# dvp_pattern_tx

dvp_pattern_tx, power grid:
The bar under the picture is 20 um long. Pins as bars on the die edge. Tap cells in grey.
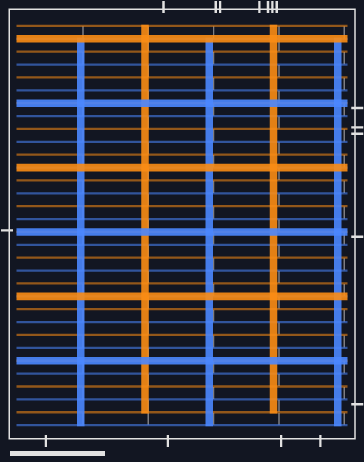

[src/rtl/dvp_pkg.sv]
// Shared types for the DVP pattern transmitter and the matching receive-side checker.
package dvp_pkg;

    typedef enum logic [2:0] {
        IDLE,
        VSYNC,
        VBACK,
        ACTIVE,
        VFRONT
    } state_e;

    typedef enum logic [1:0] {
        MODE_HRAMP = 2'd0,
        MODE_VRAMP = 2'd1,
        MODE_CHECK = 2'd2,
        MODE_FRAME = 2'd3
    } mode_e;

    localparam int BYTES_PER_PIX = 2;

    function automatic int max2(input int a, input int b);
        return (a > b) ? a : b;
    endfunction

endpackage

[src/rtl/dvp_pattern_lut.sv]
// Synthetic luma generator: Y as a pure function of pattern mode, pixel position and frame count.
module dvp_pattern_lut
    import dvp_pkg::*;
(
    input  mode_e      mode,
    input  logic [7:0] x,
    input  logic [7:0] y,
    input  logic [7:0] frame_cnt,
    output logic [7:0] luma
);

    always_comb begin
        luma = 8'h00;
        unique case (mode)
            MODE_HRAMP: luma = x;
            MODE_VRAMP: luma = y;
            MODE_CHECK: luma = (x[3] ^ y[3]) ? 8'hFF : 8'h00;
            MODE_FRAME: luma = frame_cnt;
            default:    luma = 8'h00;
        endcase
    end

endmodule

[src/rtl/dvp_pattern_tx.sv]
// Camera-side DVP timing generator (vsync/href/YUYV bytes) standing in for the CMOS sensor.
module dvp_pattern_tx
    import dvp_pkg::*;
#(
    parameter int         H_ACTIVE      = 640,
    parameter int         H_BLANK       = 144,
    parameter int         V_ACTIVE      = 480,
    parameter int         VSYNC_LINES   = 3,
    parameter int         V_BACK_LINES  = 17,
    parameter int         V_FRONT_LINES = 10,
    parameter bit         VSYNC_POL     = 1'b1,
    parameter logic [7:0] CHROMA        = 8'h80
) (
    input  logic       clk_i,
    input  logic       rst_ni,
    input  logic       enable_i,
    input  logic [1:0] mode_i,
    output logic       cmos_vsync,
    output logic       cmos_href,
    output logic [7:0] cmos_data,
    output logic       frame_done_o,
    output logic       busy_o
);

    localparam int HREF_END   = BYTES_PER_PIX * H_ACTIVE;
    localparam int LINE_TOTAL = HREF_END + H_BLANK;
    localparam int MAX_LINES  = max2(max2(VSYNC_LINES, V_BACK_LINES), max2(V_ACTIVE, V_FRONT_LINES));
    localparam int HCNT_W     = $clog2(LINE_TOTAL);
    localparam int LCNT_W     = $clog2(MAX_LINES + 1);

    function automatic int lines_in(input state_e s);
        case (s)
            VSYNC:   return VSYNC_LINES;
            VBACK:   return V_BACK_LINES;
            ACTIVE:  return V_ACTIVE;
            VFRONT:  return V_FRONT_LINES;
            default: return 1;
        endcase
    endfunction

    state_e              state_q, state_d;
    logic [HCNT_W-1:0]   hcnt_q;
    logic [LCNT_W-1:0]   lcnt_q;
    logic [7:0]          frame_cnt_q;
    mode_e               mode_q;
    logic                line_end, state_end, frame_end;

    logic                vsync_p0, href_p0, done_p0, busy_p0;
    logic [7:0]          data_p0, luma_p0;

    assign line_end  = (hcnt_q == HCNT_W'(LINE_TOTAL - 1));
    assign state_end = line_end && (int'(lcnt_q) == lines_in(state_q) - 1);
    // With no front porch the frame closes on the last active line.
    assign frame_end = state_end &&
                       ((state_q == VFRONT) || ((V_FRONT_LINES == 0) && (state_q == ACTIVE)));

    always_comb begin
        state_d = state_q;
        unique case (state_q)
            IDLE:   if (enable_i) state_d = VSYNC;
            VSYNC:  if (state_end) state_d = (V_BACK_LINES != 0) ? VBACK : ACTIVE;
            VBACK:  if (state_end) state_d = ACTIVE;
            ACTIVE: if (state_end) begin
                if (V_FRONT_LINES != 0) state_d = VFRONT;
                else                    state_d = enable_i ? VSYNC : IDLE;
            end
            VFRONT: if (state_end) state_d = enable_i ? VSYNC : IDLE;
            default: state_d = IDLE;
        endcase
    end

    always_ff @(posedge clk_i or negedge rst_ni) begin
        if (!rst_ni) begin
            state_q     <= IDLE;
            hcnt_q      <= '0;
            lcnt_q      <= '0;
            frame_cnt_q <= '0;
            mode_q      <= MODE_HRAMP;
        end else begin
            state_q <= state_d;
            if (state_q == IDLE || line_end) hcnt_q <= '0;
            else                             hcnt_q <= hcnt_q + HCNT_W'(1);
            if (state_d != state_q) lcnt_q <= '0;
            else if (line_end)      lcnt_q <= lcnt_q + LCNT_W'(1);
            if (frame_end) frame_cnt_q <= frame_cnt_q + 8'd1;
            if (state_d == VSYNC && state_q != VSYNC) mode_q <= mode_e'(mode_i);
        end
    end

    dvp_pattern_lut u_lut (
        .mode      (mode_q),
        .x         (8'(hcnt_q >> 1)),
        .y         (8'(lcnt_q)),
        .frame_cnt (frame_cnt_q),
        .luma      (luma_p0)
    );

    // p0: output values decoded from the current FSM/counter state
    assign vsync_p0 = (state_q == VSYNC) ? VSYNC_POL : ~VSYNC_POL;
    assign href_p0  = (state_q == ACTIVE) && (hcnt_q < HCNT_W'(HREF_END));
    assign data_p0  = href_p0 ? (hcnt_q[0] ? CHROMA : luma_p0) : 8'h00;
    assign done_p0  = frame_end;
    assign busy_p0  = (state_q != IDLE);

    // p1: registered pad outputs
    always_ff @(posedge clk_i or negedge rst_ni) begin
        if (!rst_ni) begin
            cmos_vsync   <= ~VSYNC_POL;
            cmos_href    <= 1'b0;
            cmos_data    <= 8'h00;
            frame_done_o <= 1'b0;
            busy_o       <= 1'b0;
        end else begin
            cmos_vsync   <= vsync_p0;
            cmos_href    <= href_p0;
            cmos_data    <= data_p0;
            frame_done_o <= done_p0;
            busy_o       <= busy_p0;
        end
    end

endmodule
[config.mk]
export PLATFORM = sky130hd
export DESIGN_NAME = dvp_pattern_tx
export DESIGN_NICKNAME = d
export VERILOG_FILES = /design/src/rtl/dvp_pkg.sv /design/src/rtl/dvp_pattern_lut.sv /design/src/rtl/dvp_pattern_tx.sv
export SDC_FILE = /design/constraint.sdc
export NUM_CORES = 1
export LEC_CHECK = 0
export CAP_MARGIN = 20
export CORE_ASPECT_RATIO = 1.25
export CORE_UTILIZATION = 40
export CTS_CLUSTER_DIAMETER = 150
export DETAILED_ROUTE_END_ITERATION = 7
export SYNTH_ARGS = -nofsm -noshare
export SYNTH_HDL_FRONTEND = slang
export SYNTH_SLANG_ARGS = --single-unit
[constraint.sdc]
create_clock -name clk_i -period 3.5 [get_ports clk_i]
set_input_delay 0.35 -clock clk_i [delete_from_list [all_inputs] [get_ports clk_i]]
set_output_delay 0.35 -clock clk_i [all_outputs]
set_load 0.05 [all_outputs]
# mux_rr_arbiter

==> src/rtl/mux_rr_arbiter.sv <==
// rtl/mux_rr_arbiter.sv - round-robin burst arbiter in front of a shared recurse_mux datapath
//
// recurse_mux : 2**S to 1 mux of T-bit words, built as a binary tree.
//   sel  in  S        select index
//   in   in  T*2**S   packed words, word i at [i*T +: T]
//   out  out T        selected word
//
// mux_rr_arbiter : grants one of N = 2**S requesters for up to B words, then rotates.
//   clk        in  1    clock
//   rst_n      in  1    synchronous active-low reset
//   req        in  N    per-requester request level
//   in         in  N*T  packed requester data
//   out_ready  in  1    downstream accepts out_data
//   grant      out N    one-hot registered grant, zero when idle
//   ctrl       out S    registered winner index, drives the mux select
//   out_valid  out 1    out_data is valid
//   out_data   out T    word of requester ctrl
//   ack        out N    one-hot pulse when requester ctrl's word is consumed

module recurse_mux #(
  parameter int S = 2,
  parameter int T = 8
) (
  input  logic [S-1:0]      sel,
  input  logic [(T<<S)-1:0] in,
  output logic [T-1:0]      out
);

  generate
    if (S == 1) begin : g_leaf
      assign out = sel[0] ? in[2*T-1:T] : in[T-1:0];
    end else begin : g_split
      // Lower half of the words goes to one subtree, upper half to the other;
      // the top select bit picks between them.
      localparam int H = T << (S - 1);
      logic [T-1:0] lo;
      logic [T-1:0] hi;

      recurse_mux #(.S(S - 1), .T(T)) u_lo (
        .sel (sel[S-2:0]),
        .in  (in[H-1:0]),
        .out (lo)
      );

      recurse_mux #(.S(S - 1), .T(T)) u_hi (
        .sel (sel[S-2:0]),
        .in  (in[2*H-1:H]),
        .out (hi)
      );

      assign out = sel[S-1] ? hi : lo;
    end
  endgenerate

endmodule

module mux_rr_arbiter #(
  parameter int S = 2,
  parameter int T = 8,
  parameter int B = 4
) (
  input  logic                 clk,
  input  logic                 rst_n,
  input  logic [(1<<S)-1:0]    req,
  input  logic [(T<<S)-1:0]    in,
  input  logic                 out_ready,
  output logic [(1<<S)-1:0]    grant,
  output logic [S-1:0]         ctrl,
  output logic                 out_valid,
  output logic [T-1:0]         out_data,
  output logic [(1<<S)-1:0]    ack
);

  localparam int N  = 1 << S;
  localparam int CW = $clog2(B + 1);
  localparam logic [CW-1:0] CNT_LAST = CW'(B - 1);
  localparam logic [N-1:0]  ONE_HOT0 = N'(1);

  typedef enum logic {IDLE = 1'b0, BUSY = 1'b1} state_t;

  state_t        state;
  state_t        state_nxt;
  logic [S-1:0]  ptr;
  logic [CW-1:0] cnt;
  logic [S-1:0]  winner;
  logic          found;
  logic          xfer;
  logic          release_c;

  // First requester at or after ptr, scanning upward with wrap. The S-bit
  // addition wraps modulo N on its own.
  always_comb begin
    winner = ptr;
    found  = 1'b0;
    for (int k = 0; k < N; k++) begin
      if (!found && req[ptr + S'(k)]) begin
        winner = ptr + S'(k);
        found  = 1'b1;
      end
    end
  end

  // State register.
  always_ff @(posedge clk) begin
    if (!rst_n) begin
      state <= IDLE;
    end else begin
      state <= state_nxt;
    end
  end

  // Next-state logic.
  always_comb begin
    state_nxt = state;
    case (state)
      IDLE:    if (found) state_nxt = BUSY;
      BUSY:    if (release_c) state_nxt = IDLE;
      default: state_nxt = IDLE;
    endcase
  end

  // Outputs. A granted requester that drops req releases the grant at the
  // next edge; a full burst releases on its last transfer.
  always_comb begin
    out_valid = (state == BUSY) && req[ctrl];
    xfer      = out_valid && out_ready;
    ack       = '0;
    if (xfer) begin
      ack[ctrl] = 1'b1;
    end
    release_c = (state == BUSY) && (!req[ctrl] || (xfer && (cnt == CNT_LAST)));
  end

  // Grant, select, rotation pointer and burst counter. ctrl is left alone on
  // release so the mux output stays stable through the idle bubble.
  always_ff @(posedge clk) begin
    if (!rst_n) begin
      ctrl  <= '0;
      grant <= '0;
      ptr   <= '0;
      cnt   <= '0;
    end else begin
      case (state)
        IDLE: begin
          if (found) begin
            ctrl  <= winner;
            grant <= ONE_HOT0 << winner;
            cnt   <= '0;
          end
        end
        BUSY: begin
          if (release_c) begin
            grant <= '0;
            ptr   <= ctrl + S'(1);
            cnt   <= '0;
          end else if (xfer) begin
            cnt <= cnt + CW'(1);
          end
        end
        default: begin
          grant <= '0;
        end
      endcase
    end
  end

  recurse_mux #(.S(S), .T(T)) u_mux (
    .sel (ctrl),
    .in  (in),
    .out (out_data)
  );

endmodule

==> config.mk <==
export PLATFORM = sky130hd
export DESIGN_NAME = mux_rr_arbiter
export DESIGN_NICKNAME = d
export VERILOG_FILES = /design/src/rtl/mux_rr_arbiter.sv
export SDC_FILE = /design/constraint.sdc
export NUM_CORES = 1
export LEC_CHECK = 0
export CORE_UTILIZATION = 40
export DETAILED_ROUTE_END_ITERATION = 16
export PLACE_DENSITY = 0.81
export SLEW_MARGIN = 20
export SYNTH_ARGS = -nofsm -noshare
export SYNTH_HDL_FRONTEND = slang
export SYNTH_HIERARCHICAL = 1
export SYNTH_SLANG_ARGS = --single-unit
export TNS_END_PERCENT = 10
==> constraint.sdc <==
create_clock -name clk -period 2.55 [get_ports clk]
set_input_delay 0.255 -clock clk [delete_from_list [all_inputs] [get_ports clk]]
set_output_delay 0.255 -clock clk [all_outputs]
set_load 0.1 [all_outputs]
# key_press_decoder_flat

===== src/rtl/key_pkg.sv =====
`default_nettype none
// +----------------------------------------------------------------------------+
// | Package     : key_pkg                                                      |
// | Description : Shared definitions for the key-handling blocks: gesture FSM  |
// |               state encoding and default timing constants (50 MHz clock).  |
// | Revision    : 1.0 - initial release                                        |
// +----------------------------------------------------------------------------+
package key_pkg;

  // Gesture FSM state encoding
  typedef logic [2:0] key_state_t;

  localparam key_state_t IDLE           = 3'd0;
  localparam key_state_t PRESSED        = 3'd1;
  localparam key_state_t LONG_HELD      = 3'd2;
  localparam key_state_t WAIT_SECOND    = 3'd3;
  localparam key_state_t SECOND_PRESSED = 3'd4;

  // Default timing, in clk cycles at 50 MHz
  localparam int KEY_LONG_CYC_DEF   = 75000000;  // 1.5 s hold
  localparam int KEY_DBL_CYC_DEF    = 15000000;  // 300 ms release-to-press gap
  localparam int KEY_REPEAT_CYC_DEF = 10000000;  // 200 ms auto-repeat period
  localparam int KEY_CNT_W_DEF      = 27;        // holds the largest count - 1

endpackage
`default_nettype wire


===== src/rtl/key_press_decoder_if.sv =====
`default_nettype none
// +----------------------------------------------------------------------------+
// | Interface   : key_press_decoder_if                                         |
// | Description : Event inputs and gesture result outputs of the key press     |
// |               decoder.                                                     |
// |   in_key_down      : one-cycle pulse, key pressed                          |
// |   in_key_up        : one-cycle pulse, key released                         |
// |   out_short_press  : one-cycle pulse, single short press confirmed         |
// |   out_long_press   : one-cycle pulse, hold reached the long threshold      |
// |   out_double_click : one-cycle pulse, second press released                |
// |   out_repeat       : one-cycle auto-repeat pulse while long-held           |
// |   out_busy         : level, a gesture is in progress                       |
// |   Modports: master (event source / result consumer), slave (decoder).      |
// | Revision    : 1.0 - initial release                                        |
// +----------------------------------------------------------------------------+
interface key_press_decoder_if;

  logic in_key_down;
  logic in_key_up;
  logic out_short_press;
  logic out_long_press;
  logic out_double_click;
  logic out_repeat;
  logic out_busy;

  modport master (
    output in_key_down,
    output in_key_up,
    input  out_short_press,
    input  out_long_press,
    input  out_double_click,
    input  out_repeat,
    input  out_busy
  );

  modport slave (
    input  in_key_down,
    input  in_key_up,
    output out_short_press,
    output out_long_press,
    output out_double_click,
    output out_repeat,
    output out_busy
  );

endinterface
`default_nettype wire


===== src/rtl/key_press_decoder_timer.sv =====
`default_nettype none
// +----------------------------------------------------------------------------+
// | Module      : key_gesture_timer                                            |
// | Description : CNT_W-bit gesture timer with synchronous clear, count enable |
// |               and a terminal compare against a run-time limit.           |
// |   clk   : system clock                                                     |
// |   rst_n : asynchronous active-low reset                                    |
// |   clr   : clear count to 0 (dominates en)                                  |
// |   en    : increment count                                                  |
// |   limit : terminal value                                                   |
// |   term  : count equals limit (combinational)                               |
// | Revision    : 1.0 - initial release                                        |
// +----------------------------------------------------------------------------+
module key_gesture_timer #(
  parameter int CNT_W = 27
) (
  input  logic             clk,
  input  logic             rst_n,
  input  logic             clr,
  input  logic             en,
  input  logic [CNT_W-1:0] limit,
  output logic             term
);

  logic [CNT_W-1:0] cnt_r;

  // The controller never enables counting past the terminal value, so the
  // counter cannot wrap.
  always_ff @(posedge clk or negedge rst_n) begin
    if (!rst_n) begin
      cnt_r <= '0;
    end else if (clr) begin
      cnt_r <= '0;
    end else if (en) begin
      cnt_r <= cnt_r + CNT_W'(1);
    end
  end

  assign term = (cnt_r == limit);

endmodule
`default_nettype wire


===== src/rtl/key_press_decoder.sv =====
`default_nettype none
// +----------------------------------------------------------------------------+
// | Module      : key_press_decoder                                            |
// | Description : Classifies clean key_down/key_up pulses into short press,    |
// |               long press and double click gestures; all results are      |
// |               registered one-cycle pulses.                                 |
// |   clk   : system clock, rising edge                                        |
// |   rst_n : asynchronous active-low reset                                    |
// |   bus   : key_press_decoder_if.slave (events in, gesture pulses out)       |
// | Options     : KEY_REPEAT_EN - periodic out_repeat pulses while long-held;  |
// |               when undefined out_repeat is tied to 0.                      |
// | Revision    : 1.0 - initial release                                        |
// +----------------------------------------------------------------------------+
module key_press_decoder
  import key_pkg::*;
#(
  parameter int LONG_CYC   = KEY_LONG_CYC_DEF,
  parameter int DBL_CYC    = KEY_DBL_CYC_DEF,
  parameter int REPEAT_CYC = KEY_REPEAT_CYC_DEF,
  parameter int CNT_W      = KEY_CNT_W_DEF
) (
  input  logic               clk,
  input  logic               rst_n,
  key_press_decoder_if.slave bus
);

  localparam logic [CNT_W-1:0] LONG_LIM   = CNT_W'(LONG_CYC - 1);
  localparam logic [CNT_W-1:0] DBL_LIM    = CNT_W'(DBL_CYC - 1);
  localparam logic [CNT_W-1:0] REPEAT_LIM = CNT_W'(REPEAT_CYC - 1);

  key_state_t       state;
  key_state_t       state_nxt;

  logic             down;
  logic             up;
  logic             term;
  logic             tmr_clr;
  logic             tmr_en;
  logic [CNT_W-1:0] tmr_limit;

  logic             short_nxt;
  logic             long_nxt;
  logic             dbl_nxt;
  logic             short_r;
  logic             long_r;
  logic             dbl_r;
  logic             busy_r;

  // Simultaneous down and up is treated as no event at all.
  assign down = bus.in_key_down & ~bus.in_key_up;
  assign up   = bus.in_key_up   & ~bus.in_key_down;

  // ---------------------------------------------------------------------------
  // Gesture timer; the limit follows the state that is timing.
  // ---------------------------------------------------------------------------
  always_comb begin
    tmr_limit = '0;
    case (state)
      PRESSED:     tmr_limit = LONG_LIM;
      WAIT_SECOND: tmr_limit = DBL_LIM;
      LONG_HELD:   tmr_limit = REPEAT_LIM;
      default:     tmr_limit = '0;
    endcase
  end

  key_gesture_timer #(
    .CNT_W (CNT_W)
  ) u_timer (
    .clk   (clk),
    .rst_n (rst_n),
    .clr   (tmr_clr),
    .en    (tmr_en),
    .limit (tmr_limit),
    .term  (term)
  );

  // ---------------------------------------------------------------------------
  // FSM: state register (outputs registered alongside)
  // ---------------------------------------------------------------------------
  always_ff @(posedge clk or negedge rst_n) begin
    if (!rst_n) begin
      state   <= IDLE;
      short_r <= 1'b0;
      long_r  <= 1'b0;
      dbl_r   <= 1'b0;
      busy_r  <= 1'b0;
    end else begin
      state   <= state_nxt;
      short_r <= short_nxt;
      long_r  <= long_nxt;
      dbl_r   <= dbl_nxt;
      busy_r  <= (state_nxt != IDLE);
    end
  end

  // ---------------------------------------------------------------------------
  // FSM: next-state logic. Key events take priority over a timer expiry on
  // the same edge.
  // ---------------------------------------------------------------------------
  always_comb begin
    state_nxt = state;
    case (state)
      IDLE: begin
        if (down) state_nxt = PRESSED;
      end
      PRESSED: begin
        if (up)        state_nxt = WAIT_SECOND;
        else if (term) state_nxt = LONG_HELD;
      end
      LONG_HELD: begin
        if (up) state_nxt = IDLE;
      end
      WAIT_SECOND: begin
        if (down)      state_nxt = SECOND_PRESSED;
        else if (term) state_nxt = IDLE;
      end
      SECOND_PRESSED: begin
        if (up) state_nxt = IDLE;
      end
      default: state_nxt = IDLE;
    endcase
  end

  // ---------------------------------------------------------------------------
  // FSM: output logic (next pulse values and timer control). The timer is
  // cleared on every state change so each state starts timing from 0.
  // ---------------------------------------------------------------------------
  always_comb begin
    short_nxt = 1'b0;
    long_nxt  = 1'b0;
    dbl_nxt   = 1'b0;
    tmr_clr   = (state_nxt != state);
    tmr_en    = 1'b0;
    case (state)
      PRESSED: begin
        long_nxt = ~up & term;
        tmr_en   = ~up & ~term;
      end
      WAIT_SECOND: begin
        short_nxt = ~down & term;
        tmr_en    = ~down & ~term;
      end
      SECOND_PRESSED: begin
        dbl_nxt = up;
      end
`ifdef KEY_REPEAT_EN
      LONG_HELD: begin
        tmr_en = ~up & ~term;
        // Restart the period after each repeat pulse.
        if (~up & term) tmr_clr = 1'b1;
      end
`endif
      default: begin
        short_nxt = 1'b0;
      end
    endcase
  end

`ifdef KEY_REPEAT_EN
  logic repeat_r;

  // Release on the period boundary suppresses the pulse.
  always_ff @(posedge clk or negedge rst_n) begin
    if (!rst_n) begin
      repeat_r <= 1'b0;
    end else begin
      repeat_r <= (state == LONG_HELD) & ~up & term;
    end
  end

  assign bus.out_repeat = repeat_r;
`else
  assign bus.out_repeat = 1'b0;
`endif

  assign bus.out_short_press  = short_r;
  assign bus.out_long_press   = long_r;
  assign bus.out_double_click = dbl_r;
  assign bus.out_busy         = busy_r;

endmodule
`default_nettype wire


===== src/flat_wrapper.sv =====
// flat-port wrapper written by rule: the top's interface ports become plain ports
module key_press_decoder_flat import key_pkg::*;
#(
  parameter int LONG_CYC   = KEY_LONG_CYC_DEF,
  parameter int DBL_CYC    = KEY_DBL_CYC_DEF,
  parameter int REPEAT_CYC = KEY_REPEAT_CYC_DEF,
  parameter int CNT_W      = KEY_CNT_W_DEF
)
  (clk, rst_n, bus_in_key_down, bus_in_key_up, bus_out_short_press, bus_out_long_press, bus_out_double_click, bus_out_repeat, bus_out_busy);
  key_press_decoder_if bus_i ();
  input  logic clk;
  input  logic rst_n;
  input wire logic [$bits(bus_i.in_key_down)-1:0] bus_in_key_down;
  input wire logic [$bits(bus_i.in_key_up)-1:0] bus_in_key_up;
  output wire logic [$bits(bus_i.out_short_press)-1:0] bus_out_short_press;
  output wire logic [$bits(bus_i.out_long_press)-1:0] bus_out_long_press;
  output wire logic [$bits(bus_i.out_double_click)-1:0] bus_out_double_click;
  output wire logic [$bits(bus_i.out_repeat)-1:0] bus_out_repeat;
  output wire logic [$bits(bus_i.out_busy)-1:0] bus_out_busy;
  assign bus_i.in_key_down = bus_in_key_down;
  assign bus_i.in_key_up = bus_in_key_up;
  assign bus_out_short_press = bus_i.out_short_press;
  assign bus_out_long_press = bus_i.out_long_press;
  assign bus_out_double_click = bus_i.out_double_click;
  assign bus_out_repeat = bus_i.out_repeat;
  assign bus_out_busy = bus_i.out_busy;
  key_press_decoder #(.LONG_CYC(LONG_CYC), .DBL_CYC(DBL_CYC), .REPEAT_CYC(REPEAT_CYC), .CNT_W(CNT_W)) u_core (.clk(clk), .rst_n(rst_n), .bus(bus_i));
endmodule

===== config.mk =====
export PLATFORM = sky130hd
export DESIGN_NAME = key_press_decoder_flat
export DESIGN_NICKNAME = d
export VERILOG_FILES = /design/src/rtl/key_pkg.sv /design/src/rtl/key_press_decoder_if.sv /design/src/rtl/key_press_decoder_timer.sv /design/src/rtl/key_press_decoder.sv /design/src/flat_wrapper.sv
export SDC_FILE = /design/constraint.sdc
export NUM_CORES = 1
export LEC_CHECK = 0
export CAP_MARGIN = 0
export CORE_ASPECT_RATIO = 1.1
export CORE_UTILIZATION = 41
export CTS_BUF_LIST = sky130_fd_sc_hd__clkbuf_8
export DETAILED_ROUTE_END_ITERATION = 7
export MAX_ROUTING_LAYER = met4
export SYNTH_ARGS = -nofsm -noshare
export SYNTH_HDL_FRONTEND = slang
export SYNTH_SLANG_ARGS = --single-unit
export TNS_END_PERCENT = 50

===== constraint.sdc =====
create_clock -name clk -period 6.8 [get_ports clk]
set_input_delay 1.02 -clock clk [delete_from_list [all_inputs] [get_ports clk]]
set_output_delay 1.02 -clock clk [all_outputs]
set_load 0.005 [all_outputs]

# leaf_rd_burst_gen

==> config.mk <==
export PLATFORM = sky130hd
export DESIGN_NAME = leaf_rd_burst_gen
export DESIGN_NICKNAME = d
export VERILOG_FILES = /design/src/rtl/leaf_rd_burst_gen.sv
export SDC_FILE = /design/constraint.sdc
export NUM_CORES = 1
export LEC_CHECK = 0
export ABC_CLOCK_PERIOD_IN_PS = 6100
export CORE_MARGIN = 2
export CORE_UTILIZATION = 52
export CTS_BUF_LIST = sky130_fd_sc_hd__clkbuf_4 sky130_fd_sc_hd__clkbuf_8
export DETAILED_ROUTE_END_ITERATION = 16
export GPL_TIMING_DRIVEN = 0
export PLACE_DENSITY = 0.83
export SLEW_MARGIN = 0
export SYNTH_ARGS = -nofsm -noshare
export SYNTH_HDL_FRONTEND = slang
export SYNTH_SLANG_ARGS = --single-unit
==> constraint.sdc <==
create_clock -name ap_clk -period 6.1 [get_ports ap_clk]
set_input_delay 1.83 -clock ap_clk [delete_from_list [all_inputs] [get_ports ap_clk]]
set_output_delay 1.83 -clock ap_clk [all_outputs]
set_load 0.01 [all_outputs]
==> src/rtl/leaf_rd_burst_gen.sv <==
// Leaf read-burst generator: splits a transfer into AXI AR bursts, throttled by
// free leaf-buffer credit, and reports done once every burst has returned rlast.
module leaf_rd_burst_gen #(
   parameter int C_M_AXI_ADDR_WIDTH = 64,
   parameter int C_M_AXI_DATA_WIDTH = 512,
   parameter int C_XFER_SIZE_WIDTH  = 32,
   parameter int C_BURST_BYTES      = 1024,
   parameter int C_BUF_BEATS        = 64
) (
   input  logic                          ap_clk,
   input  logic                          areset,
   input  logic                          start,
   input  logic [C_M_AXI_ADDR_WIDTH-1:0] base_addr,
   input  logic [C_XFER_SIZE_WIDTH-1:0]  xfer_bytes,
   output logic                          m_axi_arvalid,
   input  logic                          m_axi_arready,
   output logic [C_M_AXI_ADDR_WIDTH-1:0] m_axi_araddr,
   output logic [7:0]                    m_axi_arlen,
   input  logic                          r_last_hs,
   input  logic                          buf_release,
   output logic                          busy,
   output logic                          done
);

   localparam int AW          = C_M_AXI_ADDR_WIDTH;
   localparam int XW          = C_XFER_SIZE_WIDTH;
   localparam int BEAT_BYTES  = C_M_AXI_DATA_WIDTH / 8;
   localparam int BEAT_SHIFT  = $clog2(BEAT_BYTES);
   localparam int BURST_BEATS = C_BURST_BYTES / BEAT_BYTES;
   localparam int CW          = $clog2(C_BUF_BEATS + 1);

   typedef enum logic [1:0] {IDLE, REQ, WAIT} state_t;

   state_t          state;
   state_t          state_nxt;
   logic [AW-1:0]   addr;
   logic [XW-1:0]   remaining;
   logic [CW-1:0]   credit;
   logic [CW-1:0]   credit_nxt;
   logic [CW:0]     credit_sum;
   logic [7:0]      out_cnt;
   logic [CW-1:0]   beats;
   logic [XW-1:0]   burst_bytes;
   logic            can_issue;
   logic            ar_hs;
   logic            last_burst;
   logic            rlast_ok;

   // Size of the pending burst: a full burst, or whatever is left if shorter.
   always_comb begin
      beats = CW'(BURST_BEATS);
      if (remaining < XW'(C_BURST_BYTES)) begin
         beats = CW'(remaining >> BEAT_SHIFT);
      end
      burst_bytes = XW'(beats) << BEAT_SHIFT;
      last_burst  = (remaining == burst_bytes);
      can_issue   = (state == REQ) && (credit >= beats);
      ar_hs       = can_issue && m_axi_arready;
      rlast_ok    = r_last_hs && (out_cnt != 8'd0);
   end

   // Handshake and release can coincide; saturate so a release at full credit is dropped.
   always_comb begin
      credit_sum = {1'b0, credit} + (buf_release ? (CW+1)'(1) : (CW+1)'(0));
      if (ar_hs) begin
         credit_sum = credit_sum - {1'b0, beats};
      end
      credit_nxt = credit_sum[CW-1:0];
      if (credit_sum > (CW+1)'(C_BUF_BEATS)) begin
         credit_nxt = CW'(C_BUF_BEATS);
      end
   end

   always_ff @(posedge ap_clk) begin
      if (areset) begin
         state <= IDLE;
      end else begin
         state <= state_nxt;
      end
   end

   // A zero-byte transfer skips REQ so done follows start by exactly one cycle.
   always_comb begin
      state_nxt = state;
      case (state)
         IDLE: begin
            if (start) begin
               state_nxt = (xfer_bytes == '0) ? WAIT : REQ;
            end
         end
         REQ: begin
            if (ar_hs && last_burst) begin
               state_nxt = WAIT;
            end
         end
         WAIT: begin
            if (out_cnt == 8'd0) begin
               state_nxt = IDLE;
            end
         end
         default: state_nxt = IDLE;
      endcase
   end

   always_ff @(posedge ap_clk) begin
      if (areset) begin
         addr      <= '0;
         remaining <= '0;
         credit    <= CW'(C_BUF_BEATS);
         out_cnt   <= 8'd0;
      end else begin
         if (state == IDLE && start) begin
            addr      <= base_addr;
            remaining <= xfer_bytes;
            credit    <= CW'(C_BUF_BEATS);
         end else begin
            credit <= credit_nxt;
            if (ar_hs) begin
               addr      <= addr + AW'(burst_bytes);
               remaining <= remaining - burst_bytes;
            end
         end
         if (ar_hs && !rlast_ok) begin
            out_cnt <= out_cnt + 8'd1;
         end else if (!ar_hs && rlast_ok) begin
            out_cnt <= out_cnt - 8'd1;
         end
      end
   end

   // Address/length only come from registered state, so they hold while arready is low.
   always_comb begin
      m_axi_arvalid = !areset && can_issue;
      m_axi_araddr  = m_axi_arvalid ? addr : '0;
      m_axi_arlen   = m_axi_arvalid ? 8'(beats - CW'(1)) : 8'd0;
      busy          = !areset && (state != IDLE);
      done          = !areset && (state == WAIT) && (out_cnt == 8'd0);
   end

endmodule

dvp_pattern_tx, routed clock nets over the placement:
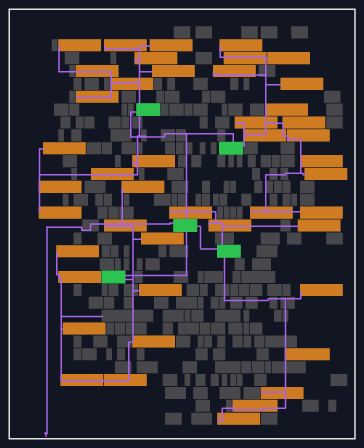
Key: cells driving clock nets = green [count 5]; flip-flops = orange [count 45]; clock wires = purple [length 609 um]
There are 6 routed clock nets.

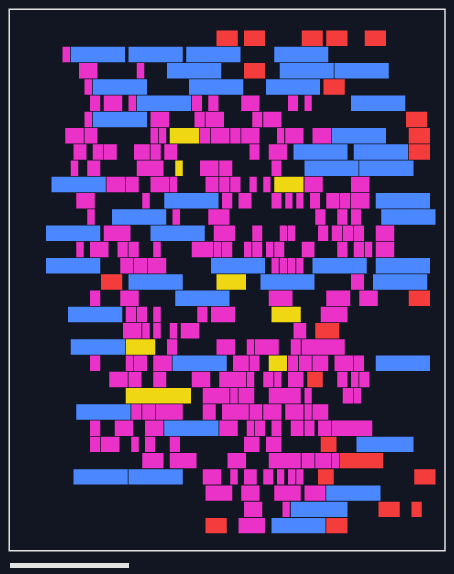
dvp_pattern_tx: placed cells, one colour a class
The bar under the picture is 20 um long.
Key: other buffers and delay cells = red [cells 22, share of their area 7.7%]; clock drivers and dummy loads = yellow [cells 8, share of their area 3.9%]; all other logic = magenta [cells 208, share of their area 48%]; flip-flops = blue [cells 45, share of their area 40%]

## Picture notes: 'power grid' of dvp_pattern_tx
Key: VDD = orange; VSS = blue
5 straps on met4. 82 tap cells. The core has 31 rows. 32 met1 rails follow the rows.

==> Slide: Implementation Results, dvp_pattern_tx <==
Physical Implementation Snapshot

Pwr
  • Logic gate share of total power: approximately 2%
  • Net Sw Frac: approximately 21%
  • Pleak: ~1.2 nW
  • Internal power: 0.000740 W

Min path
  • Worst hold path class: primary input to asynchronous set/reset pin

Placed design
  • Placed cell area: about 0.0027 mm2

Setup path
  • Cell Chain, Critical Path: or2_2 > nor2_1 > nor2_1 > ha_1 > ha_2 > and2_1 > ha_1 > or4_1 > a21oi_1 > o2111ai_2 > buf_4 > nor2_2 > mux2_2
  • RR Endpoint: frame_cnt_q[1]

Detailed routing
  • Routed length on met3: approximately 200 um
  • Detailed Routing Iterations Pass 1: 4
  • Routed vias/inst: 5.44
  • WL met2: roughly 2800 um

Synth
  • Syn_nets: 276
  • Post-synth top cells: 45 x dfrtp_1, 23 x nor2_1, 21 x nand2_1
  • Synth top area share: around 45%
  • Yosys cell types: 39

Final timing
  • Hold_ws: between 0.3 and 0.4 ns
  • Final Max Slew Viols: 0
  • Worst slew pin tran: roughly 0.57 ns

Final layout
  • Non-clock inverters: 8
  • Comb_multi_in: roughly 200
  • Ant diodes: 0

Status
  • Status: completed

Floorplan
  • Chip Footprint: 0.00658 mm2

Global routing
  • Gr usage total: between 10% and 20%
[dvp_pattern_tx: flip-flops by register name, summed over array words and instances, names as in the netlist]
register and cells:
hcnt_q 11, busy_o 1, frame_cnt_q 8, lcnt_q 9, mode_q 2, cmos_data 8
state_q 3, frame_done_o 1, cmos_href 1, cmos_vsync 1
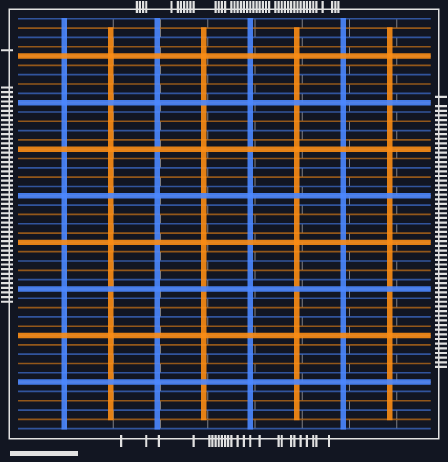
leaf_rd_burst_gen: power grid
The bar under the picture is 20 um long. Pins as bars on the die edge. Tap cells in grey.
Key: VDD = orange; VSS = blue
The core has 44 rows. 177 signal pins sit on the boundary.

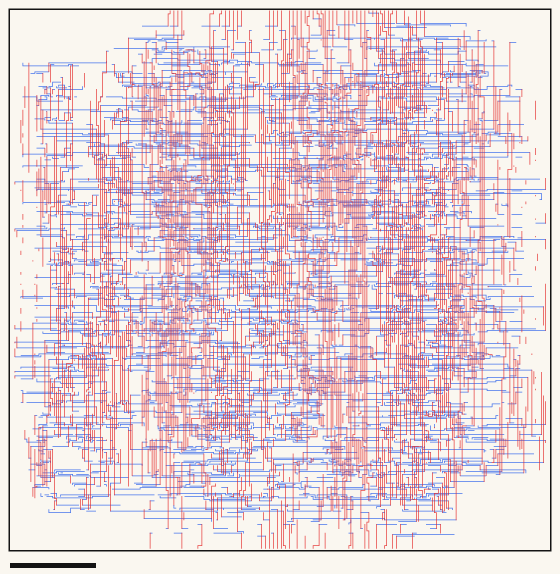
leaf_rd_burst_gen: metal layers overlaid
The bar under the picture is 20 um long. Two of the layers only.
Key: met1 = blue [wire length 11,200 um]; met2 = red [wire length 12,200 um]

==> Slide: Implementation Results, leaf_rd_burst_gen <==
Physical Implementation Snapshot

Global routing
  • Global routing's busiest layer: met2
  • Global routing met3 resource utilization: ~8.8%

Synth
  • Simple-Gate Area Share: 32.5%
  • Most common cell in the netlist: dfxtp_1
  • Yosys stat chip area: 0.00761 mm2
  • Area fraction in xor and xnor cells: roughly 5.6%

Final layout
  • Finished Cell Area: 0.0103 mm2
  • Clock buf count: 19

Setup path
  • R2R setup slack: between 0.3 and 0.4 ns
  • WP depth: 14
  • CP Launch Point: remaining[20]
  • Slowest-stage cell, CP: clkdlybuf4s50_1
  • Cell Chain, Critical Path: nor4_1 > nand4_1 > nor3_4 > and2_4 > ha_1 > nand2b_1 > a31oi_4 > o21ai_4 > nand3_4 > clkinvlp_4 > buf_4 > buf_4 > and2_1 > clkdlybuf4s50_1
  • Critical path destination: m_axi_araddr[24]
  • Cells on worst reg2reg path: 22

Pwr
  • Internal power: around 0.0015 W
  • Clk pwr share: between 30 and 40%

Detailed routing
  • Final ANT Viol Nets: 0
  • Routed WL: 27,800 um

Clock network
  • Clock Path Buffers: 2

Min path
  • Worst hold path class: flip-flop to flip-flop

Floorplan
  • Row cnt: between 40 and 50

Status
  • Status: completed
leaf_rd_burst_gen: worst register-to-register path: stages, from the launching register on:
cell	delay [ns]
dfxtp_1	0.37
nor4_1	0.41
nand4_1	0.27
nor3_4	0.37
buf_6	0.16
nand2_1	0.12
ha_1	0.31
nand4_1	0.17
o21ai_4	0.21
buf_4	0.19
nand2_1	0.19
inv_1	0.24
buf_2	0.32
buf_2	0.31
ha_1	0.24
inv_1	0.15
ha_1	0.30
a21oi_1	0.21
o211ai_1	0.15
o41ai_1	0.37
xnor2_1	0.15
or3_1	0.34
a21oi_1	0.14
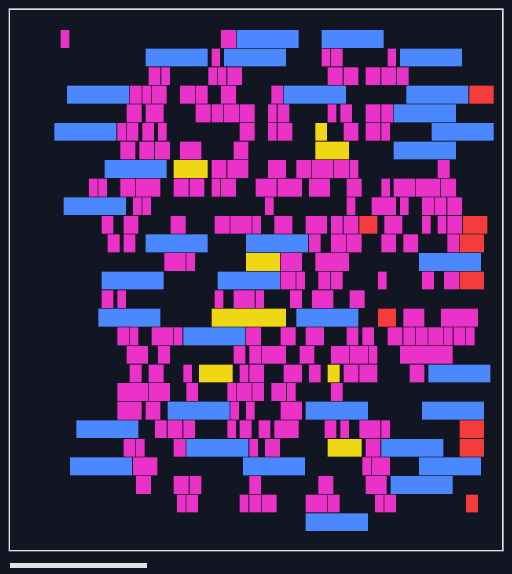
key_press_decoder_flat: placed cells, one colour a class
The bar under the picture is 20 um long.
Key: other buffers and delay cells = red [cells 9, share of their area 3.5%]; all other logic = magenta [cells 211, share of their area 55%]; flip-flops = blue [cells 34, share of their area 37%]; clock drivers and dummy loads = yellow [cells 8, share of their area 4.8%]

==> Slide: Implementation Results, key_press_decoder_flat <==
Physical Implementation Snapshot

Min path
  • Worst hold path class: flip-flop to flip-flop

Final layout
  • Fillers: ~500
  • Combinational share of cell area: about 50%
  • Comb_multi_in: around 200
  • Flop area: around 850 um2

Status
  • Status: completed

Clock network
  • CTS Hold Bufs: 0
  • CTS tree: built

Global routing
  • Gr usage total: a little over a fifth
  • Met1 Usage GRT: a little over a quarter
  • Global routing's busiest layer: met2

Synth
  • Simple-Gate Area Share: 34.2%
  • Cell area leaders: dfrtp_1 38%, nand2_1 6.1%, nand3_1 5.4%
  • Main flop type: dfrtp_1
  • Flip-flops with a built-in enable: 0
  • Synth top area share: roughly two fifths
  • Post-Synth Adder-Cell Area: less than 1%

Detailed routing
  • Final ANT Viol Nets: 0
  • Routed WL: ~5400 um
  • Detailed Routing Iterations Pass 1: 4

Final timing
  • Post-route setup slack: approximately 3.6 ns
  • # setup viols final: 0
  • Final hold vios: 0
  • Period minus WS final: 3.16 ns

Pwr
  • Total power: approximately 0.00071 W
  • Net Sw Frac: approximately two fifths
  • Clk pwr share: about a quarter

Setup path
  • Slowest-stage cell, CP: o211a_1

Placed design
  • DP Cell Count: roughly 330
key_press_decoder_flat: worst paths after layout:
kind,start,endpoint,slack (ns),cells past startpoint
setup / recovery,bus_in_key_down,u_core.u_timer.cnt_r[9],3.64,5
hold / removal,u_core.u_timer.cnt_r[2],u_core.u_timer.cnt_r[2],0.57,1
setup reg to reg,u_core.state[1],u_core.u_timer.cnt_r[9],3.92,6
hold reg to reg,u_core.u_timer.cnt_r[2],u_core.u_timer.cnt_r[2],0.57,1
max in group asynchronous,rst_n,u_core.u_timer.cnt_r[21],5.49,1
min in group asynchronous,rst_n,u_core.u_timer.cnt_r[12],0.81,1
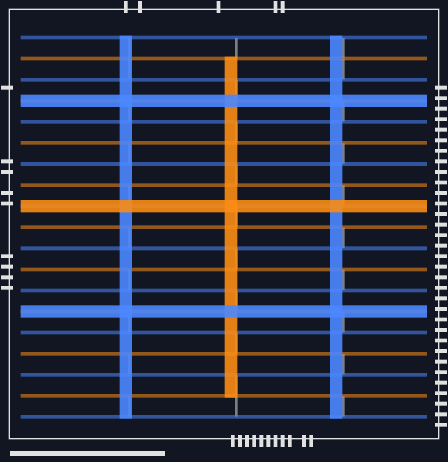
mux_rr_arbiter: power grid
The bar under the picture is 20 um long. Pins as bars on the die edge. Tap cells in grey.
Key: VDD = orange; VSS = blue
3 straps on met4. 30 tap cells.

==> Slide: Implementation Results, mux_rr_arbiter <==
Physical Implementation Snapshot

Synth
  • Main flop type: dfxtp_1
  • Post-Syn Area per Cell: 10.7 um2
  • Synth mux share: between 30% and 40%
  • Synth area leader: mux2_4
  • Yosys Instances: approximately 110
  • Syn_nets: roughly 150

Floorplan
  • Chip Footprint: 0.00305 mm2

Final layout
  • Synth-to-layout area growth: 54.2%
  • Clock-cell share: 1.29%
  • Share of cells above drive strength 1: a little over a third
  • Logic area: around 800 um2

Detailed routing
  • Routed met1 length: roughly 1300 um

Setup path
  • Worst R2R Start: ptr[1]
  • Data arrival time at the worst-slack endpoint: between 1.5 and 2 ns

Status
  • Status: completed

Clock network
  • Post-CTS sizing: 0
  • Clock Path Buffers: 2

Final timing
  • Final Max Slew Viols: 0

Placed design
  • Dpl ws: 0.363 ns
-- mux_rr_arbiter: power by group --
group | switching [W] | total [W] | internal, W
Sequential | 0.0000108 | 0.000211 | 0.000201
Clock | 0.0000562 | 0.000111 | 0.0000545
Combinational | 0.000316 | 0.000516 | 0.000200
Total | 0.000383 | 0.000838 | 0.000455
-- mux_rr_arbiter: worst max-delay path, delay by kind of cell --
family | cells | cell delay, ns
buf+inv | 2 | 0.69
mux | 1 | 0.53
simple gates | 2 | 0.44
-- mux_rr_arbiter: state kept, by name (all words and copies together), names as in the netlist --
name	cells
ctrl	2
cnt	3
ptr	2
state	1
grant	4

# storage_exc_ctrl

storage_exc_ctrl, metal layers overlaid:
The bar under the picture is 20 um long. Two of the layers only.
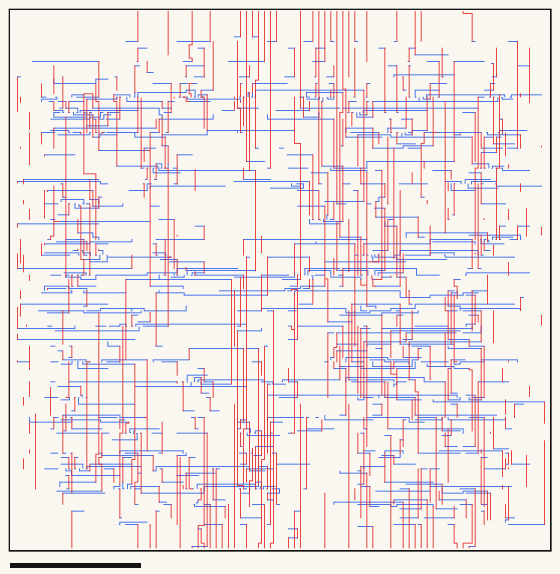

## src/rtl/storage_exc_ctrl.sv

```systemverilog
// Storage-exception controller: per-channel MMU permission check, first-fault ISI/DSI capture.
// Optional TLB-miss reporting (entry_hit, itlb_miss, dtlb_miss) when STORAGE_EXC_MISS_EN is defined.

`ifndef MSR_PR
`define MSR_PR 17
`endif

module storage_exc_ctrl #(
  parameter int NCH    = 2,
  parameter int ADDR_W = 32,
  parameter int CH_W   = 1
) (
  input  logic                    clk,
  input  logic                    rst,
  input  logic [0:31]             MSR,
  input  logic [NCH-1:0]          acc_vld,
  input  logic [NCH-1:0]          acc_fetch,
  input  logic [NCH-1:0]          acc_load,
  input  logic [NCH-1:0]          acc_store,
  input  logic [NCH*ADDR_W-1:0]   acc_addr,
  input  logic [NCH*6-1:0]        entry_perm,
`ifdef STORAGE_EXC_MISS_EN
  input  logic [NCH-1:0]          entry_hit,
  output logic                    itlb_miss,
  output logic                    dtlb_miss,
`endif
  input  logic                    ack,
  output logic                    isi,
  output logic                    dsi,
  output logic [ADDR_W-1:0]       exc_addr,
  output logic [CH_W-1:0]         exc_ch,
  output logic                    exc_st,
  output logic                    exc_ovf
);

  typedef enum logic [0:0] {
    IDLE = 1'b0,
    PEND = 1'b1
  } state_e;

  state_e              state_q, state_d;
  logic                isi_q, isi_d;
  logic                dsi_q, dsi_d;
  logic                st_q, st_d;
  logic                ovf_q, ovf_d;
  logic [ADDR_W-1:0]   addr_q, addr_d;
  logic [CH_W-1:0]     ch_q, ch_d;
`ifdef STORAGE_EXC_MISS_EN
  logic                itlb_q, itlb_d;
  logic                dtlb_q, dtlb_d;
`endif

  logic                pr_s;
  logic [0:31]         msr_unused_s;
  logic [NCH-1:0]      hit_s;
  logic [NCH-1:0]      xv_s, wv_s, rv_s, mv_s, ev_s, oh_s;
  logic                any_s;
  logic [ADDR_W-1:0]   win_addr_s;
  logic [CH_W-1:0]     win_ch_s;
  logic                win_fetch_s, win_store_s, win_miss_s;
  logic                cap_s, clr_s;

  assign pr_s         = MSR[`MSR_PR];
  assign msr_unused_s = MSR;

`ifdef STORAGE_EXC_MISS_EN
  assign hit_s = entry_hit;
`else
  assign hit_s = {NCH{1'b1}};
`endif

  // Per-channel violation detect; perm layout per channel is {UX,SX,UR,SR,UW,SW}
  always_comb begin
    xv_s = '0;
    wv_s = '0;
    rv_s = '0;
    mv_s = '0;
    for (int i = 0; i < NCH; i++) begin
      mv_s[i] = acc_vld[i] & ~hit_s[i] & (acc_fetch[i] | acc_load[i] | acc_store[i]);
      xv_s[i] = acc_vld[i] & hit_s[i] & acc_fetch[i]
              & ~(pr_s ? entry_perm[i*6+5] : entry_perm[i*6+4]);
      wv_s[i] = acc_vld[i] & hit_s[i] & acc_store[i]
              & ~(pr_s ? entry_perm[i*6+1] : entry_perm[i*6+0]);
      rv_s[i] = acc_vld[i] & hit_s[i] & acc_load[i]
              & ~(pr_s ? entry_perm[i*6+3] : entry_perm[i*6+2]);
    end
  end

  assign ev_s  = xv_s | wv_s | rv_s | mv_s;
  assign oh_s  = ev_s & (~ev_s + NCH'(1));
  assign any_s = |ev_s;

  // Select the syndrome of the lowest-index faulting channel (one-hot AND-OR mux)
  always_comb begin
    win_addr_s  = '0;
    win_ch_s    = '0;
    win_fetch_s = 1'b0;
    win_store_s = 1'b0;
    win_miss_s  = 1'b0;
    for (int i = 0; i < NCH; i++) begin
      win_addr_s  = win_addr_s | ({ADDR_W{oh_s[i]}} & acc_addr[i*ADDR_W +: ADDR_W]);
      win_ch_s    = win_ch_s | ({CH_W{oh_s[i]}} & CH_W'(i));
      win_miss_s  = win_miss_s | (oh_s[i] & mv_s[i]);
      win_fetch_s = win_fetch_s | (oh_s[i] & (mv_s[i] ? acc_fetch[i] : xv_s[i]));
      win_store_s = win_store_s | (oh_s[i] & (mv_s[i] ? (~acc_fetch[i] & acc_store[i])
                                                      : (~xv_s[i] & wv_s[i])));
    end
  end

  // Next-state logic; an ack coinciding with a new fault re-captures without idling
  always_comb begin
    state_d = state_q;
    ovf_d   = ovf_q;
    cap_s   = 1'b0;
    clr_s   = 1'b0;
    case (state_q)
      IDLE: begin
        if (any_s) begin
          state_d = PEND;
          cap_s   = 1'b1;
          ovf_d   = 1'b0;
        end else begin
          state_d = IDLE;
        end
      end
      PEND: begin
        if (ack) begin
          ovf_d = 1'b0;
          if (any_s) begin
            state_d = PEND;
            cap_s   = 1'b1;
          end else begin
            state_d = IDLE;
            clr_s   = 1'b1;
          end
        end else if (any_s) begin
          ovf_d = 1'b1;
        end else begin
          ovf_d = ovf_q;
        end
      end
      default: begin
        state_d = IDLE;
        clr_s   = 1'b1;
        ovf_d   = 1'b0;
      end
    endcase
  end

  // Pending flags and syndrome; syndrome is kept after clear
  always_comb begin
    isi_d  = isi_q;
    dsi_d  = dsi_q;
    st_d   = st_q;
    addr_d = addr_q;
    ch_d   = ch_q;
`ifdef STORAGE_EXC_MISS_EN
    itlb_d = itlb_q;
    dtlb_d = dtlb_q;
`endif
    if (cap_s) begin
      isi_d  = ~win_miss_s & win_fetch_s;
      dsi_d  = ~win_miss_s & ~win_fetch_s;
      st_d   = win_store_s;
      addr_d = win_addr_s;
      ch_d   = win_ch_s;
`ifdef STORAGE_EXC_MISS_EN
      itlb_d = win_miss_s & win_fetch_s;
      dtlb_d = win_miss_s & ~win_fetch_s;
`endif
    end else if (clr_s) begin
      isi_d  = 1'b0;
      dsi_d  = 1'b0;
`ifdef STORAGE_EXC_MISS_EN
      itlb_d = 1'b0;
      dtlb_d = 1'b0;
`endif
    end else begin
      isi_d  = isi_q;
      dsi_d  = dsi_q;
    end
  end

  // State and output registers
  always_ff @(posedge clk) begin
    if (rst) begin
      state_q <= IDLE;
      isi_q   <= 1'b0;
      dsi_q   <= 1'b0;
      st_q    <= 1'b0;
      ovf_q   <= 1'b0;
      addr_q  <= '0;
      ch_q    <= '0;
`ifdef STORAGE_EXC_MISS_EN
      itlb_q  <= 1'b0;
      dtlb_q  <= 1'b0;
`endif
    end else begin
      state_q <= state_d;
      isi_q   <= isi_d;
      dsi_q   <= dsi_d;
      st_q    <= st_d;
      ovf_q   <= ovf_d;
      addr_q  <= addr_d;
      ch_q    <= ch_d;
`ifdef STORAGE_EXC_MISS_EN
      itlb_q  <= itlb_d;
      dtlb_q  <= dtlb_d;
`endif
    end
  end

  assign isi      = isi_q;
  assign dsi      = dsi_q;
  assign exc_addr = addr_q;
  assign exc_ch   = ch_q;
  assign exc_st   = st_q;
  assign exc_ovf  = ovf_q;
`ifdef STORAGE_EXC_MISS_EN
  assign itlb_miss = itlb_q;
  assign dtlb_miss = dtlb_q;
`endif

endmodule
```

## config.mk

```make
export PLATFORM = sky130hd
export DESIGN_NAME = storage_exc_ctrl
export DESIGN_NICKNAME = d
export VERILOG_FILES = /design/src/rtl/storage_exc_ctrl.sv
export SDC_FILE = /design/constraint.sdc
export NUM_CORES = 1
export LEC_CHECK = 0
export CAP_MARGIN = 25
export CORE_UTILIZATION = 30
export DETAILED_ROUTE_END_ITERATION = 10
export GPL_TIMING_DRIVEN = 0
export MAX_ROUTING_LAYER = met4
export PLACE_DENSITY_LB_ADDON = 0.05
export SLEW_MARGIN = 5
export SYNTH_ARGS = -nofsm -noshare
export SYNTH_HDL_FRONTEND = slang
export SYNTH_SLANG_ARGS = --single-unit
```

## constraint.sdc

```tcl
create_clock -name clk -period 1.75 [get_ports clk]
set_input_delay 0.35 -clock clk [delete_from_list [all_inputs] [get_ports clk]]
set_output_delay 0.35 -clock clk [all_outputs]
set_load 0.005 [all_outputs]
```

# des_key_sched

===== src/rtl/des_key_sched.sv =====
// DES key schedule: PC-1 load, per-round C/D rotation, PC-2 round keys.
// Optional key parity check enabled by defining KEY_PARITY_CHK_EN.
module des_key_sched (
  input  logic        i_clk,
  input  logic        i_rst_n,
  input  logic        i_start,
  input  logic [63:0] i_key,
  input  logic        i_decrypt,
  input  logic        i_rk_ready,
  output logic        o_busy,
  output logic        o_rk_valid,
  output logic [47:0] o_rk,
  output logic [3:0]  o_rk_idx,
  output logic        o_done,
  output logic        o_parity_err
);

  typedef enum logic {
    IDLE,
    RUN
  } state_t;

  localparam int PC1 [56] = '{
    57, 49, 41, 33, 25, 17,  9,
     1, 58, 50, 42, 34, 26, 18,
    10,  2, 59, 51, 43, 35, 27,
    19, 11,  3, 60, 52, 44, 36,
    63, 55, 47, 39, 31, 23, 15,
     7, 62, 54, 46, 38, 30, 22,
    14,  6, 61, 53, 45, 37, 29,
    21, 13,  5, 28, 20, 12,  4
  };

  localparam int PC2 [48] = '{
    14, 17, 11, 24,  1,  5,
     3, 28, 15,  6, 21, 10,
    23, 19, 12,  4, 26,  8,
    16,  7, 27, 20, 13,  2,
    41, 52, 31, 37, 47, 55,
    30, 40, 51, 45, 33, 48,
    44, 49, 39, 56, 34, 53,
    46, 42, 50, 36, 29, 32
  };

  function automatic logic [27:0] rol1(input logic [27:0] x);
    return {x[26:0], x[27]};
  endfunction

  function automatic logic [27:0] rol2(input logic [27:0] x);
    return {x[25:0], x[27:26]};
  endfunction

  function automatic logic [27:0] ror1(input logic [27:0] x);
    return {x[0], x[27:1]};
  endfunction

  function automatic logic [27:0] ror2(input logic [27:0] x);
    return {x[1:0], x[27:2]};
  endfunction

  state_t      state;
  state_t      state_nxt;
  logic [55:0] cd;
  logic [55:0] cd_nxt;
  logic [55:0] pc1_key;
  logic [55:0] cd_fwd;
  logic [55:0] cd_rev;
  logic [3:0]  p;
  logic [3:0]  p_nxt;
  logic [3:0]  p_inc;
  logic        dec;
  logic        dec_nxt;
  logic        done_q;
  logic        done_nxt;
  logic        perr_q;
  logic        perr_nxt;
  logic        short_step;
  logic        key_ok;

  for (genvar g = 0; g < 56; g++) begin : g_pc1
    assign pc1_key[55-g] = i_key[64-PC1[g]];
  end

  for (genvar g = 0; g < 48; g++) begin : g_pc2
    assign o_rk[47-g] = cd[56-PC2[g]];
  end

`ifdef KEY_PARITY_CHK_EN
  logic [7:0] byte_odd;
  for (genvar b = 0; b < 8; b++) begin : g_par
    assign byte_odd[b] = ^i_key[8*b +: 8];
  end
  assign key_ok = &byte_odd;
`else
  logic unused_par;
  assign unused_par = ^{i_key[56], i_key[48], i_key[40], i_key[32],
                        i_key[24], i_key[16], i_key[8],  i_key[0]};
  assign key_ok = 1'b1;
`endif

  // Rounds 2, 9 and 16 use a single-bit rotation.
  assign p_inc      = p + 4'd1;
  assign short_step = (p_inc == 4'd1) || (p_inc == 4'd8) ||
                      (p_inc == 4'd15);

  assign cd_fwd = short_step ?
                  {rol1(cd[55:28]), rol1(cd[27:0])} :
                  {rol2(cd[55:28]), rol2(cd[27:0])};
  assign cd_rev = short_step ?
                  {ror1(cd[55:28]), ror1(cd[27:0])} :
                  {ror2(cd[55:28]), ror2(cd[27:0])};

  // Next-state: load on start, advance one round per handshake.
  always_comb begin
    state_nxt = state;
    cd_nxt    = cd;
    p_nxt     = p;
    dec_nxt   = dec;
    done_nxt  = 1'b0;
    perr_nxt  = 1'b0;
    unique case (state)
      IDLE: begin
        if (i_start) begin
          if (!key_ok) begin
            perr_nxt = 1'b1;
          end else begin
            state_nxt = RUN;
            p_nxt     = 4'd0;
            dec_nxt   = i_decrypt;
            cd_nxt    = i_decrypt ? pc1_key :
                        {rol1(pc1_key[55:28]), rol1(pc1_key[27:0])};
          end
        end
      end
      RUN: begin
        if (i_rk_ready) begin
          if (p == 4'd15) begin
            state_nxt = IDLE;
            done_nxt  = 1'b1;
          end else begin
            p_nxt  = p_inc;
            cd_nxt = dec ? cd_rev : cd_fwd;
          end
        end
      end
      default: state_nxt = IDLE;
    endcase
  end

  // State register with synchronous active-low reset.
  always_ff @(posedge i_clk) begin
    if (!i_rst_n) begin
      state  <= IDLE;
      cd     <= '0;
      p      <= '0;
      dec    <= 1'b0;
      done_q <= 1'b0;
      perr_q <= 1'b0;
    end else begin
      state  <= state_nxt;
      cd     <= cd_nxt;
      p      <= p_nxt;
      dec    <= dec_nxt;
      done_q <= done_nxt;
      perr_q <= perr_nxt;
    end
  end

  assign o_busy       = (state == RUN);
  assign o_rk_valid   = (state == RUN);
  assign o_rk_idx     = dec ? (4'd15 - p) : p;
  assign o_done       = done_q;
  assign o_parity_err = perr_q;

endmodule


===== config.mk =====
export PLATFORM = sky130hd
export DESIGN_NAME = des_key_sched
export DESIGN_NICKNAME = d
export VERILOG_FILES = /design/src/rtl/des_key_sched.sv
export SDC_FILE = /design/constraint.sdc
export NUM_CORES = 1
export LEC_CHECK = 0
export CORE_ASPECT_RATIO = 0.9
export CORE_MARGIN = 3
export CORE_UTILIZATION = 45
export CTS_CLUSTER_SIZE = 25
export DETAILED_ROUTE_END_ITERATION = 16
export GPL_TIMING_DRIVEN = 0
export PLACE_DENSITY = 0.78
export SYNTH_ARGS = -nofsm -noshare
export SYNTH_HDL_FRONTEND = slang
export SYNTH_SLANG_ARGS = --single-unit

===== constraint.sdc =====
create_clock -name i_clk -period 2.6 [get_ports i_clk]
set_input_delay 0.78 -clock i_clk [delete_from_list [all_inputs] [get_ports i_clk]]
set_output_delay 0.78 -clock i_clk [all_outputs]
set_load 0.05 [all_outputs]


## Gallery

Placement view.
shot_01.png
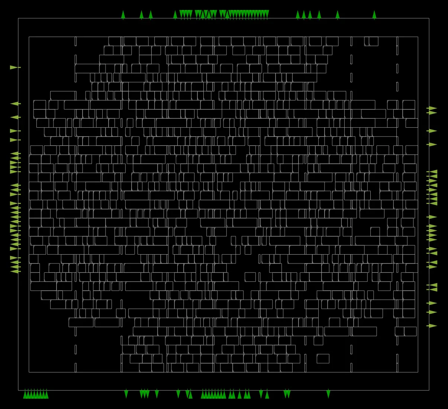
shot_02.png
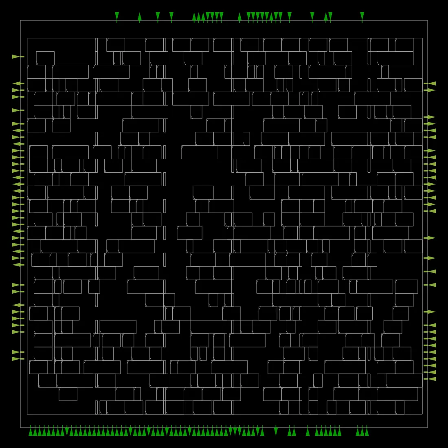
| picture | from |
|---|---|
| shot_02.png | storage_exc_ctrl |
| shot_01.png | des_key_sched |
Of these, most sequential cells: shot_01.png
Of these, most cells: shot_01.png

storage_exc_ctrl, power grid:
The bar under the picture is 20 um long. Pins as bars on the die edge. Tap cells in grey.
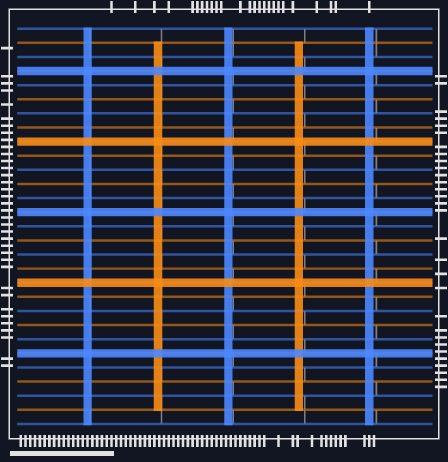
Key: VSS = blue; VDD = orange
156 signal pins sit on the boundary. 5 straps on met4. 5 straps on met5. 29 met1 rails follow the rows.

Notes on 'metal layers overlaid' of storage_exc_ctrl above:
Key: met1 = blue [wire length 2,600 um]; met2 = red [wire length 2,800 um]

==> Slide: Implementation Results, storage_exc_ctrl <==
Physical Implementation Snapshot

Status
  • Status: completed

Synth
  • Synth top area share: about two fifths
  • Flip-flops with a built-in enable: 0
  • Area fraction in xor and xnor cells: 0%

Detailed routing
  • DR top layer: met4
  • Starting DRT DRC Count: 180
  • WL/cell: approximately 13 um

Floorplan
  • Chip Footprint: about 0.0068 mm2
  • Chip height: about 82 um

Clock network
  • CTS tree: built

Global routing
  • Number of global-route vias before repair: 2,022

Setup path
  • Crit path kind: primary input to flip-flop
  • Critical path destination: exc_addr[29]

Min path
  • Worst hold endpoint: exc_ovf
  • Hold Startpoint: ack

Placed design
  • Placed cell area: approximately 0.0033 mm2
==> storage_exc_ctrl: registers in the layout, summed over array words and instances, names as in the netlist <==
register,cells
exc_st,1
exc_addr,32
exc_ch,1
dsi,1
exc_ovf,1
state_q,1
isi,1
==> storage_exc_ctrl: cell type report <==
| cell class | count | area share [%] |
|---|---|---|
| clock inverter | 2 | 0.358 |
| buffer | 14 | 4.09 |
| inverter | 64 | 6.88 |
| sequential | 38 | 21.8 |
| tap | 75 | 2.69 |
| multi-input combinational | 108 | 25.8 |
| clock buffer | 6 | 2.37 |
| timing repair buffer | 131 | 36.1 |
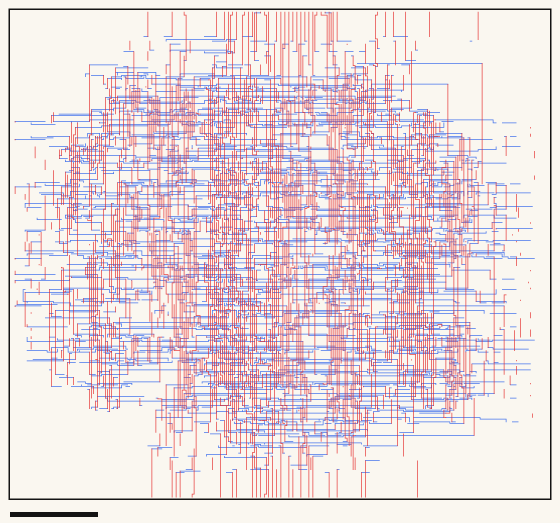
des_key_sched: metal layers overlaid
The bar under the picture is 20 um long. Two of the layers only.
Key: met2 = red [wire length 8,580 um]; met1 = blue [wire length 8,510 um]

==> Slide: Implementation Results, des_key_sched <==
Physical Implementation Snapshot

Status
  • Status: completed

Final layout
  • Synth-to-layout area growth: 29.5%
  • Non-clock inverters: 5
  • Flop area: 0.00126 mm2
  • Combinational share of cell area: 49.5%
  • Max FFs per register: around 56
  • Comb_multi_in: 550
  • Reg with most FFs: cd
  • Largest regs: cd: 56 flops, p: 4 flops

Placed design
  • Placed cell area: between 0.006 and 0.007 mm2
  • Dpl ws: -0.984 ns

Global routing
  • Initial antenna violation count: 0
  • Gr ovfl total: 0

Pwr
  • P per Cell Area: around 550 mW/mm2
  • Clk pwr: ~0.0012 W
  • Clk pwr share: 29.4%
  • Seq power: 0.00124 W

Setup path
  • Top Family by Delay on Critical Path: buffers and inverters
  • Data arrival time at the worst-slack endpoint: 1.82 ns
  • Crit path kind: flip-flop to primary output

Synth
  • Dominant kind of combinational cell: AND-OR/OR-AND gates
  • Simple-Gate Area Share: a little over an eighth
  • Post-Synth Adder-Cell Area: less than 1%
  • Flip-flops with a built-in enable: 0
  • Synth warnings: 0

Floorplan
  • N_taps: between 150 and 200

Final timing
  • Slew Limit Headroom: ~40%

Detailed routing
  • WL/cell: 19.9 um

Run
  • OpenROAD warning count: 37

Clock network
  • CTS tree: built
## des_key_sched: per-layer routing
| metal | track usage, % | part of all wire [%] | up-vias |
|---|---|---|---|
| met5 | 0 | 0 | - |
| met4 | 11.8 | 3.4 | 0 |
| met3 | 6.96 | 12 | 68 |
| met2 | 41.1 | 42 | 460 |
| met1 | 41.8 | 42 | 2861 |
| li1 | - | - | 2850 |
## des_key_sched: stage by stage
step,total power (W),std cells
finish,0.00400,1022
global route,0.00414,1022
CTS,0.00394,1020
detailed placement,0.00279,1006
global placement,0.00278,1006
floorplan,0.00227,737

# lcd_cmd_ctrl

lcd_cmd_ctrl, placed cells, one colour a class:
The bar under the picture is 20 um long.
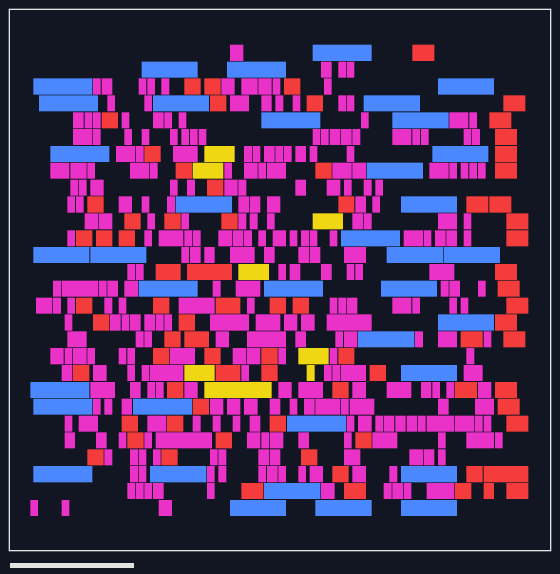

File: src/rtl/lcd_cmd_ctrl.sv
// HD44780 character-LCD sequencer: runs the power-up init sequence, then forwards
// handshaked byte writes with setup / enable / hold / execution-wait timing in i_clk cycles.
module lcd_cmd_ctrl #(
  parameter int CNT_W   = 20,
  parameter int T_PWRUP = 750000,
  parameter int T_SETUP = 2,
  parameter int T_EN    = 23,
  parameter int T_HOLD  = 2,
  parameter int T_EXEC  = 2000,
  parameter int T_CLEAR = 82000
) (
  input  logic       i_clk,
  input  logic       i_rst_n,
  input  logic       i_valid,
  input  logic       i_rs,
  input  logic [7:0] i_data,
  output logic       o_ready,
  output logic       o_init_done,
  output logic [7:0] o_lcd_data,
  output logic       o_lcd_rs,
  output logic       o_lcd_rw,
  output logic       o_lcd_en,
  output logic       o_lcd_on
);

  // state   | meaning
  // PWRUP   | waiting for the LCD supply to settle after reset
  // SETUP   | RS/data driven, EN still low
  // EN_HI   | EN pulse high
  // HOLD    | EN low again, RS/data held
  // WAIT    | LCD executing the command
  // IDLE    | ready for a core write
  typedef enum logic [2:0] {
    S_PWRUP, S_SETUP, S_EN_HI, S_HOLD, S_WAIT, S_IDLE
  } state_t;

  localparam logic [CNT_W-1:0] LD_PWRUP = CNT_W'(T_PWRUP - 1);
  localparam logic [CNT_W-1:0] LD_SETUP = CNT_W'(T_SETUP - 1);
  localparam logic [CNT_W-1:0] LD_EN    = CNT_W'(T_EN - 1);
  localparam logic [CNT_W-1:0] LD_HOLD  = CNT_W'(T_HOLD - 1);
  localparam logic [CNT_W-1:0] LD_EXEC  = CNT_W'(T_EXEC - 1);
  localparam logic [CNT_W-1:0] LD_CLEAR = CNT_W'(T_CLEAR - 1);

  state_t           state;
  logic [CNT_W-1:0] cnt;
  logic [1:0]       init_idx;
  logic             cnt_zero;
  logic             long_wait;

  function automatic logic [7:0] init_cmd(input logic [1:0] idx);
    case (idx)
      2'd0:    init_cmd = 8'h38;
      2'd1:    init_cmd = 8'h0C;
      2'd2:    init_cmd = 8'h01;
      default: init_cmd = 8'h06;
    endcase
  endfunction

  assign cnt_zero  = (cnt == '0);
  // clear and return-home need the long execution wait
  assign long_wait = !o_lcd_rs && (o_lcd_data == 8'h01 || o_lcd_data == 8'h02 ||
                                   o_lcd_data == 8'h03);
  assign o_lcd_rw  = 1'b0;
  assign o_lcd_on  = 1'b1;

  always_ff @(posedge i_clk or negedge i_rst_n) begin
    if (!i_rst_n) begin
      state       <= S_PWRUP;
      cnt         <= LD_PWRUP;
      init_idx    <= 2'd0;
      o_ready     <= 1'b0;
      o_init_done <= 1'b0;
      o_lcd_data  <= 8'h00;
      o_lcd_rs    <= 1'b0;
      o_lcd_en    <= 1'b0;
    end else begin
      case (state)
        S_PWRUP: begin
          if (cnt_zero) begin
            state      <= S_SETUP;
            cnt        <= LD_SETUP;
            init_idx   <= 2'd0;
            o_lcd_rs   <= 1'b0;
            o_lcd_data <= init_cmd(2'd0);
          end else cnt <= cnt - 1'b1;
        end
        S_SETUP: begin
          if (cnt_zero) begin
            state    <= S_EN_HI;
            cnt      <= LD_EN;
            o_lcd_en <= 1'b1;
          end else cnt <= cnt - 1'b1;
        end
        S_EN_HI: begin
          if (cnt_zero) begin
            state    <= S_HOLD;
            cnt      <= LD_HOLD;
            o_lcd_en <= 1'b0;
          end else cnt <= cnt - 1'b1;
        end
        S_HOLD: begin
          if (cnt_zero) begin
            state <= S_WAIT;
            cnt   <= long_wait ? LD_CLEAR : LD_EXEC;
          end else cnt <= cnt - 1'b1;
        end
        S_WAIT: begin
          if (cnt_zero) begin
            if (!o_init_done && init_idx != 2'd3) begin
              state      <= S_SETUP;
              cnt        <= LD_SETUP;
              init_idx   <= init_idx + 2'd1;
              o_lcd_rs   <= 1'b0;
              o_lcd_data <= init_cmd(init_idx + 2'd1);
            end else begin
              state       <= S_IDLE;
              o_ready     <= 1'b1;
              o_init_done <= 1'b1;
            end
          end else cnt <= cnt - 1'b1;
        end
        S_IDLE: begin
          if (i_valid && o_ready) begin
            state      <= S_SETUP;
            cnt        <= LD_SETUP;
            o_ready    <= 1'b0;
            o_lcd_rs   <= i_rs;
            o_lcd_data <= i_data;
          end
        end
        default: begin
          state   <= S_PWRUP;
          cnt     <= LD_PWRUP;
          o_ready <= 1'b0;
        end
      endcase
    end
  end

endmodule

File: config.mk
export PLATFORM = sky130hd
export DESIGN_NAME = lcd_cmd_ctrl
export DESIGN_NICKNAME = d
export VERILOG_FILES = /design/src/rtl/lcd_cmd_ctrl.sv
export SDC_FILE = /design/constraint.sdc
export NUM_CORES = 1
export LEC_CHECK = 0
export ABC_AREA = 1
export CAP_MARGIN = 40
export CELL_PAD_IN_SITES_DETAIL_PLACEMENT = 0
export CELL_PAD_IN_SITES_GLOBAL_PLACEMENT = 1
export CORE_MARGIN = 3
export CORE_UTILIZATION = 38
export CTS_BUF_LIST = sky130_fd_sc_hd__clkbuf_8
export DETAILED_ROUTE_END_ITERATION = 16
export HOLD_SLACK_MARGIN = 0.15
export PLACE_DENSITY_LB_ADDON = 0.1
export SYNTH_ARGS = -nofsm -noshare
export SYNTH_HDL_FRONTEND = slang
export SYNTH_SLANG_ARGS = --single-unit
File: constraint.sdc
create_clock -name i_clk -period 1.7 [get_ports i_clk]
set_input_delay 0.17 -clock i_clk [delete_from_list [all_inputs] [get_ports i_clk]]
set_output_delay 0.17 -clock i_clk [all_outputs]
set_load 0.005 [all_outputs]
# vend_controller_flat

===== src/rtl/vend_controller_if.sv =====
`default_nettype none
// ============================================================================
// Module   : vend_controller_if
// Brief    : Dispenser request/acknowledge handshake bundle.
// Revision : 1.0 - initial release
// ============================================================================
interface vend_controller_if;
  logic       disp_req;
  logic [1:0] disp_prod;
  logic       disp_ack;

  modport master (output disp_req, output disp_prod, input disp_ack);
  modport slave  (input disp_req, input disp_prod, output disp_ack);
endinterface
`default_nettype wire


===== src/rtl/vend_controller.sv =====
`default_nettype none
// ============================================================================
// Module   : vend_controller
// Brief    : Vending sequencer: button sync, credit, price check, dispense
//            handshake with timeout, and change payout.
// Revision : 1.0 - initial release
// ============================================================================
module vend_controller #(
  parameter int PRICE0      = 2,
  parameter int PRICE1      = 3,
  parameter int PRICE2      = 5,
  parameter int MAX_CREDIT  = 5,
  parameter int ACK_TIMEOUT = 255
) (
  input  logic                     clk,
  input  logic                     rst_n,
  input  logic                     coin,
  input  logic                     go,
  input  logic [1:0]               sel,
  vend_controller_if.master        disp,
  output logic [2:0]               credit,
  output logic                     change_pulse,
  output logic                     coin_reject,
  output logic                     deny,
  output logic                     busy,
  output logic                     error
);

  localparam logic [2:0] c_price0  = 3'(PRICE0);
  localparam logic [2:0] c_price1  = 3'(PRICE1);
  localparam logic [2:0] c_price2  = 3'(PRICE2);
  localparam logic [2:0] c_max     = 3'(MAX_CREDIT);
  localparam logic [7:0] c_timeout = 8'(ACK_TIMEOUT);

  typedef enum logic [2:0] {
    S_IDLE     = 3'd0,
    S_CHECK    = 3'd1,
    S_DISPENSE = 3'd2,
    S_CHANGE   = 3'd3,
    S_FAULT    = 3'd4
  } state_t;

  state_t     r_state, w_state_n;
  logic       r_coin_s1, r_coin_s2, r_coin_s3;
  logic       r_go_s1, r_go_s2, r_go_s3;
  logic [1:0] r_sel_s1, r_sel_s2;
  logic [7:0] r_cnt, w_cnt_n;
  logic       r_phase, w_phase_n;
  logic [2:0] r_credit, w_credit_n;
  logic       r_disp_req, w_disp_req_n;
  logic [1:0] r_disp_prod, w_disp_prod_n;
  logic       r_change_pulse, w_change_pulse_n;
  logic       r_coin_reject, w_coin_reject_n;
  logic       r_deny, w_deny_n;
  logic       r_busy, w_busy_n;
  logic       r_error, w_error_n;

  logic       w_coin_rise, w_go_rise;
  logic [2:0] w_price;
  logic [3:0] w_restore;

  assign w_coin_rise = r_coin_s2 & ~r_coin_s3;
  assign w_go_rise   = r_go_s2 & ~r_go_s3;
  assign w_restore   = {1'b0, r_credit} + {1'b0, w_price};

  always_comb begin
    w_price = c_price2;
    case (r_disp_prod)
      2'd0:    w_price = c_price0;
      2'd1:    w_price = c_price1;
      default: w_price = c_price2;
    endcase
  end

  always_ff @(posedge clk or negedge rst_n) begin
    if (!rst_n) begin
      r_state        <= S_IDLE;
      r_coin_s1      <= 1'b0;
      r_coin_s2      <= 1'b0;
      r_coin_s3      <= 1'b0;
      r_go_s1        <= 1'b0;
      r_go_s2        <= 1'b0;
      r_go_s3        <= 1'b0;
      r_sel_s1       <= 2'd0;
      r_sel_s2       <= 2'd0;
      r_cnt          <= 8'd0;
      r_phase        <= 1'b0;
      r_credit       <= 3'd0;
      r_disp_req     <= 1'b0;
      r_disp_prod    <= 2'd0;
      r_change_pulse <= 1'b0;
      r_coin_reject  <= 1'b0;
      r_deny         <= 1'b0;
      r_busy         <= 1'b0;
      r_error        <= 1'b0;
    end else begin
      r_state        <= w_state_n;
      r_coin_s1      <= coin;
      r_coin_s2      <= r_coin_s1;
      r_coin_s3      <= r_coin_s2;
      r_go_s1        <= go;
      r_go_s2        <= r_go_s1;
      r_go_s3        <= r_go_s2;
      r_sel_s1       <= sel;
      r_sel_s2       <= r_sel_s1;
      r_cnt          <= w_cnt_n;
      r_phase        <= w_phase_n;
      r_credit       <= w_credit_n;
      r_disp_req     <= w_disp_req_n;
      r_disp_prod    <= w_disp_prod_n;
      r_change_pulse <= w_change_pulse_n;
      r_coin_reject  <= w_coin_reject_n;
      r_deny         <= w_deny_n;
      r_busy         <= w_busy_n;
      r_error        <= w_error_n;
    end
  end

  always_comb begin
    w_state_n        = r_state;
    w_cnt_n          = r_cnt;
    w_phase_n        = r_phase;
    w_credit_n       = r_credit;
    w_disp_req_n     = r_disp_req;
    w_disp_prod_n    = r_disp_prod;
    w_change_pulse_n = 1'b0;
    w_coin_reject_n  = 1'b0;
    w_deny_n         = 1'b0;
    w_error_n        = r_error;

    // Coins are only banked in IDLE; everywhere else they bounce.
    if (w_coin_rise && r_state != S_IDLE) w_coin_reject_n = 1'b1;

    case (r_state)
      S_IDLE: begin
        if (w_go_rise) begin
          if (r_sel_s2 == 2'd3) begin
            w_phase_n = 1'b0;
            w_state_n = S_CHANGE;
          end else begin
            w_disp_prod_n = r_sel_s2;
            w_state_n     = S_CHECK;
          end
        end
        if (w_coin_rise) begin
          if (w_go_rise || r_credit == c_max) w_coin_reject_n = 1'b1;
          else                                w_credit_n      = r_credit + 3'd1;
        end
      end
      S_CHECK: begin
        if (r_credit >= w_price) begin
          w_credit_n   = r_credit - w_price;
          w_disp_req_n = 1'b1;
          w_cnt_n      = 8'd0;
          w_state_n    = S_DISPENSE;
        end else begin
          w_deny_n  = 1'b1;
          w_state_n = S_IDLE;
        end
      end
      S_DISPENSE: begin
        if (disp.disp_ack) begin
          w_disp_req_n = 1'b0;
          w_phase_n    = 1'b0;
          w_state_n    = (r_credit != 3'd0) ? S_CHANGE : S_IDLE;
        end else if (r_cnt == c_timeout) begin
          // Hand the price back so the customer is not charged for a failed vend.
          w_credit_n   = (w_restore > {1'b0, c_max}) ? c_max : w_restore[2:0];
          w_disp_req_n = 1'b0;
          w_error_n    = 1'b1;
          w_state_n    = S_FAULT;
        end else begin
          w_cnt_n = r_cnt + 8'd1;
        end
      end
      S_CHANGE: begin
        if (r_phase) begin
          w_phase_n = 1'b0;
        end else if (r_credit != 3'd0) begin
          w_change_pulse_n = 1'b1;
          w_credit_n       = r_credit - 3'd1;
          w_phase_n        = 1'b1;
        end else begin
          w_state_n = S_IDLE;
        end
      end
      S_FAULT: begin
        w_error_n = 1'b1;
      end
      default: begin
        w_state_n = S_IDLE;
      end
    endcase

    w_busy_n = (w_state_n != S_IDLE);
  end

  assign disp.disp_req  = r_disp_req;
  assign disp.disp_prod = r_disp_prod;
  assign credit         = r_credit;
  assign change_pulse   = r_change_pulse;
  assign coin_reject    = r_coin_reject;
  assign deny           = r_deny;
  assign busy           = r_busy;
  assign error          = r_error;

endmodule
`default_nettype wire

===== src/flat_wrapper.sv =====
// flat-port wrapper written by rule: the top's interface ports become plain ports
module vend_controller_flat 
#(
  parameter int PRICE0      = 2,
  parameter int PRICE1      = 3,
  parameter int PRICE2      = 5,
  parameter int MAX_CREDIT  = 5,
  parameter int ACK_TIMEOUT = 255
)
  (clk, rst_n, coin, go, sel, credit, change_pulse, coin_reject, deny, busy, error, disp_disp_req, disp_disp_prod, disp_disp_ack);
  vend_controller_if disp_i ();
  input  logic clk;
  input  logic rst_n;
  input  logic coin;
  input  logic go;
  input  logic [1:0] sel;
  output logic [2:0] credit;
  output logic change_pulse;
  output logic coin_reject;
  output logic deny;
  output logic busy;
  output logic error;
  output wire logic [$bits(disp_i.disp_req)-1:0] disp_disp_req;
  output wire logic [$bits(disp_i.disp_prod)-1:0] disp_disp_prod;
  input wire logic [$bits(disp_i.disp_ack)-1:0] disp_disp_ack;
  assign disp_disp_req = disp_i.disp_req;
  assign disp_disp_prod = disp_i.disp_prod;
  assign disp_i.disp_ack = disp_disp_ack;
  vend_controller #(.PRICE0(PRICE0), .PRICE1(PRICE1), .PRICE2(PRICE2), .MAX_CREDIT(MAX_CREDIT), .ACK_TIMEOUT(ACK_TIMEOUT)) u_core (.clk(clk), .rst_n(rst_n), .coin(coin), .go(go), .sel(sel), .disp(disp_i), .credit(credit), .change_pulse(change_pulse), .coin_reject(coin_reject), .deny(deny), .busy(busy), .error(error));
endmodule

===== config.mk =====
export PLATFORM = sky130hd
export DESIGN_NAME = vend_controller_flat
export DESIGN_NICKNAME = d
export VERILOG_FILES = /design/src/rtl/vend_controller_if.sv /design/src/rtl/vend_controller.sv /design/src/flat_wrapper.sv
export SDC_FILE = /design/constraint.sdc
export NUM_CORES = 1
export LEC_CHECK = 0
export ABC_AREA = 1
export CORE_ASPECT_RATIO = 0.8
export CORE_MARGIN = 2
export CORE_UTILIZATION = 61
export DETAILED_ROUTE_END_ITERATION = 6
export PLACE_DENSITY = 0.86
export SKIP_CTS_REPAIR_TIMING = 1
export SLEW_MARGIN = 20
export SYNTH_ARGS = -nofsm -noshare
export SYNTH_HDL_FRONTEND = slang
export SYNTH_SLANG_ARGS = --single-unit

===== constraint.sdc =====
create_clock -name clk -period 4.3 [get_ports clk]
set_clock_uncertainty 0.15 [all_clocks]
set_input_delay 0.645 -clock clk [delete_from_list [all_inputs] [get_ports clk]]
set_output_delay 0.645 -clock clk [all_outputs]
set_load 0.05 [all_outputs]


==> screenshots <==
Placement view.
Plate I
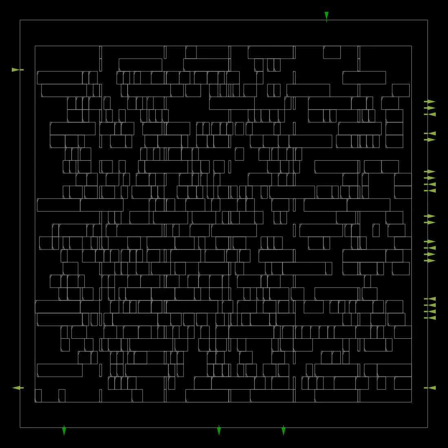
Plate II
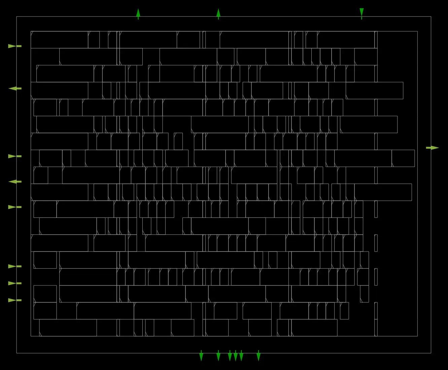
Plate I is lcd_cmd_ctrl.
Plate II is vend_controller_flat.
- highest utilization: Plate II
- most cells: Plate I

lcd_cmd_ctrl, metal layers overlaid:
The bar under the picture is 20 um long. Two of the layers only.
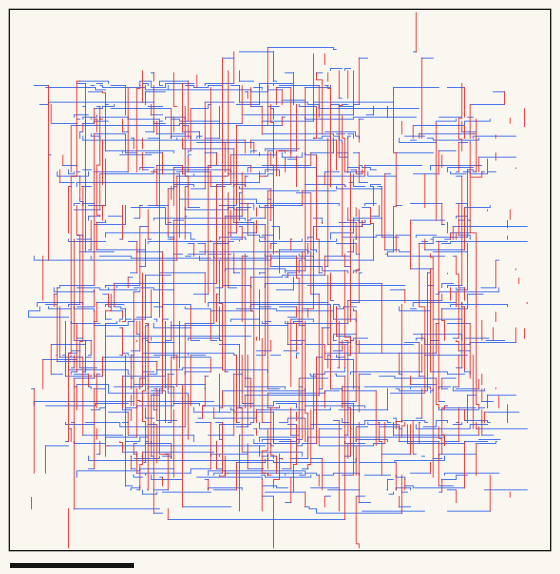
Key: met1 = blue [wire length 3,350 um]; met2 = red [wire length 3,360 um]

About 'placed cells, one colour a class' of lcd_cmd_ctrl:
Key: other buffers and delay cells = red [cells 77, share of their area 20%]; clock drivers and dummy loads = yellow [cells 8, share of their area 3.4%]; flip-flops = blue [cells 37, share of their area 28%]; all other logic = magenta [cells 309, share of their area 49%]

==> Slide: Implementation Results, lcd_cmd_ctrl <==
Physical Implementation Snapshot

Final layout
  • Clock buf count: 6
  • Max FFs per register: 20
  • Nonclk buf count: 77
  • Synth-to-layout area growth: 40.0%
  • Share of cells above drive strength 1: 33.2%

Synth
  • Post-Syn Area per Cell: 7.11 um2
  • Synth flops: 37
  • Syn_nets: 369

Final timing
  • RSZ-0062 raised after global routing: yes
  • Clock skew: ~0.0098 ns
  • Fmax: 0.600 GHz

Detailed routing
  • Routed length on met3: 309 um
  • Routed WL: 7110 um
  • Final ANT Viol Nets: 0

Floorplan
  • Chip height: roughly 87 um

Setup path
  • Crit-path max cell delay: between 0.3 and 0.4 ns
  • R2R setup slack: 0.03 ns
  • Crit path kind: flip-flop to flip-flop
  • CP Capture Type: flip-flop
  • Critical path destination: cnt[0]

Pwr
  • Seq power: 0.000881 W
  • Max VDD drop: about 0.35 mV
  • Internal power: around 0.0014 W

Clock network
  • Clock Path Buffers: 2
  • Clk sinks: 37
  • Post-CTS sizing: 14

Global routing
  • Number of global-route vias before repair: approximately 2,400

Status
  • Status: completed
## lcd_cmd_ctrl: cell usage in the layout (no fill, tap or decap), types with 9 or more instances in the layout
cell             synthesis  routed
buf_4                    2      47
clkdlybuf4s50_1          0      22
dfrtp_1                 24      23
dfstp_2                 13      13
inv_1                   39      35
nand2_1                102      94
nand2_2                  3      10
nand3_1                 28      27
nor2_1                  52      35
nor2_2                   7      18
nor2_4                   3       9
o21ai_0                 16      14
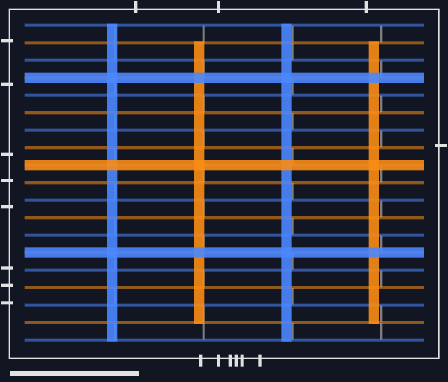
vend_controller_flat: power grid
The bar under the picture is 20 um long. Pins as bars on the die edge. Tap cells in grey.
Key: VDD = orange; VSS = blue
19 met1 rails follow the rows. The core has 18 rows. 40 tap cells. 4 straps on met4. 3 straps on met5.

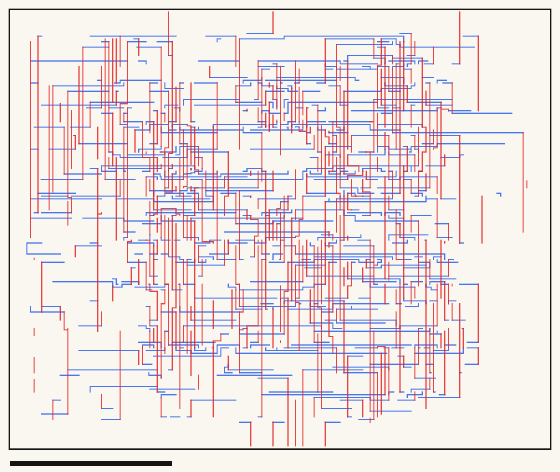
vend_controller_flat: metal layers overlaid
The bar under the picture is 20 um long. Two of the layers only.
Key: met2 = red [wire length 1,850 um]; met1 = blue [wire length 1,730 um]

==> Slide: Implementation Results, vend_controller_flat <==
Physical Implementation Snapshot

Final layout
  • Comb_multi_in: 163
  • Non-clock inverters: between 40 and 50
  • Logic area: around 910 um2

Synth
  • Area fraction in xor and xnor cells: 1.38%
  • Yosys stat chip area: ~0.0019 mm2
  • Dominant kind of combinational cell: simple AND/OR/NAND/NOR gates
  • Yosys Instances: between 200 and 250

Pwr
  • Max VDD drop: ~0.25 mV

Detailed routing
  • DRC: 0
  • Routed length on met3: 203 um

Run
  • OpenROAD warning count: 31

Placed design
  • Placed cell area: 0.00213 mm2

Status
  • Status: completed

Final timing
  • Final Max Slew Viols: 0
  • Hold_ws: approximately 0.2 ns
  • Slew Limit Headroom: 66.1%
  • Post-route setup slack: ~1.9 ns

Clock network
  • Total CTS buffers: 5
  • Clock Path Buffers: 2

Global routing
  • Number of global-route vias before repair: roughly 1,500
==> vend_controller_flat: synth_stat cells (2+ instances only) <==
master   number
a21oi_1      10
dfrtp_1      33
inv_2         7
fa_1          3
inv_1        37
nand4_1       4
nand2_2       4
nand3_1      22
xor2_1        2
a31oi_1       3
o21ai_0       7
nand2_1      63
nand3_4       2
nor2_1       18
nor2_2        2
o21ai_1       4
ha_1          9

# icache_refill

icache_refill, routed clock nets over the placement:
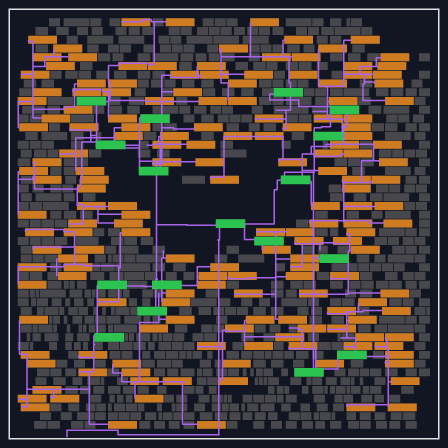

<file path="src/rtl/icache_refill.sv">
// Instruction-cache line-fill engine: fetches a whole line over a pipelined
// req/gnt/rvalid port, stores it into the cache line and returns the missed word.
module icache_refill #(
  parameter int N_CACHELINE_LENGTH = 4,
  parameter int BITSIZE            = 32,
  localparam int OFFBITS           = $clog2(N_CACHELINE_LENGTH)
) (
  input  logic                                  clk,
  input  logic                                  rstn_i,
  input  logic                                  miss_i,
  input  logic [BITSIZE-1:0]                    addr_i,
  input  logic                                  flush_i,
  output logic                                  busy_o,
  output logic                                  store_o,
  output logic [BITSIZE-1:0]                    line_addr_o,
  output logic [BITSIZE*N_CACHELINE_LENGTH-1:0] line_data_o,
  output logic                                  valid_o,
  output logic [BITSIZE-1:0]                    data_o,
  output logic                                  mem_req_o,
  output logic [BITSIZE-1:0]                    mem_addr_o,
  input  logic                                  mem_gnt_i,
  input  logic                                  mem_rvalid_i,
  input  logic [BITSIZE-1:0]                    mem_rdata_i
);

  localparam logic [OFFBITS:0] N_CNT   = (OFFBITS+1)'(N_CACHELINE_LENGTH);
  localparam logic [OFFBITS:0] CNT_ONE = (OFFBITS+1)'(1);

  typedef enum logic [1:0] {
    ST_IDLE  = 2'd0,
    ST_FILL  = 2'd1,
    ST_DRAIN = 2'd2,
    ST_DONE  = 2'd3
  } state_t;

  state_t               state_r, state_s;
  logic [BITSIZE-1:0]   base_r, base_s;
  logic [OFFBITS-1:0]   off_r, off_s;
  logic [OFFBITS:0]     iss_cnt_r, iss_cnt_s;
  logic [OFFBITS:0]     rcv_cnt_r, rcv_cnt_s;
  logic [BITSIZE-1:0]   buf_r [N_CACHELINE_LENGTH];
  logic                 wr_en_s;
  logic [OFFBITS-1:0]   wr_idx_s;
  logic                 req_s;
  logic                 rsp_ok_s;

  // Request is purely a function of registered state (no flush/gnt path).
  always_comb begin
    req_s    = (state_r == ST_FILL) && (iss_cnt_r < N_CNT);
    rsp_ok_s = mem_rvalid_i && (rcv_cnt_r < iss_cnt_r);
    wr_idx_s = rcv_cnt_r[OFFBITS-1:0];
  end

  // Next-state and counter update logic.
  always_comb begin
    state_s   = state_r;
    base_s    = base_r;
    off_s     = off_r;
    iss_cnt_s = iss_cnt_r;
    rcv_cnt_s = rcv_cnt_r;
    wr_en_s   = 1'b0;
    case (state_r)
      ST_IDLE: begin
        if (miss_i && !flush_i) begin
          base_s    = {addr_i[BITSIZE-1:OFFBITS], {OFFBITS{1'b0}}};
          off_s     = addr_i[OFFBITS-1:0];
          iss_cnt_s = {(OFFBITS+1){1'b0}};
          rcv_cnt_s = {(OFFBITS+1){1'b0}};
          state_s   = ST_FILL;
        end else begin
          state_s = ST_IDLE;
        end
      end
      ST_FILL: begin
        if (req_s && mem_gnt_i) begin
          iss_cnt_s = iss_cnt_r + CNT_ONE;
        end else begin
          iss_cnt_s = iss_cnt_r;
        end
        if (rsp_ok_s) begin
          rcv_cnt_s = rcv_cnt_r + CNT_ONE;
          wr_en_s   = 1'b1;
        end else begin
          rcv_cnt_s = rcv_cnt_r;
        end
        // Flush wins over completion; DRAIN then exits at once if nothing is pending.
        if (flush_i) begin
          state_s = ST_DRAIN;
        end else if (rcv_cnt_s == N_CNT) begin
          state_s = ST_DONE;
        end else begin
          state_s = ST_FILL;
        end
      end
      ST_DRAIN: begin
        if (rsp_ok_s) begin
          rcv_cnt_s = rcv_cnt_r + CNT_ONE;
        end else begin
          rcv_cnt_s = rcv_cnt_r;
        end
        if (rcv_cnt_s == iss_cnt_r) begin
          state_s = ST_IDLE;
        end else begin
          state_s = ST_DRAIN;
        end
      end
      ST_DONE: begin
        state_s = ST_IDLE;
      end
      default: begin
        state_s = ST_IDLE;
      end
    endcase
  end

  // FSM, line base, offset and counters.
  always_ff @(posedge clk or negedge rstn_i) begin
    if (!rstn_i) begin
      state_r   <= ST_IDLE;
      base_r    <= {BITSIZE{1'b0}};
      off_r     <= {OFFBITS{1'b0}};
      iss_cnt_r <= {(OFFBITS+1){1'b0}};
      rcv_cnt_r <= {(OFFBITS+1){1'b0}};
    end else begin
      state_r   <= state_s;
      base_r    <= base_s;
      off_r     <= off_s;
      iss_cnt_r <= iss_cnt_s;
      rcv_cnt_r <= rcv_cnt_s;
    end
  end

  // Word buffer, filled in response order.
  always_ff @(posedge clk or negedge rstn_i) begin
    if (!rstn_i) begin
      for (int k = 0; k < N_CACHELINE_LENGTH; k++) begin
        buf_r[k] <= {BITSIZE{1'b0}};
      end
    end else if (wr_en_s) begin
      buf_r[wr_idx_s] <= mem_rdata_i;
    end
  end

  // Output decode from registered state.
  always_comb begin
    line_data_o = {(BITSIZE*N_CACHELINE_LENGTH){1'b0}};
    for (int k = 0; k < N_CACHELINE_LENGTH; k++) begin
      line_data_o[k*BITSIZE +: BITSIZE] = buf_r[k];
    end
    busy_o      = (state_r != ST_IDLE);
    store_o     = (state_r == ST_DONE);
    valid_o     = (state_r == ST_DONE) && !flush_i;
    data_o      = buf_r[off_r];
    line_addr_o = base_r;
    mem_req_o   = req_s;
    mem_addr_o  = base_r + BITSIZE'(iss_cnt_r);
  end

endmodule

</file>
<file path="config.mk">
export PLATFORM = sky130hd
export DESIGN_NAME = icache_refill
export DESIGN_NICKNAME = d
export VERILOG_FILES = /design/src/rtl/icache_refill.sv
export SDC_FILE = /design/constraint.sdc
export NUM_CORES = 1
export LEC_CHECK = 0
export CORE_MARGIN = 2
export CORE_UTILIZATION = 48
export DETAILED_ROUTE_END_ITERATION = 10
export MAX_ROUTING_LAYER = met4
export PLACE_DENSITY = 0.92
export SLEW_MARGIN = 20
export SYNTH_ARGS = -nofsm -noshare
export SYNTH_HDL_FRONTEND = slang
export SYNTH_SLANG_ARGS = --single-unit
</file>
<file path="constraint.sdc">
create_clock -name clk -period 3.9 [get_ports clk]
set_clock_uncertainty 0.05 [all_clocks]
set_input_delay 0.975 -clock clk [delete_from_list [all_inputs] [get_ports clk]]
set_output_delay 0.975 -clock clk [all_outputs]
set_load 0.01 [all_outputs]
</file>
# multiplier

==> config.mk <==
export PLATFORM = sky130hd
export DESIGN_NAME = multiplier
export DESIGN_NICKNAME = d
export VERILOG_FILES = /design/src/rtl/multiplier_pkg.sv /design/src/rtl/booth_core.sv /design/src/rtl/multiplier.sv
export SDC_FILE = /design/constraint.sdc
export NUM_CORES = 1
export LEC_CHECK = 0
export ABC_AREA = 1
export CAP_MARGIN = 10
export CORE_MARGIN = 10
export CORE_UTILIZATION = 35
export CTS_BUF_LIST = sky130_fd_sc_hd__clkbuf_4 sky130_fd_sc_hd__clkbuf_8
export DETAILED_ROUTE_END_ITERATION = 8
export PLACE_DENSITY = 0.59
export SYNTH_ARGS = -nofsm -noshare
export SYNTH_HDL_FRONTEND = slang
export SYNTH_SLANG_ARGS = --single-unit
==> constraint.sdc <==
create_clock -name clk -period 7.75 [get_ports clk]
set_input_delay 0.775 -clock clk [delete_from_list [all_inputs] [get_ports clk]]
set_output_delay 0.775 -clock clk [all_outputs]
set_load 0.01 [all_outputs]
==> src/rtl/multiplier_pkg.sv <==
// Shared constants and the controller state encoding for the Booth multiplier.
package multiplier_pkg;

   localparam int N_DEFAULT = 4;

   typedef enum logic [1:0] {
      IDLE,
      MUL,
      BIST
   } state_e;

endpackage

==> src/rtl/booth_core.sv <==
// Radix-2 Booth datapath: A/Q/Q[-1]/M registers and one add/sub-then-shift step per enabled clock.
// step_result is the A:Q value this step will produce, so the controller can capture it on the final edge.
module booth_core
   import multiplier_pkg::*;
#(
   parameter int N = N_DEFAULT
) (
   input  logic           clk,
   input  logic           rst_n,
   input  logic           load_i,
   input  logic           step_i,
   input  logic [N-1:0]   a_i,
   input  logic [N-1:0]   b_i,
   output logic [2*N-1:0] step_result_o
);

   // A and M carry one extra sign bit so that -2^(N-1) * -2^(N-1) does not overflow.
   logic [N:0]   a_q, a_d, m_q, a_cur, sum;
   logic [N-1:0] q_q, q_d;
   logic         qm1_q, qm1_d;
   logic         a_lsb;

   assign a_lsb = a_q[0];
   assign a_cur = {a_q[N:1], a_lsb};

   always_comb begin
      case ({q_q[0], qm1_q})
         2'b10:   sum = a_cur - m_q;
         2'b01:   sum = a_cur + m_q;
         default: sum = a_cur;
      endcase
   end

   // Arithmetic shift of A:Q:Q[-1] one place to the right.
   assign a_d           = {sum[N], sum[N:1]};
   assign q_d           = {sum[0], q_q[N-1:1]};
   assign qm1_d         = q_q[0];
   assign step_result_o = {a_d[N-1:0], q_d};

   // NOTE: sequential state uses non-blocking assignments so every register samples pre-edge values.
   always_ff @(posedge clk or negedge rst_n) begin
      if (!rst_n) begin
         a_q   <= '0;
         m_q   <= '0;
         q_q   <= '0;
         qm1_q <= 1'b0;
      end else if (load_i) begin
         a_q   <= '0;
         m_q   <= {a_i[N-1], a_i};
         q_q   <= b_i;
         qm1_q <= 1'b0;
      end else if (step_i) begin
         a_q   <= a_d;
         q_q   <= q_d;
         qm1_q <= qm1_d;
      end
   end

endmodule

==> src/rtl/multiplier.sv <==
// Signed Booth multiplier with a BIST mode that sweeps every operand pair through the same datapath
// and compares each result against a combinational reference product.
module multiplier
   import multiplier_pkg::*;
#(
   parameter int N = N_DEFAULT
) (
   input  logic           clk,
   input  logic           rst_n,
   input  logic [N-1:0]   a,
   input  logic [N-1:0]   b,
   input  logic           start,
   input  logic           test,
   output logic [2*N-1:0] product,
   output logic           busy,
   output logic           pass
);

   localparam int            CW        = $clog2(N + 1);
   localparam logic [CW-1:0] LAST_STEP = CW'(N - 1);

   state_e           state_q, state_d;
   logic [CW-1:0]    cnt_q, cnt_d;
   logic [2*N-1:0]   vec_q, vec_d;
   logic [2*N-1:0]   product_q, product_d;
   logic             load_ph_q, load_ph_d;
   logic             mismatch_q, mismatch_d;
   logic             busy_q, busy_d;
   logic             pass_q, pass_d;

   logic             core_load, core_step;
   logic [N-1:0]     core_a, core_b;
   logic [2*N-1:0]   step_result;
   logic [2*N-1:0]   ref_a, ref_b, ref_prod;

   booth_core #(.N(N)) u_core (
      .clk           (clk),
      .rst_n         (rst_n),
      .load_i        (core_load),
      .step_i        (core_step),
      .a_i           (core_a),
      .b_i           (core_b),
      .step_result_o (step_result)
   );

   // Reference operands are sign-extended to 2N so the truncated product is the exact signed result.
   assign ref_a    = {{N{vec_q[2*N-1]}}, vec_q[2*N-1:N]};
   assign ref_b    = {{N{vec_q[N-1]}}, vec_q[N-1:0]};
   assign ref_prod = ref_a * ref_b;

   // NOTE: every output of this block gets a default first, so no path can infer a latch.
   always_comb begin
      state_d    = state_q;
      cnt_d      = cnt_q;
      vec_d      = vec_q;
      product_d  = product_q;
      load_ph_d  = load_ph_q;
      mismatch_d = mismatch_q;
      busy_d     = busy_q;
      pass_d     = pass_q;
      core_load  = 1'b0;
      core_step  = 1'b0;
      core_a     = a;
      core_b     = b;

      case (state_q)
         IDLE: begin
            if (test) begin
               state_d    = BIST;
               busy_d     = 1'b1;
               mismatch_d = 1'b0;
               pass_d     = 1'b0;
               vec_d      = '0;
               load_ph_d  = 1'b1;
               cnt_d      = '0;
            end else if (start) begin
               state_d   = MUL;
               busy_d    = 1'b1;
               core_load = 1'b1;
               cnt_d     = '0;
            end
         end

         MUL: begin
            core_step = 1'b1;
            cnt_d     = cnt_q + CW'(1);
            if (cnt_q == LAST_STEP) begin
               product_d = step_result;
               busy_d    = 1'b0;
               state_d   = IDLE;
            end
         end

         BIST: begin
            core_a = vec_q[2*N-1:N];
            core_b = vec_q[N-1:0];
            if (load_ph_q) begin
               core_load = 1'b1;
               load_ph_d = 1'b0;
               cnt_d     = '0;
            end else begin
               core_step = 1'b1;
               cnt_d     = cnt_q + CW'(1);
               if (cnt_q == LAST_STEP) begin
                  product_d  = step_result;
                  load_ph_d  = 1'b1;
                  mismatch_d = mismatch_q | (step_result != ref_prod);
                  if (vec_q == '1) begin
                     pass_d  = ~mismatch_d;
                     busy_d  = 1'b0;
                     state_d = IDLE;
                  end else begin
                     vec_d = vec_q + (2*N)'(1);
                  end
               end
            end
         end

         default: state_d = IDLE;
      endcase
   end

   always_ff @(posedge clk or negedge rst_n) begin
      if (!rst_n) begin
         state_q    <= IDLE;
         cnt_q      <= '0;
         vec_q      <= '0;
         product_q  <= '0;
         load_ph_q  <= 1'b0;
         mismatch_q <= 1'b0;
         busy_q     <= 1'b0;
         pass_q     <= 1'b0;
      end else begin
         state_q    <= state_d;
         cnt_q      <= cnt_d;
         vec_q      <= vec_d;
         product_q  <= product_d;
         load_ph_q  <= load_ph_d;
         mismatch_q <= mismatch_d;
         busy_q     <= busy_d;
         pass_q     <= pass_d;
      end
   end

   assign product = product_q;
   assign busy    = busy_q;
   assign pass    = pass_q;

endmodule

# sccb_responder

`src/rtl/sccb_responder.sv`:
```
// sccb_responder: oversampling SCCB target that decodes 3-phase/2-phase writes and 2-phase reads
module sccb_responder #(
  parameter logic [7:0] DEVICE_ID   = 8'h42,
  parameter int         SYNC_STAGES = 2,
  parameter bit         DRIVE_ACK   = 1'b1
) (
  input  logic       clk,
  input  logic       rst,
  input  logic       sioc,
  input  logic       siod_in,
  output logic       siod_oe,
  output logic       siod_out,
  output logic       reg_wr_en,
  output logic [7:0] reg_wr_addr,
  output logic [7:0] reg_wr_data,
  output logic [7:0] rd_addr,
  input  logic [7:0] rd_data,
  output logic       busy,
  output logic       id_err
);
  localparam logic [7:0] RD_ID = DEVICE_ID | 8'h01;
  typedef enum logic [3:0] {IDLE, ID, ID_X, SUB, SUB_X, DATA, DATA_X, RD, RD_X, IGNORE} state_t;
  state_t state, state_n;
  logic [SYNC_STAGES-1:0] sc, sd;
  logic sioc_p, siod_p, sioc_s, siod_s;
  logic rise, fall, start, stop;
  logic [3:0] cnt, cnt_n;
  logic [6:0] sh, sh_n;
  logic [7:0] rx_byte, tx, tx_n, sub, sub_n, wdat_n;
  logic rdm, rdm_n, oe_n, out_n, wr_n, err_n;
  assign sioc_s      = sc[SYNC_STAGES-1];
  assign siod_s      = sd[SYNC_STAGES-1];
  assign rise        = sioc_s & ~sioc_p;
  assign fall        = ~sioc_s & sioc_p;
  assign start       = sioc_s & sioc_p & siod_p & ~siod_s;
  assign stop        = sioc_s & sioc_p & ~siod_p & siod_s;
  assign rx_byte     = {sh, siod_s};
  assign reg_wr_addr = sub;
  assign rd_addr     = sub;
  assign busy        = state != IDLE;
  // Input synchronizers plus one history flop for edge and start/stop detection; idle bus level is high
  always_ff @(posedge clk or posedge rst)
    if (rst) begin
      sc     <= '1;
      sd     <= '1;
      sioc_p <= 1'b1;
      siod_p <= 1'b1;
    end else begin
      sc     <= {sc[SYNC_STAGES-2:0], sioc};
      sd     <= {sd[SYNC_STAGES-2:0], siod_in};
      sioc_p <= sioc_s;
      siod_p <= siod_s;
    end
  // State and datapath registers; reset releases the bus immediately
  always_ff @(posedge clk or posedge rst)
    if (rst) begin
      state       <= IDLE;
      cnt         <= '0;
      sh          <= '0;
      tx          <= '0;
      sub         <= '0;
      rdm         <= 1'b0;
      siod_oe     <= 1'b0;
      siod_out    <= 1'b0;
      reg_wr_en   <= 1'b0;
      reg_wr_data <= '0;
      id_err      <= 1'b0;
    end else begin
      state       <= state_n;
      cnt         <= cnt_n;
      sh          <= sh_n;
      tx          <= tx_n;
      sub         <= sub_n;
      rdm         <= rdm_n;
      siod_oe     <= oe_n;
      siod_out    <= out_n;
      reg_wr_en   <= wr_n;
      reg_wr_data <= wdat_n;
      id_err      <= err_n;
    end
  // Phase decoding: X states see the ack-start fall (cnt=8), the 9th rise (cnt->0), then the phase-ending fall
  always_comb begin
    state_n = state;
    cnt_n   = cnt;
    sh_n    = sh;
    tx_n    = tx;
    sub_n   = sub;
    rdm_n   = rdm;
    oe_n    = siod_oe;
    out_n   = siod_out;
    wr_n    = 1'b0;
    wdat_n  = reg_wr_data;
    err_n   = 1'b0;
    if (stop) begin
      state_n = IDLE;
      cnt_n   = '0;
      oe_n    = 1'b0;
      out_n   = 1'b0;
    end else if (start) begin
      state_n = ID;
      cnt_n   = '0;
      oe_n    = 1'b0;
      out_n   = 1'b0;
    end else case (state)
      ID, SUB, DATA: if (rise) begin
        sh_n  = rx_byte[6:0];
        cnt_n = cnt + 4'd1;
        if (cnt == 4'd7) begin
          if (state == SUB) begin
            sub_n   = rx_byte;
            state_n = SUB_X;
          end else if (state == DATA) begin
            wr_n    = 1'b1;
            wdat_n  = rx_byte;
            state_n = DATA_X;
          end else if (rx_byte == DEVICE_ID || rx_byte == RD_ID) begin
            rdm_n   = rx_byte == RD_ID;
            tx_n    = rd_data;
            state_n = ID_X;
          end else begin
            err_n   = 1'b1;
            state_n = IGNORE;
          end
        end
      end
      ID_X, SUB_X, DATA_X:
        if (fall && cnt == 4'd8) begin
          oe_n  = DRIVE_ACK;
          out_n = 1'b0;
        end else if (rise) begin
          cnt_n = '0;
        end else if (fall) begin
          oe_n  = 1'b0;
          out_n = 1'b0;
          if (state == ID_X && rdm) begin
            state_n = RD;
            oe_n    = 1'b1;
            out_n   = tx[7];
          end else begin
            state_n = state == ID_X ? SUB : state == SUB_X ? DATA : IGNORE;
          end
        end
      RD:
        if (rise) begin
          cnt_n = cnt + 4'd1;
        end else if (fall) begin
          if (cnt == 4'd8) begin
            state_n = RD_X;
            cnt_n   = '0;
            oe_n    = 1'b0;
            out_n   = 1'b0;
          end else begin
            tx_n  = {tx[6:0], 1'b0};
            out_n = tx[6];
          end
        end
      RD_X: if (rise) state_n = IGNORE;
      default: ;
    endcase
  end
endmodule
```
`config.mk`:
```
export PLATFORM = sky130hd
export DESIGN_NAME = sccb_responder
export DESIGN_NICKNAME = d
export VERILOG_FILES = /design/src/rtl/sccb_responder.sv
export SDC_FILE = /design/constraint.sdc
export NUM_CORES = 1
export LEC_CHECK = 0
export ABC_AREA = 1
export ABC_CLOCK_PERIOD_IN_PS = 5350
export CORE_UTILIZATION = 65
export CTS_CLUSTER_SIZE = 30
export DETAILED_ROUTE_END_ITERATION = 12
export DONT_BUFFER_PORTS = 1
export PLACE_DENSITY = 0.92
export SYNTH_ARGS = -nofsm -noshare
export SYNTH_HDL_FRONTEND = slang
export SYNTH_SLANG_ARGS = --single-unit
```
`constraint.sdc`:
```
create_clock -name clk -period 5.35 [get_ports clk]
set_input_delay 1.07 -clock clk [delete_from_list [all_inputs] [get_ports clk]]
set_output_delay 1.07 -clock clk [all_outputs]
set_load 0.005 [all_outputs]
```
multiplier, metal layers overlaid:
The bar under the picture is 20 um long. Two of the layers only.
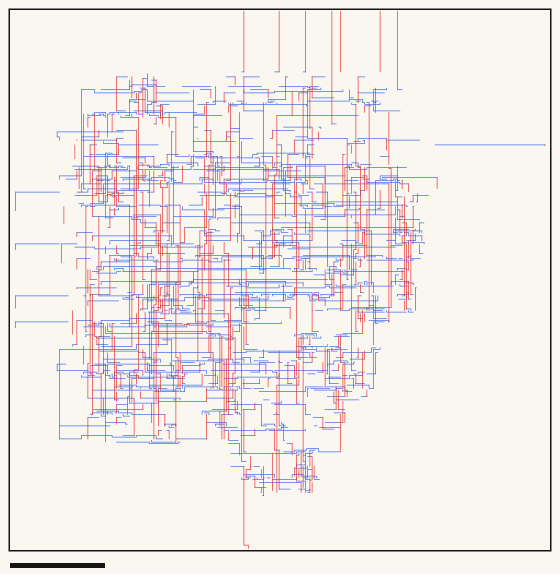
Key: met1 = blue [wire length 3,390 um]; met2 = red [wire length 3,000 um]

==> Slide: Implementation Results, multiplier <==
Physical Implementation Snapshot

Floorplan
  • Chip Footprint: roughly 0.013 mm2
  • IO Count: 22

Detailed routing
  • Routed WL: 6730 um
  • Starting DRT DRC Count: 85
  • Final ANT Viol Nets: 0
  • WL met2: approximately 3000 um

Final layout
  • Non-clock inverters: 76
  • Final cell count without fillers: roughly 530
  • Most used logic cell in the final layout: nand2_1
  • Ant diodes: 0

Global routing
  • Met2 usage: about 17%
  • First-pass GRT wire length: ~12,000 um
  • Initial antenna violation count: 0

Synth
  • Simple-Gate Area Share: approximately 26%
  • Main flop type: dfrtp_1
  • Flip-flops with a built-in enable: 0
  • Post-synthesis compound-gate area fraction: 12.7%

Status
  • Status: completed

Min path
  • Worst hold endpoint: product[1]

Placed design
  • Gpl congestion: between 0.8 and 0.9

Final timing
  • Final hold vios: 0
  • Worst slew pin tran: 0.894 ns
-- multiplier: metrics by stage --
stage | util (%) | setup WS (ns) | cell area (um2) | hold slack [ns]
floorplan | - | 4.11 | 3030 | 0.446
global placement | 39.8 | 3.96 | 3320 | 0.457
detailed placement | 39.8 | 3.88 | 3320 | 0.462
CTS | 41.1 | 3.87 | 3430 | 0.480
global route | 41.1 | 3.51 | 3430 | 0.505
finish | 41.1 | 3.88 | 3430 | 0.473
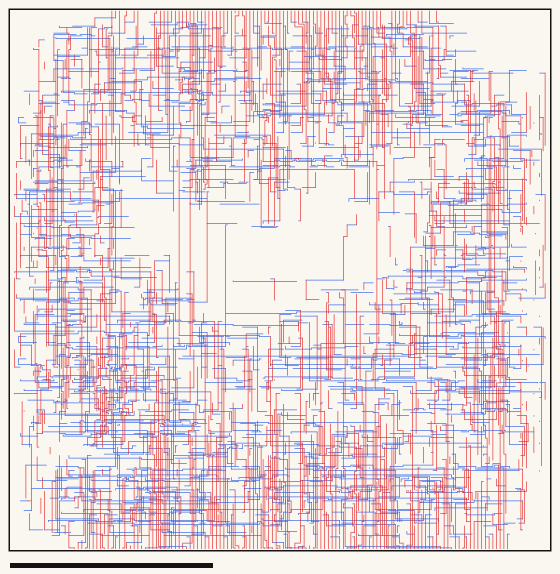
icache_refill: metal layers overlaid
The bar under the picture is 50 um long. Two of the layers only.
Key: met1 = blue [wire length 8,880 um]; met2 = red [wire length 11,400 um]

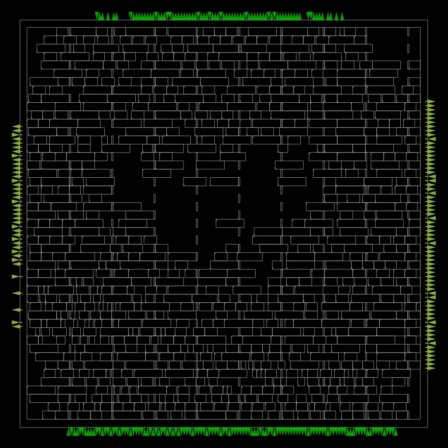
icache_refill: placement view
Util after Layout: 72.0%
n_taps: 220
Core Region: 0.0164 mm2

## Picture notes: 'routed clock nets over the placement' of icache_refill
Key: clock wires = purple [length 2,030 um]; flip-flops = orange [count 168]; cells driving clock nets = green [count 17]
There are 18 routed clock nets.

==> Slide: Implementation Results, icache_refill <==
Physical Implementation Snapshot

Clock network
  • Clock Path Buffers: 2
  • Clock root buffer: clkbuf_16
  • CTS clk-pin slew, worst paths: approximately 0.06 ns

Final layout
  • Share of cells above drive strength 1: between 20% and 30%

Global routing
  • Met1 Usage GRT: between 30% and 40%
  • Initial antenna violation count: 0

Detailed routing
  • Final ANT Viol Nets: 0
  • WL/cell: just over 20 um
  • DRC: 0

Status
  • Status: completed

Pwr
  • Internal power: just over 0.004 W
  • Net Sw Frac: 28.5%
  • Clk pwr share: 30.2%

Run
  • Total of max-cap violations: 0

Setup path
  • Crit path launch type: flip-flop
  • RR Endpoint: line_data_o[95]
  • Worst R2R Start: iss_cnt_r[2]
  • WP depth: 9
  • CP Launch Point: line_addr_o[2]

Synth
  • Post-synth top cells: 168 x dfrtp_1, 155 x mux2_2, 32 x mux4_2
  • Synthesized area: between 0.007 and 0.008 mm2
  • FFs w/ async S/R, synth: 100%
  • Synth warnings: 0
  • Sequential area share after synthesis: between 50% and 60%

Final timing
  • Fmax: roughly 0.27 GHz

Floorplan
  • Fp_density: about half
==> icache_refill: power by group through the flow <==
stage          sequential [W]  combinational [W]  clock [W]
3_3_place_gp          0.00227            0.00165          0
6_report              0.00226            0.00167    0.00170
4_1_cts               0.00226            0.00169    0.00174
2_1_floorplan         0.00230           0.000642          0
5_1_grt               0.00230            0.00176    0.00181
3_5_place_dp          0.00229            0.00168          0
==> icache_refill: flip-flops by register name (all words and copies together), names as in the netlist <==
signal,flops
rcv_cnt_r,3
line_addr_o,30
iss_cnt_r,3
off_r,2
state_r,2
line_data_o,128
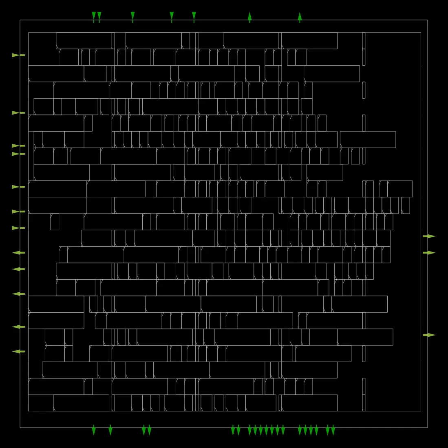
sccb_responder: placement view
Seq/total area: 44.5%
Util after Layout: 69.7%
row cnt: 23

==> Slide: Implementation Results, sccb_responder <==
Physical Implementation Snapshot

Synth
  • Mapped Cells: 335
  • Synth flops: around 50
  • Area fraction in xor and xnor cells: 0.315%
  • Yosys cell types: 33

Clock network
  • Clock root buffer: clkbuf_8

Status
  • Status: completed

Pwr
  • Comb power: 0.000556 W
  • Pleak: 1.46 nW
  • Net Sw Frac: 42.7%

Min path
  • Hold Startpoint: sc[0]

Global routing
  • First-pass GRT wire length: 9000 um
  • Number of global-route vias before repair: roughly 2,000

Placed design
  • DP Cell Count: 371

Detailed routing
  • Routed met1 length: 2380 um
  • WL/cell: between 10 and 15 um
  • DR top layer: met4

Final layout
  • Most used logic cell in the final layout: nand2_1
  • Final cell count without fillers: roughly 380

Floorplan
  • Fp_density: 68.4%

Final timing
  • Fmax: around 0.46 GHz
  • Final hold vios: 0
  • Final Max Slew Viols: 0
-- sccb_responder: sequential cells by signal, summed over array words and instances (netlist names) --
name,count
cnt,4
sh,7
reg_wr_en,1
id_err,1
reg_wr_data,8
rd_addr,8
state,4
sc,2
sioc_p,1
siod_out,1
siod_p,1
sd,2
siod_oe,1
tx,8
rdm,1
-- sccb_responder: area by class of cell --
class | instances | area, um2 | area share (%)
clock buffers | 7 | 86.3 | 3.05
clock inverters | 1 | 8.76 | 0.310
inverters | 34 | 128 | 4.51
multi-input cells | 237 | 1280 | 45.4
flip-flops and latches | 50 | 1260 | 44.5
well taps | 50 | 62.6 | 2.21


==> layout pictures side by side <==
Power grid.
panel A
The bar under the picture is 20 um long. Pins as bars on the die edge. Tap cells in grey.
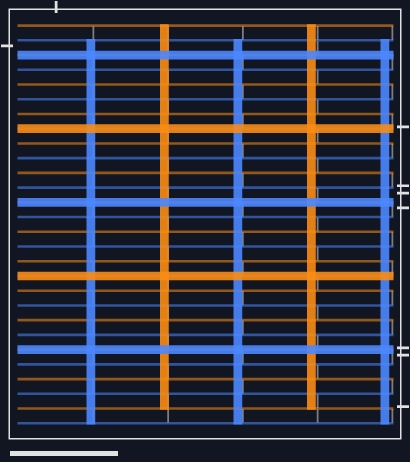
panel B
The bar under the picture is 20 um long. Pins as bars on the die edge. Tap cells in grey.
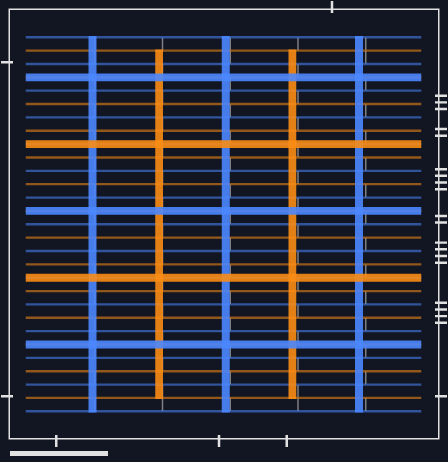
panel C
The bar under the picture is 20 um long. Pins as bars on the die edge. Tap cells in grey.
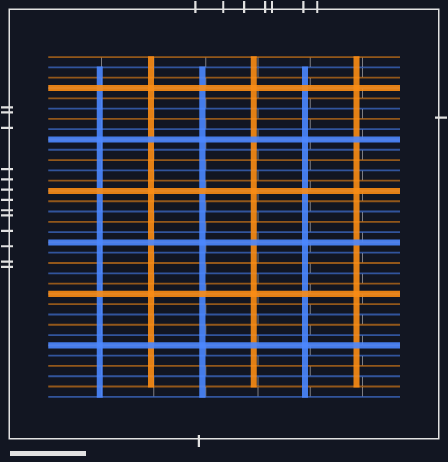
panel D
The bar under the picture is 20 um long. Pins as bars on the die edge. Tap cells in grey.
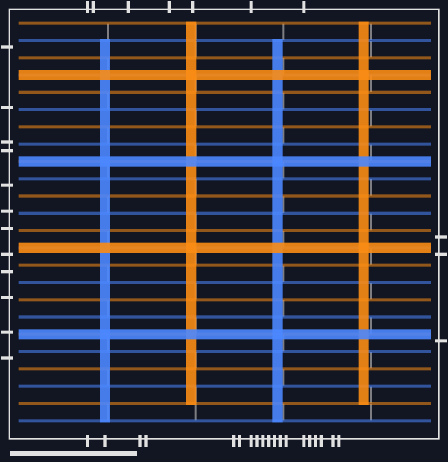
panel E
The bar under the picture is 50 um long. Pins as bars on the die edge. Tap cells in grey.
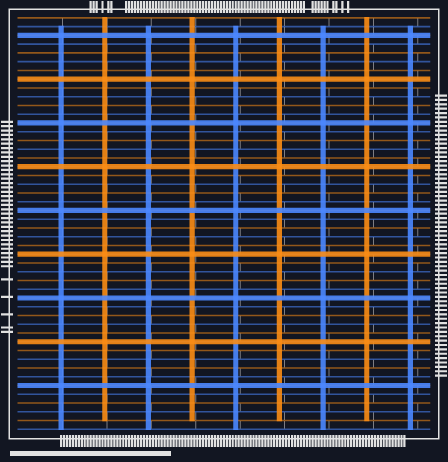
panel F
The bar under the picture is 20 um long. Pins as bars on the die edge. Tap cells in grey.
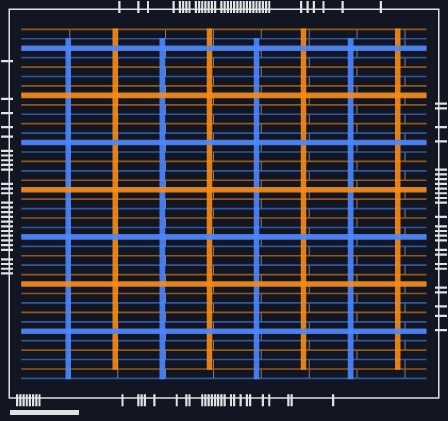
Of these, most pins: panel E
panel E: icache_refill
panel B: lcd_cmd_ctrl
panel C: multiplier
panel A: key_press_decoder_flat
panel F: des_key_sched
panel D: sccb_responder

Key to panel C:
Key: VDD = orange; VSS = blue
34 met1 rails follow the rows. 105 tap cells.


==> screenshots <==
Routed clock nets over the placement.
image #1
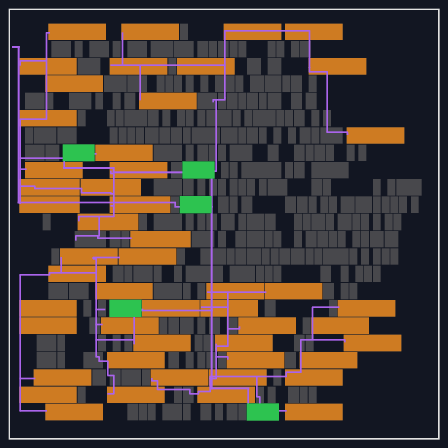
image #2
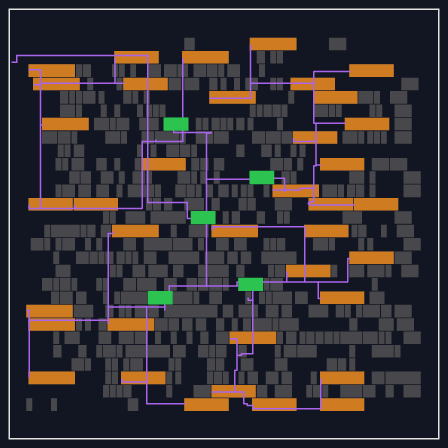
image #3
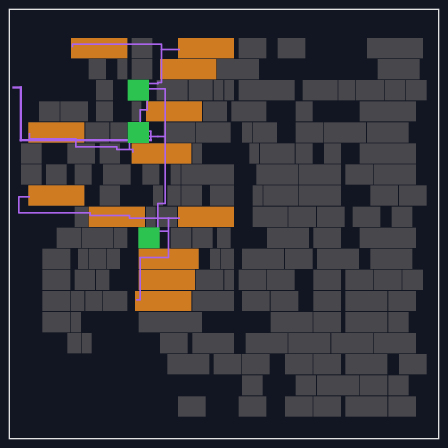
image #4
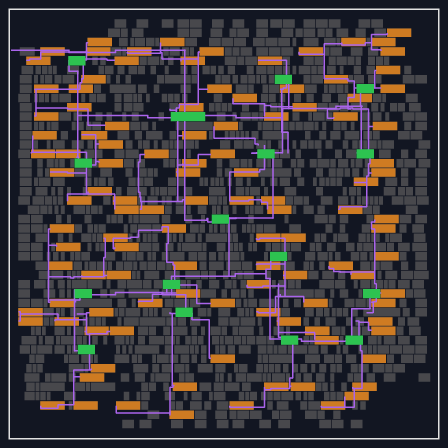
image #5
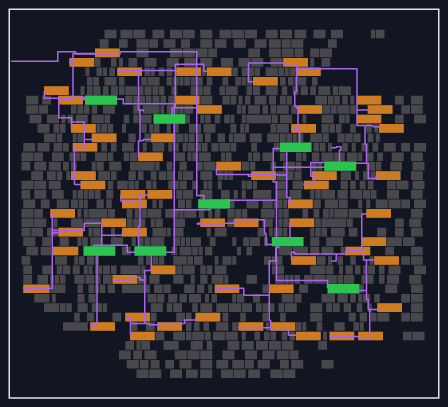
image #6
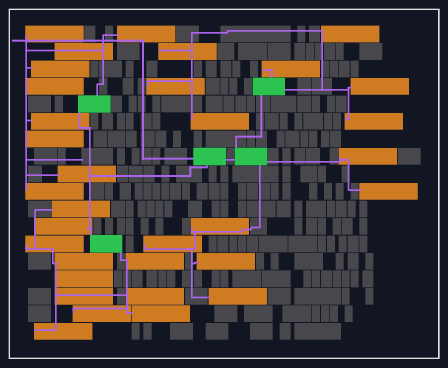
- most sequential cells: image #4
- des_key_sched = image #5
- leaf_rd_burst_gen = image #4
- sccb_responder = image #1
- vend_controller_flat = image #6
- lcd_cmd_ctrl = image #2
- mux_rr_arbiter = image #3

Key to image #3:
Key: clock wires = purple [length 147 um]; cells driving clock nets = green [count 3]; flip-flops = orange [count 12]
There are 4 routed clock nets.

Power and IR drop assume default switching activity.
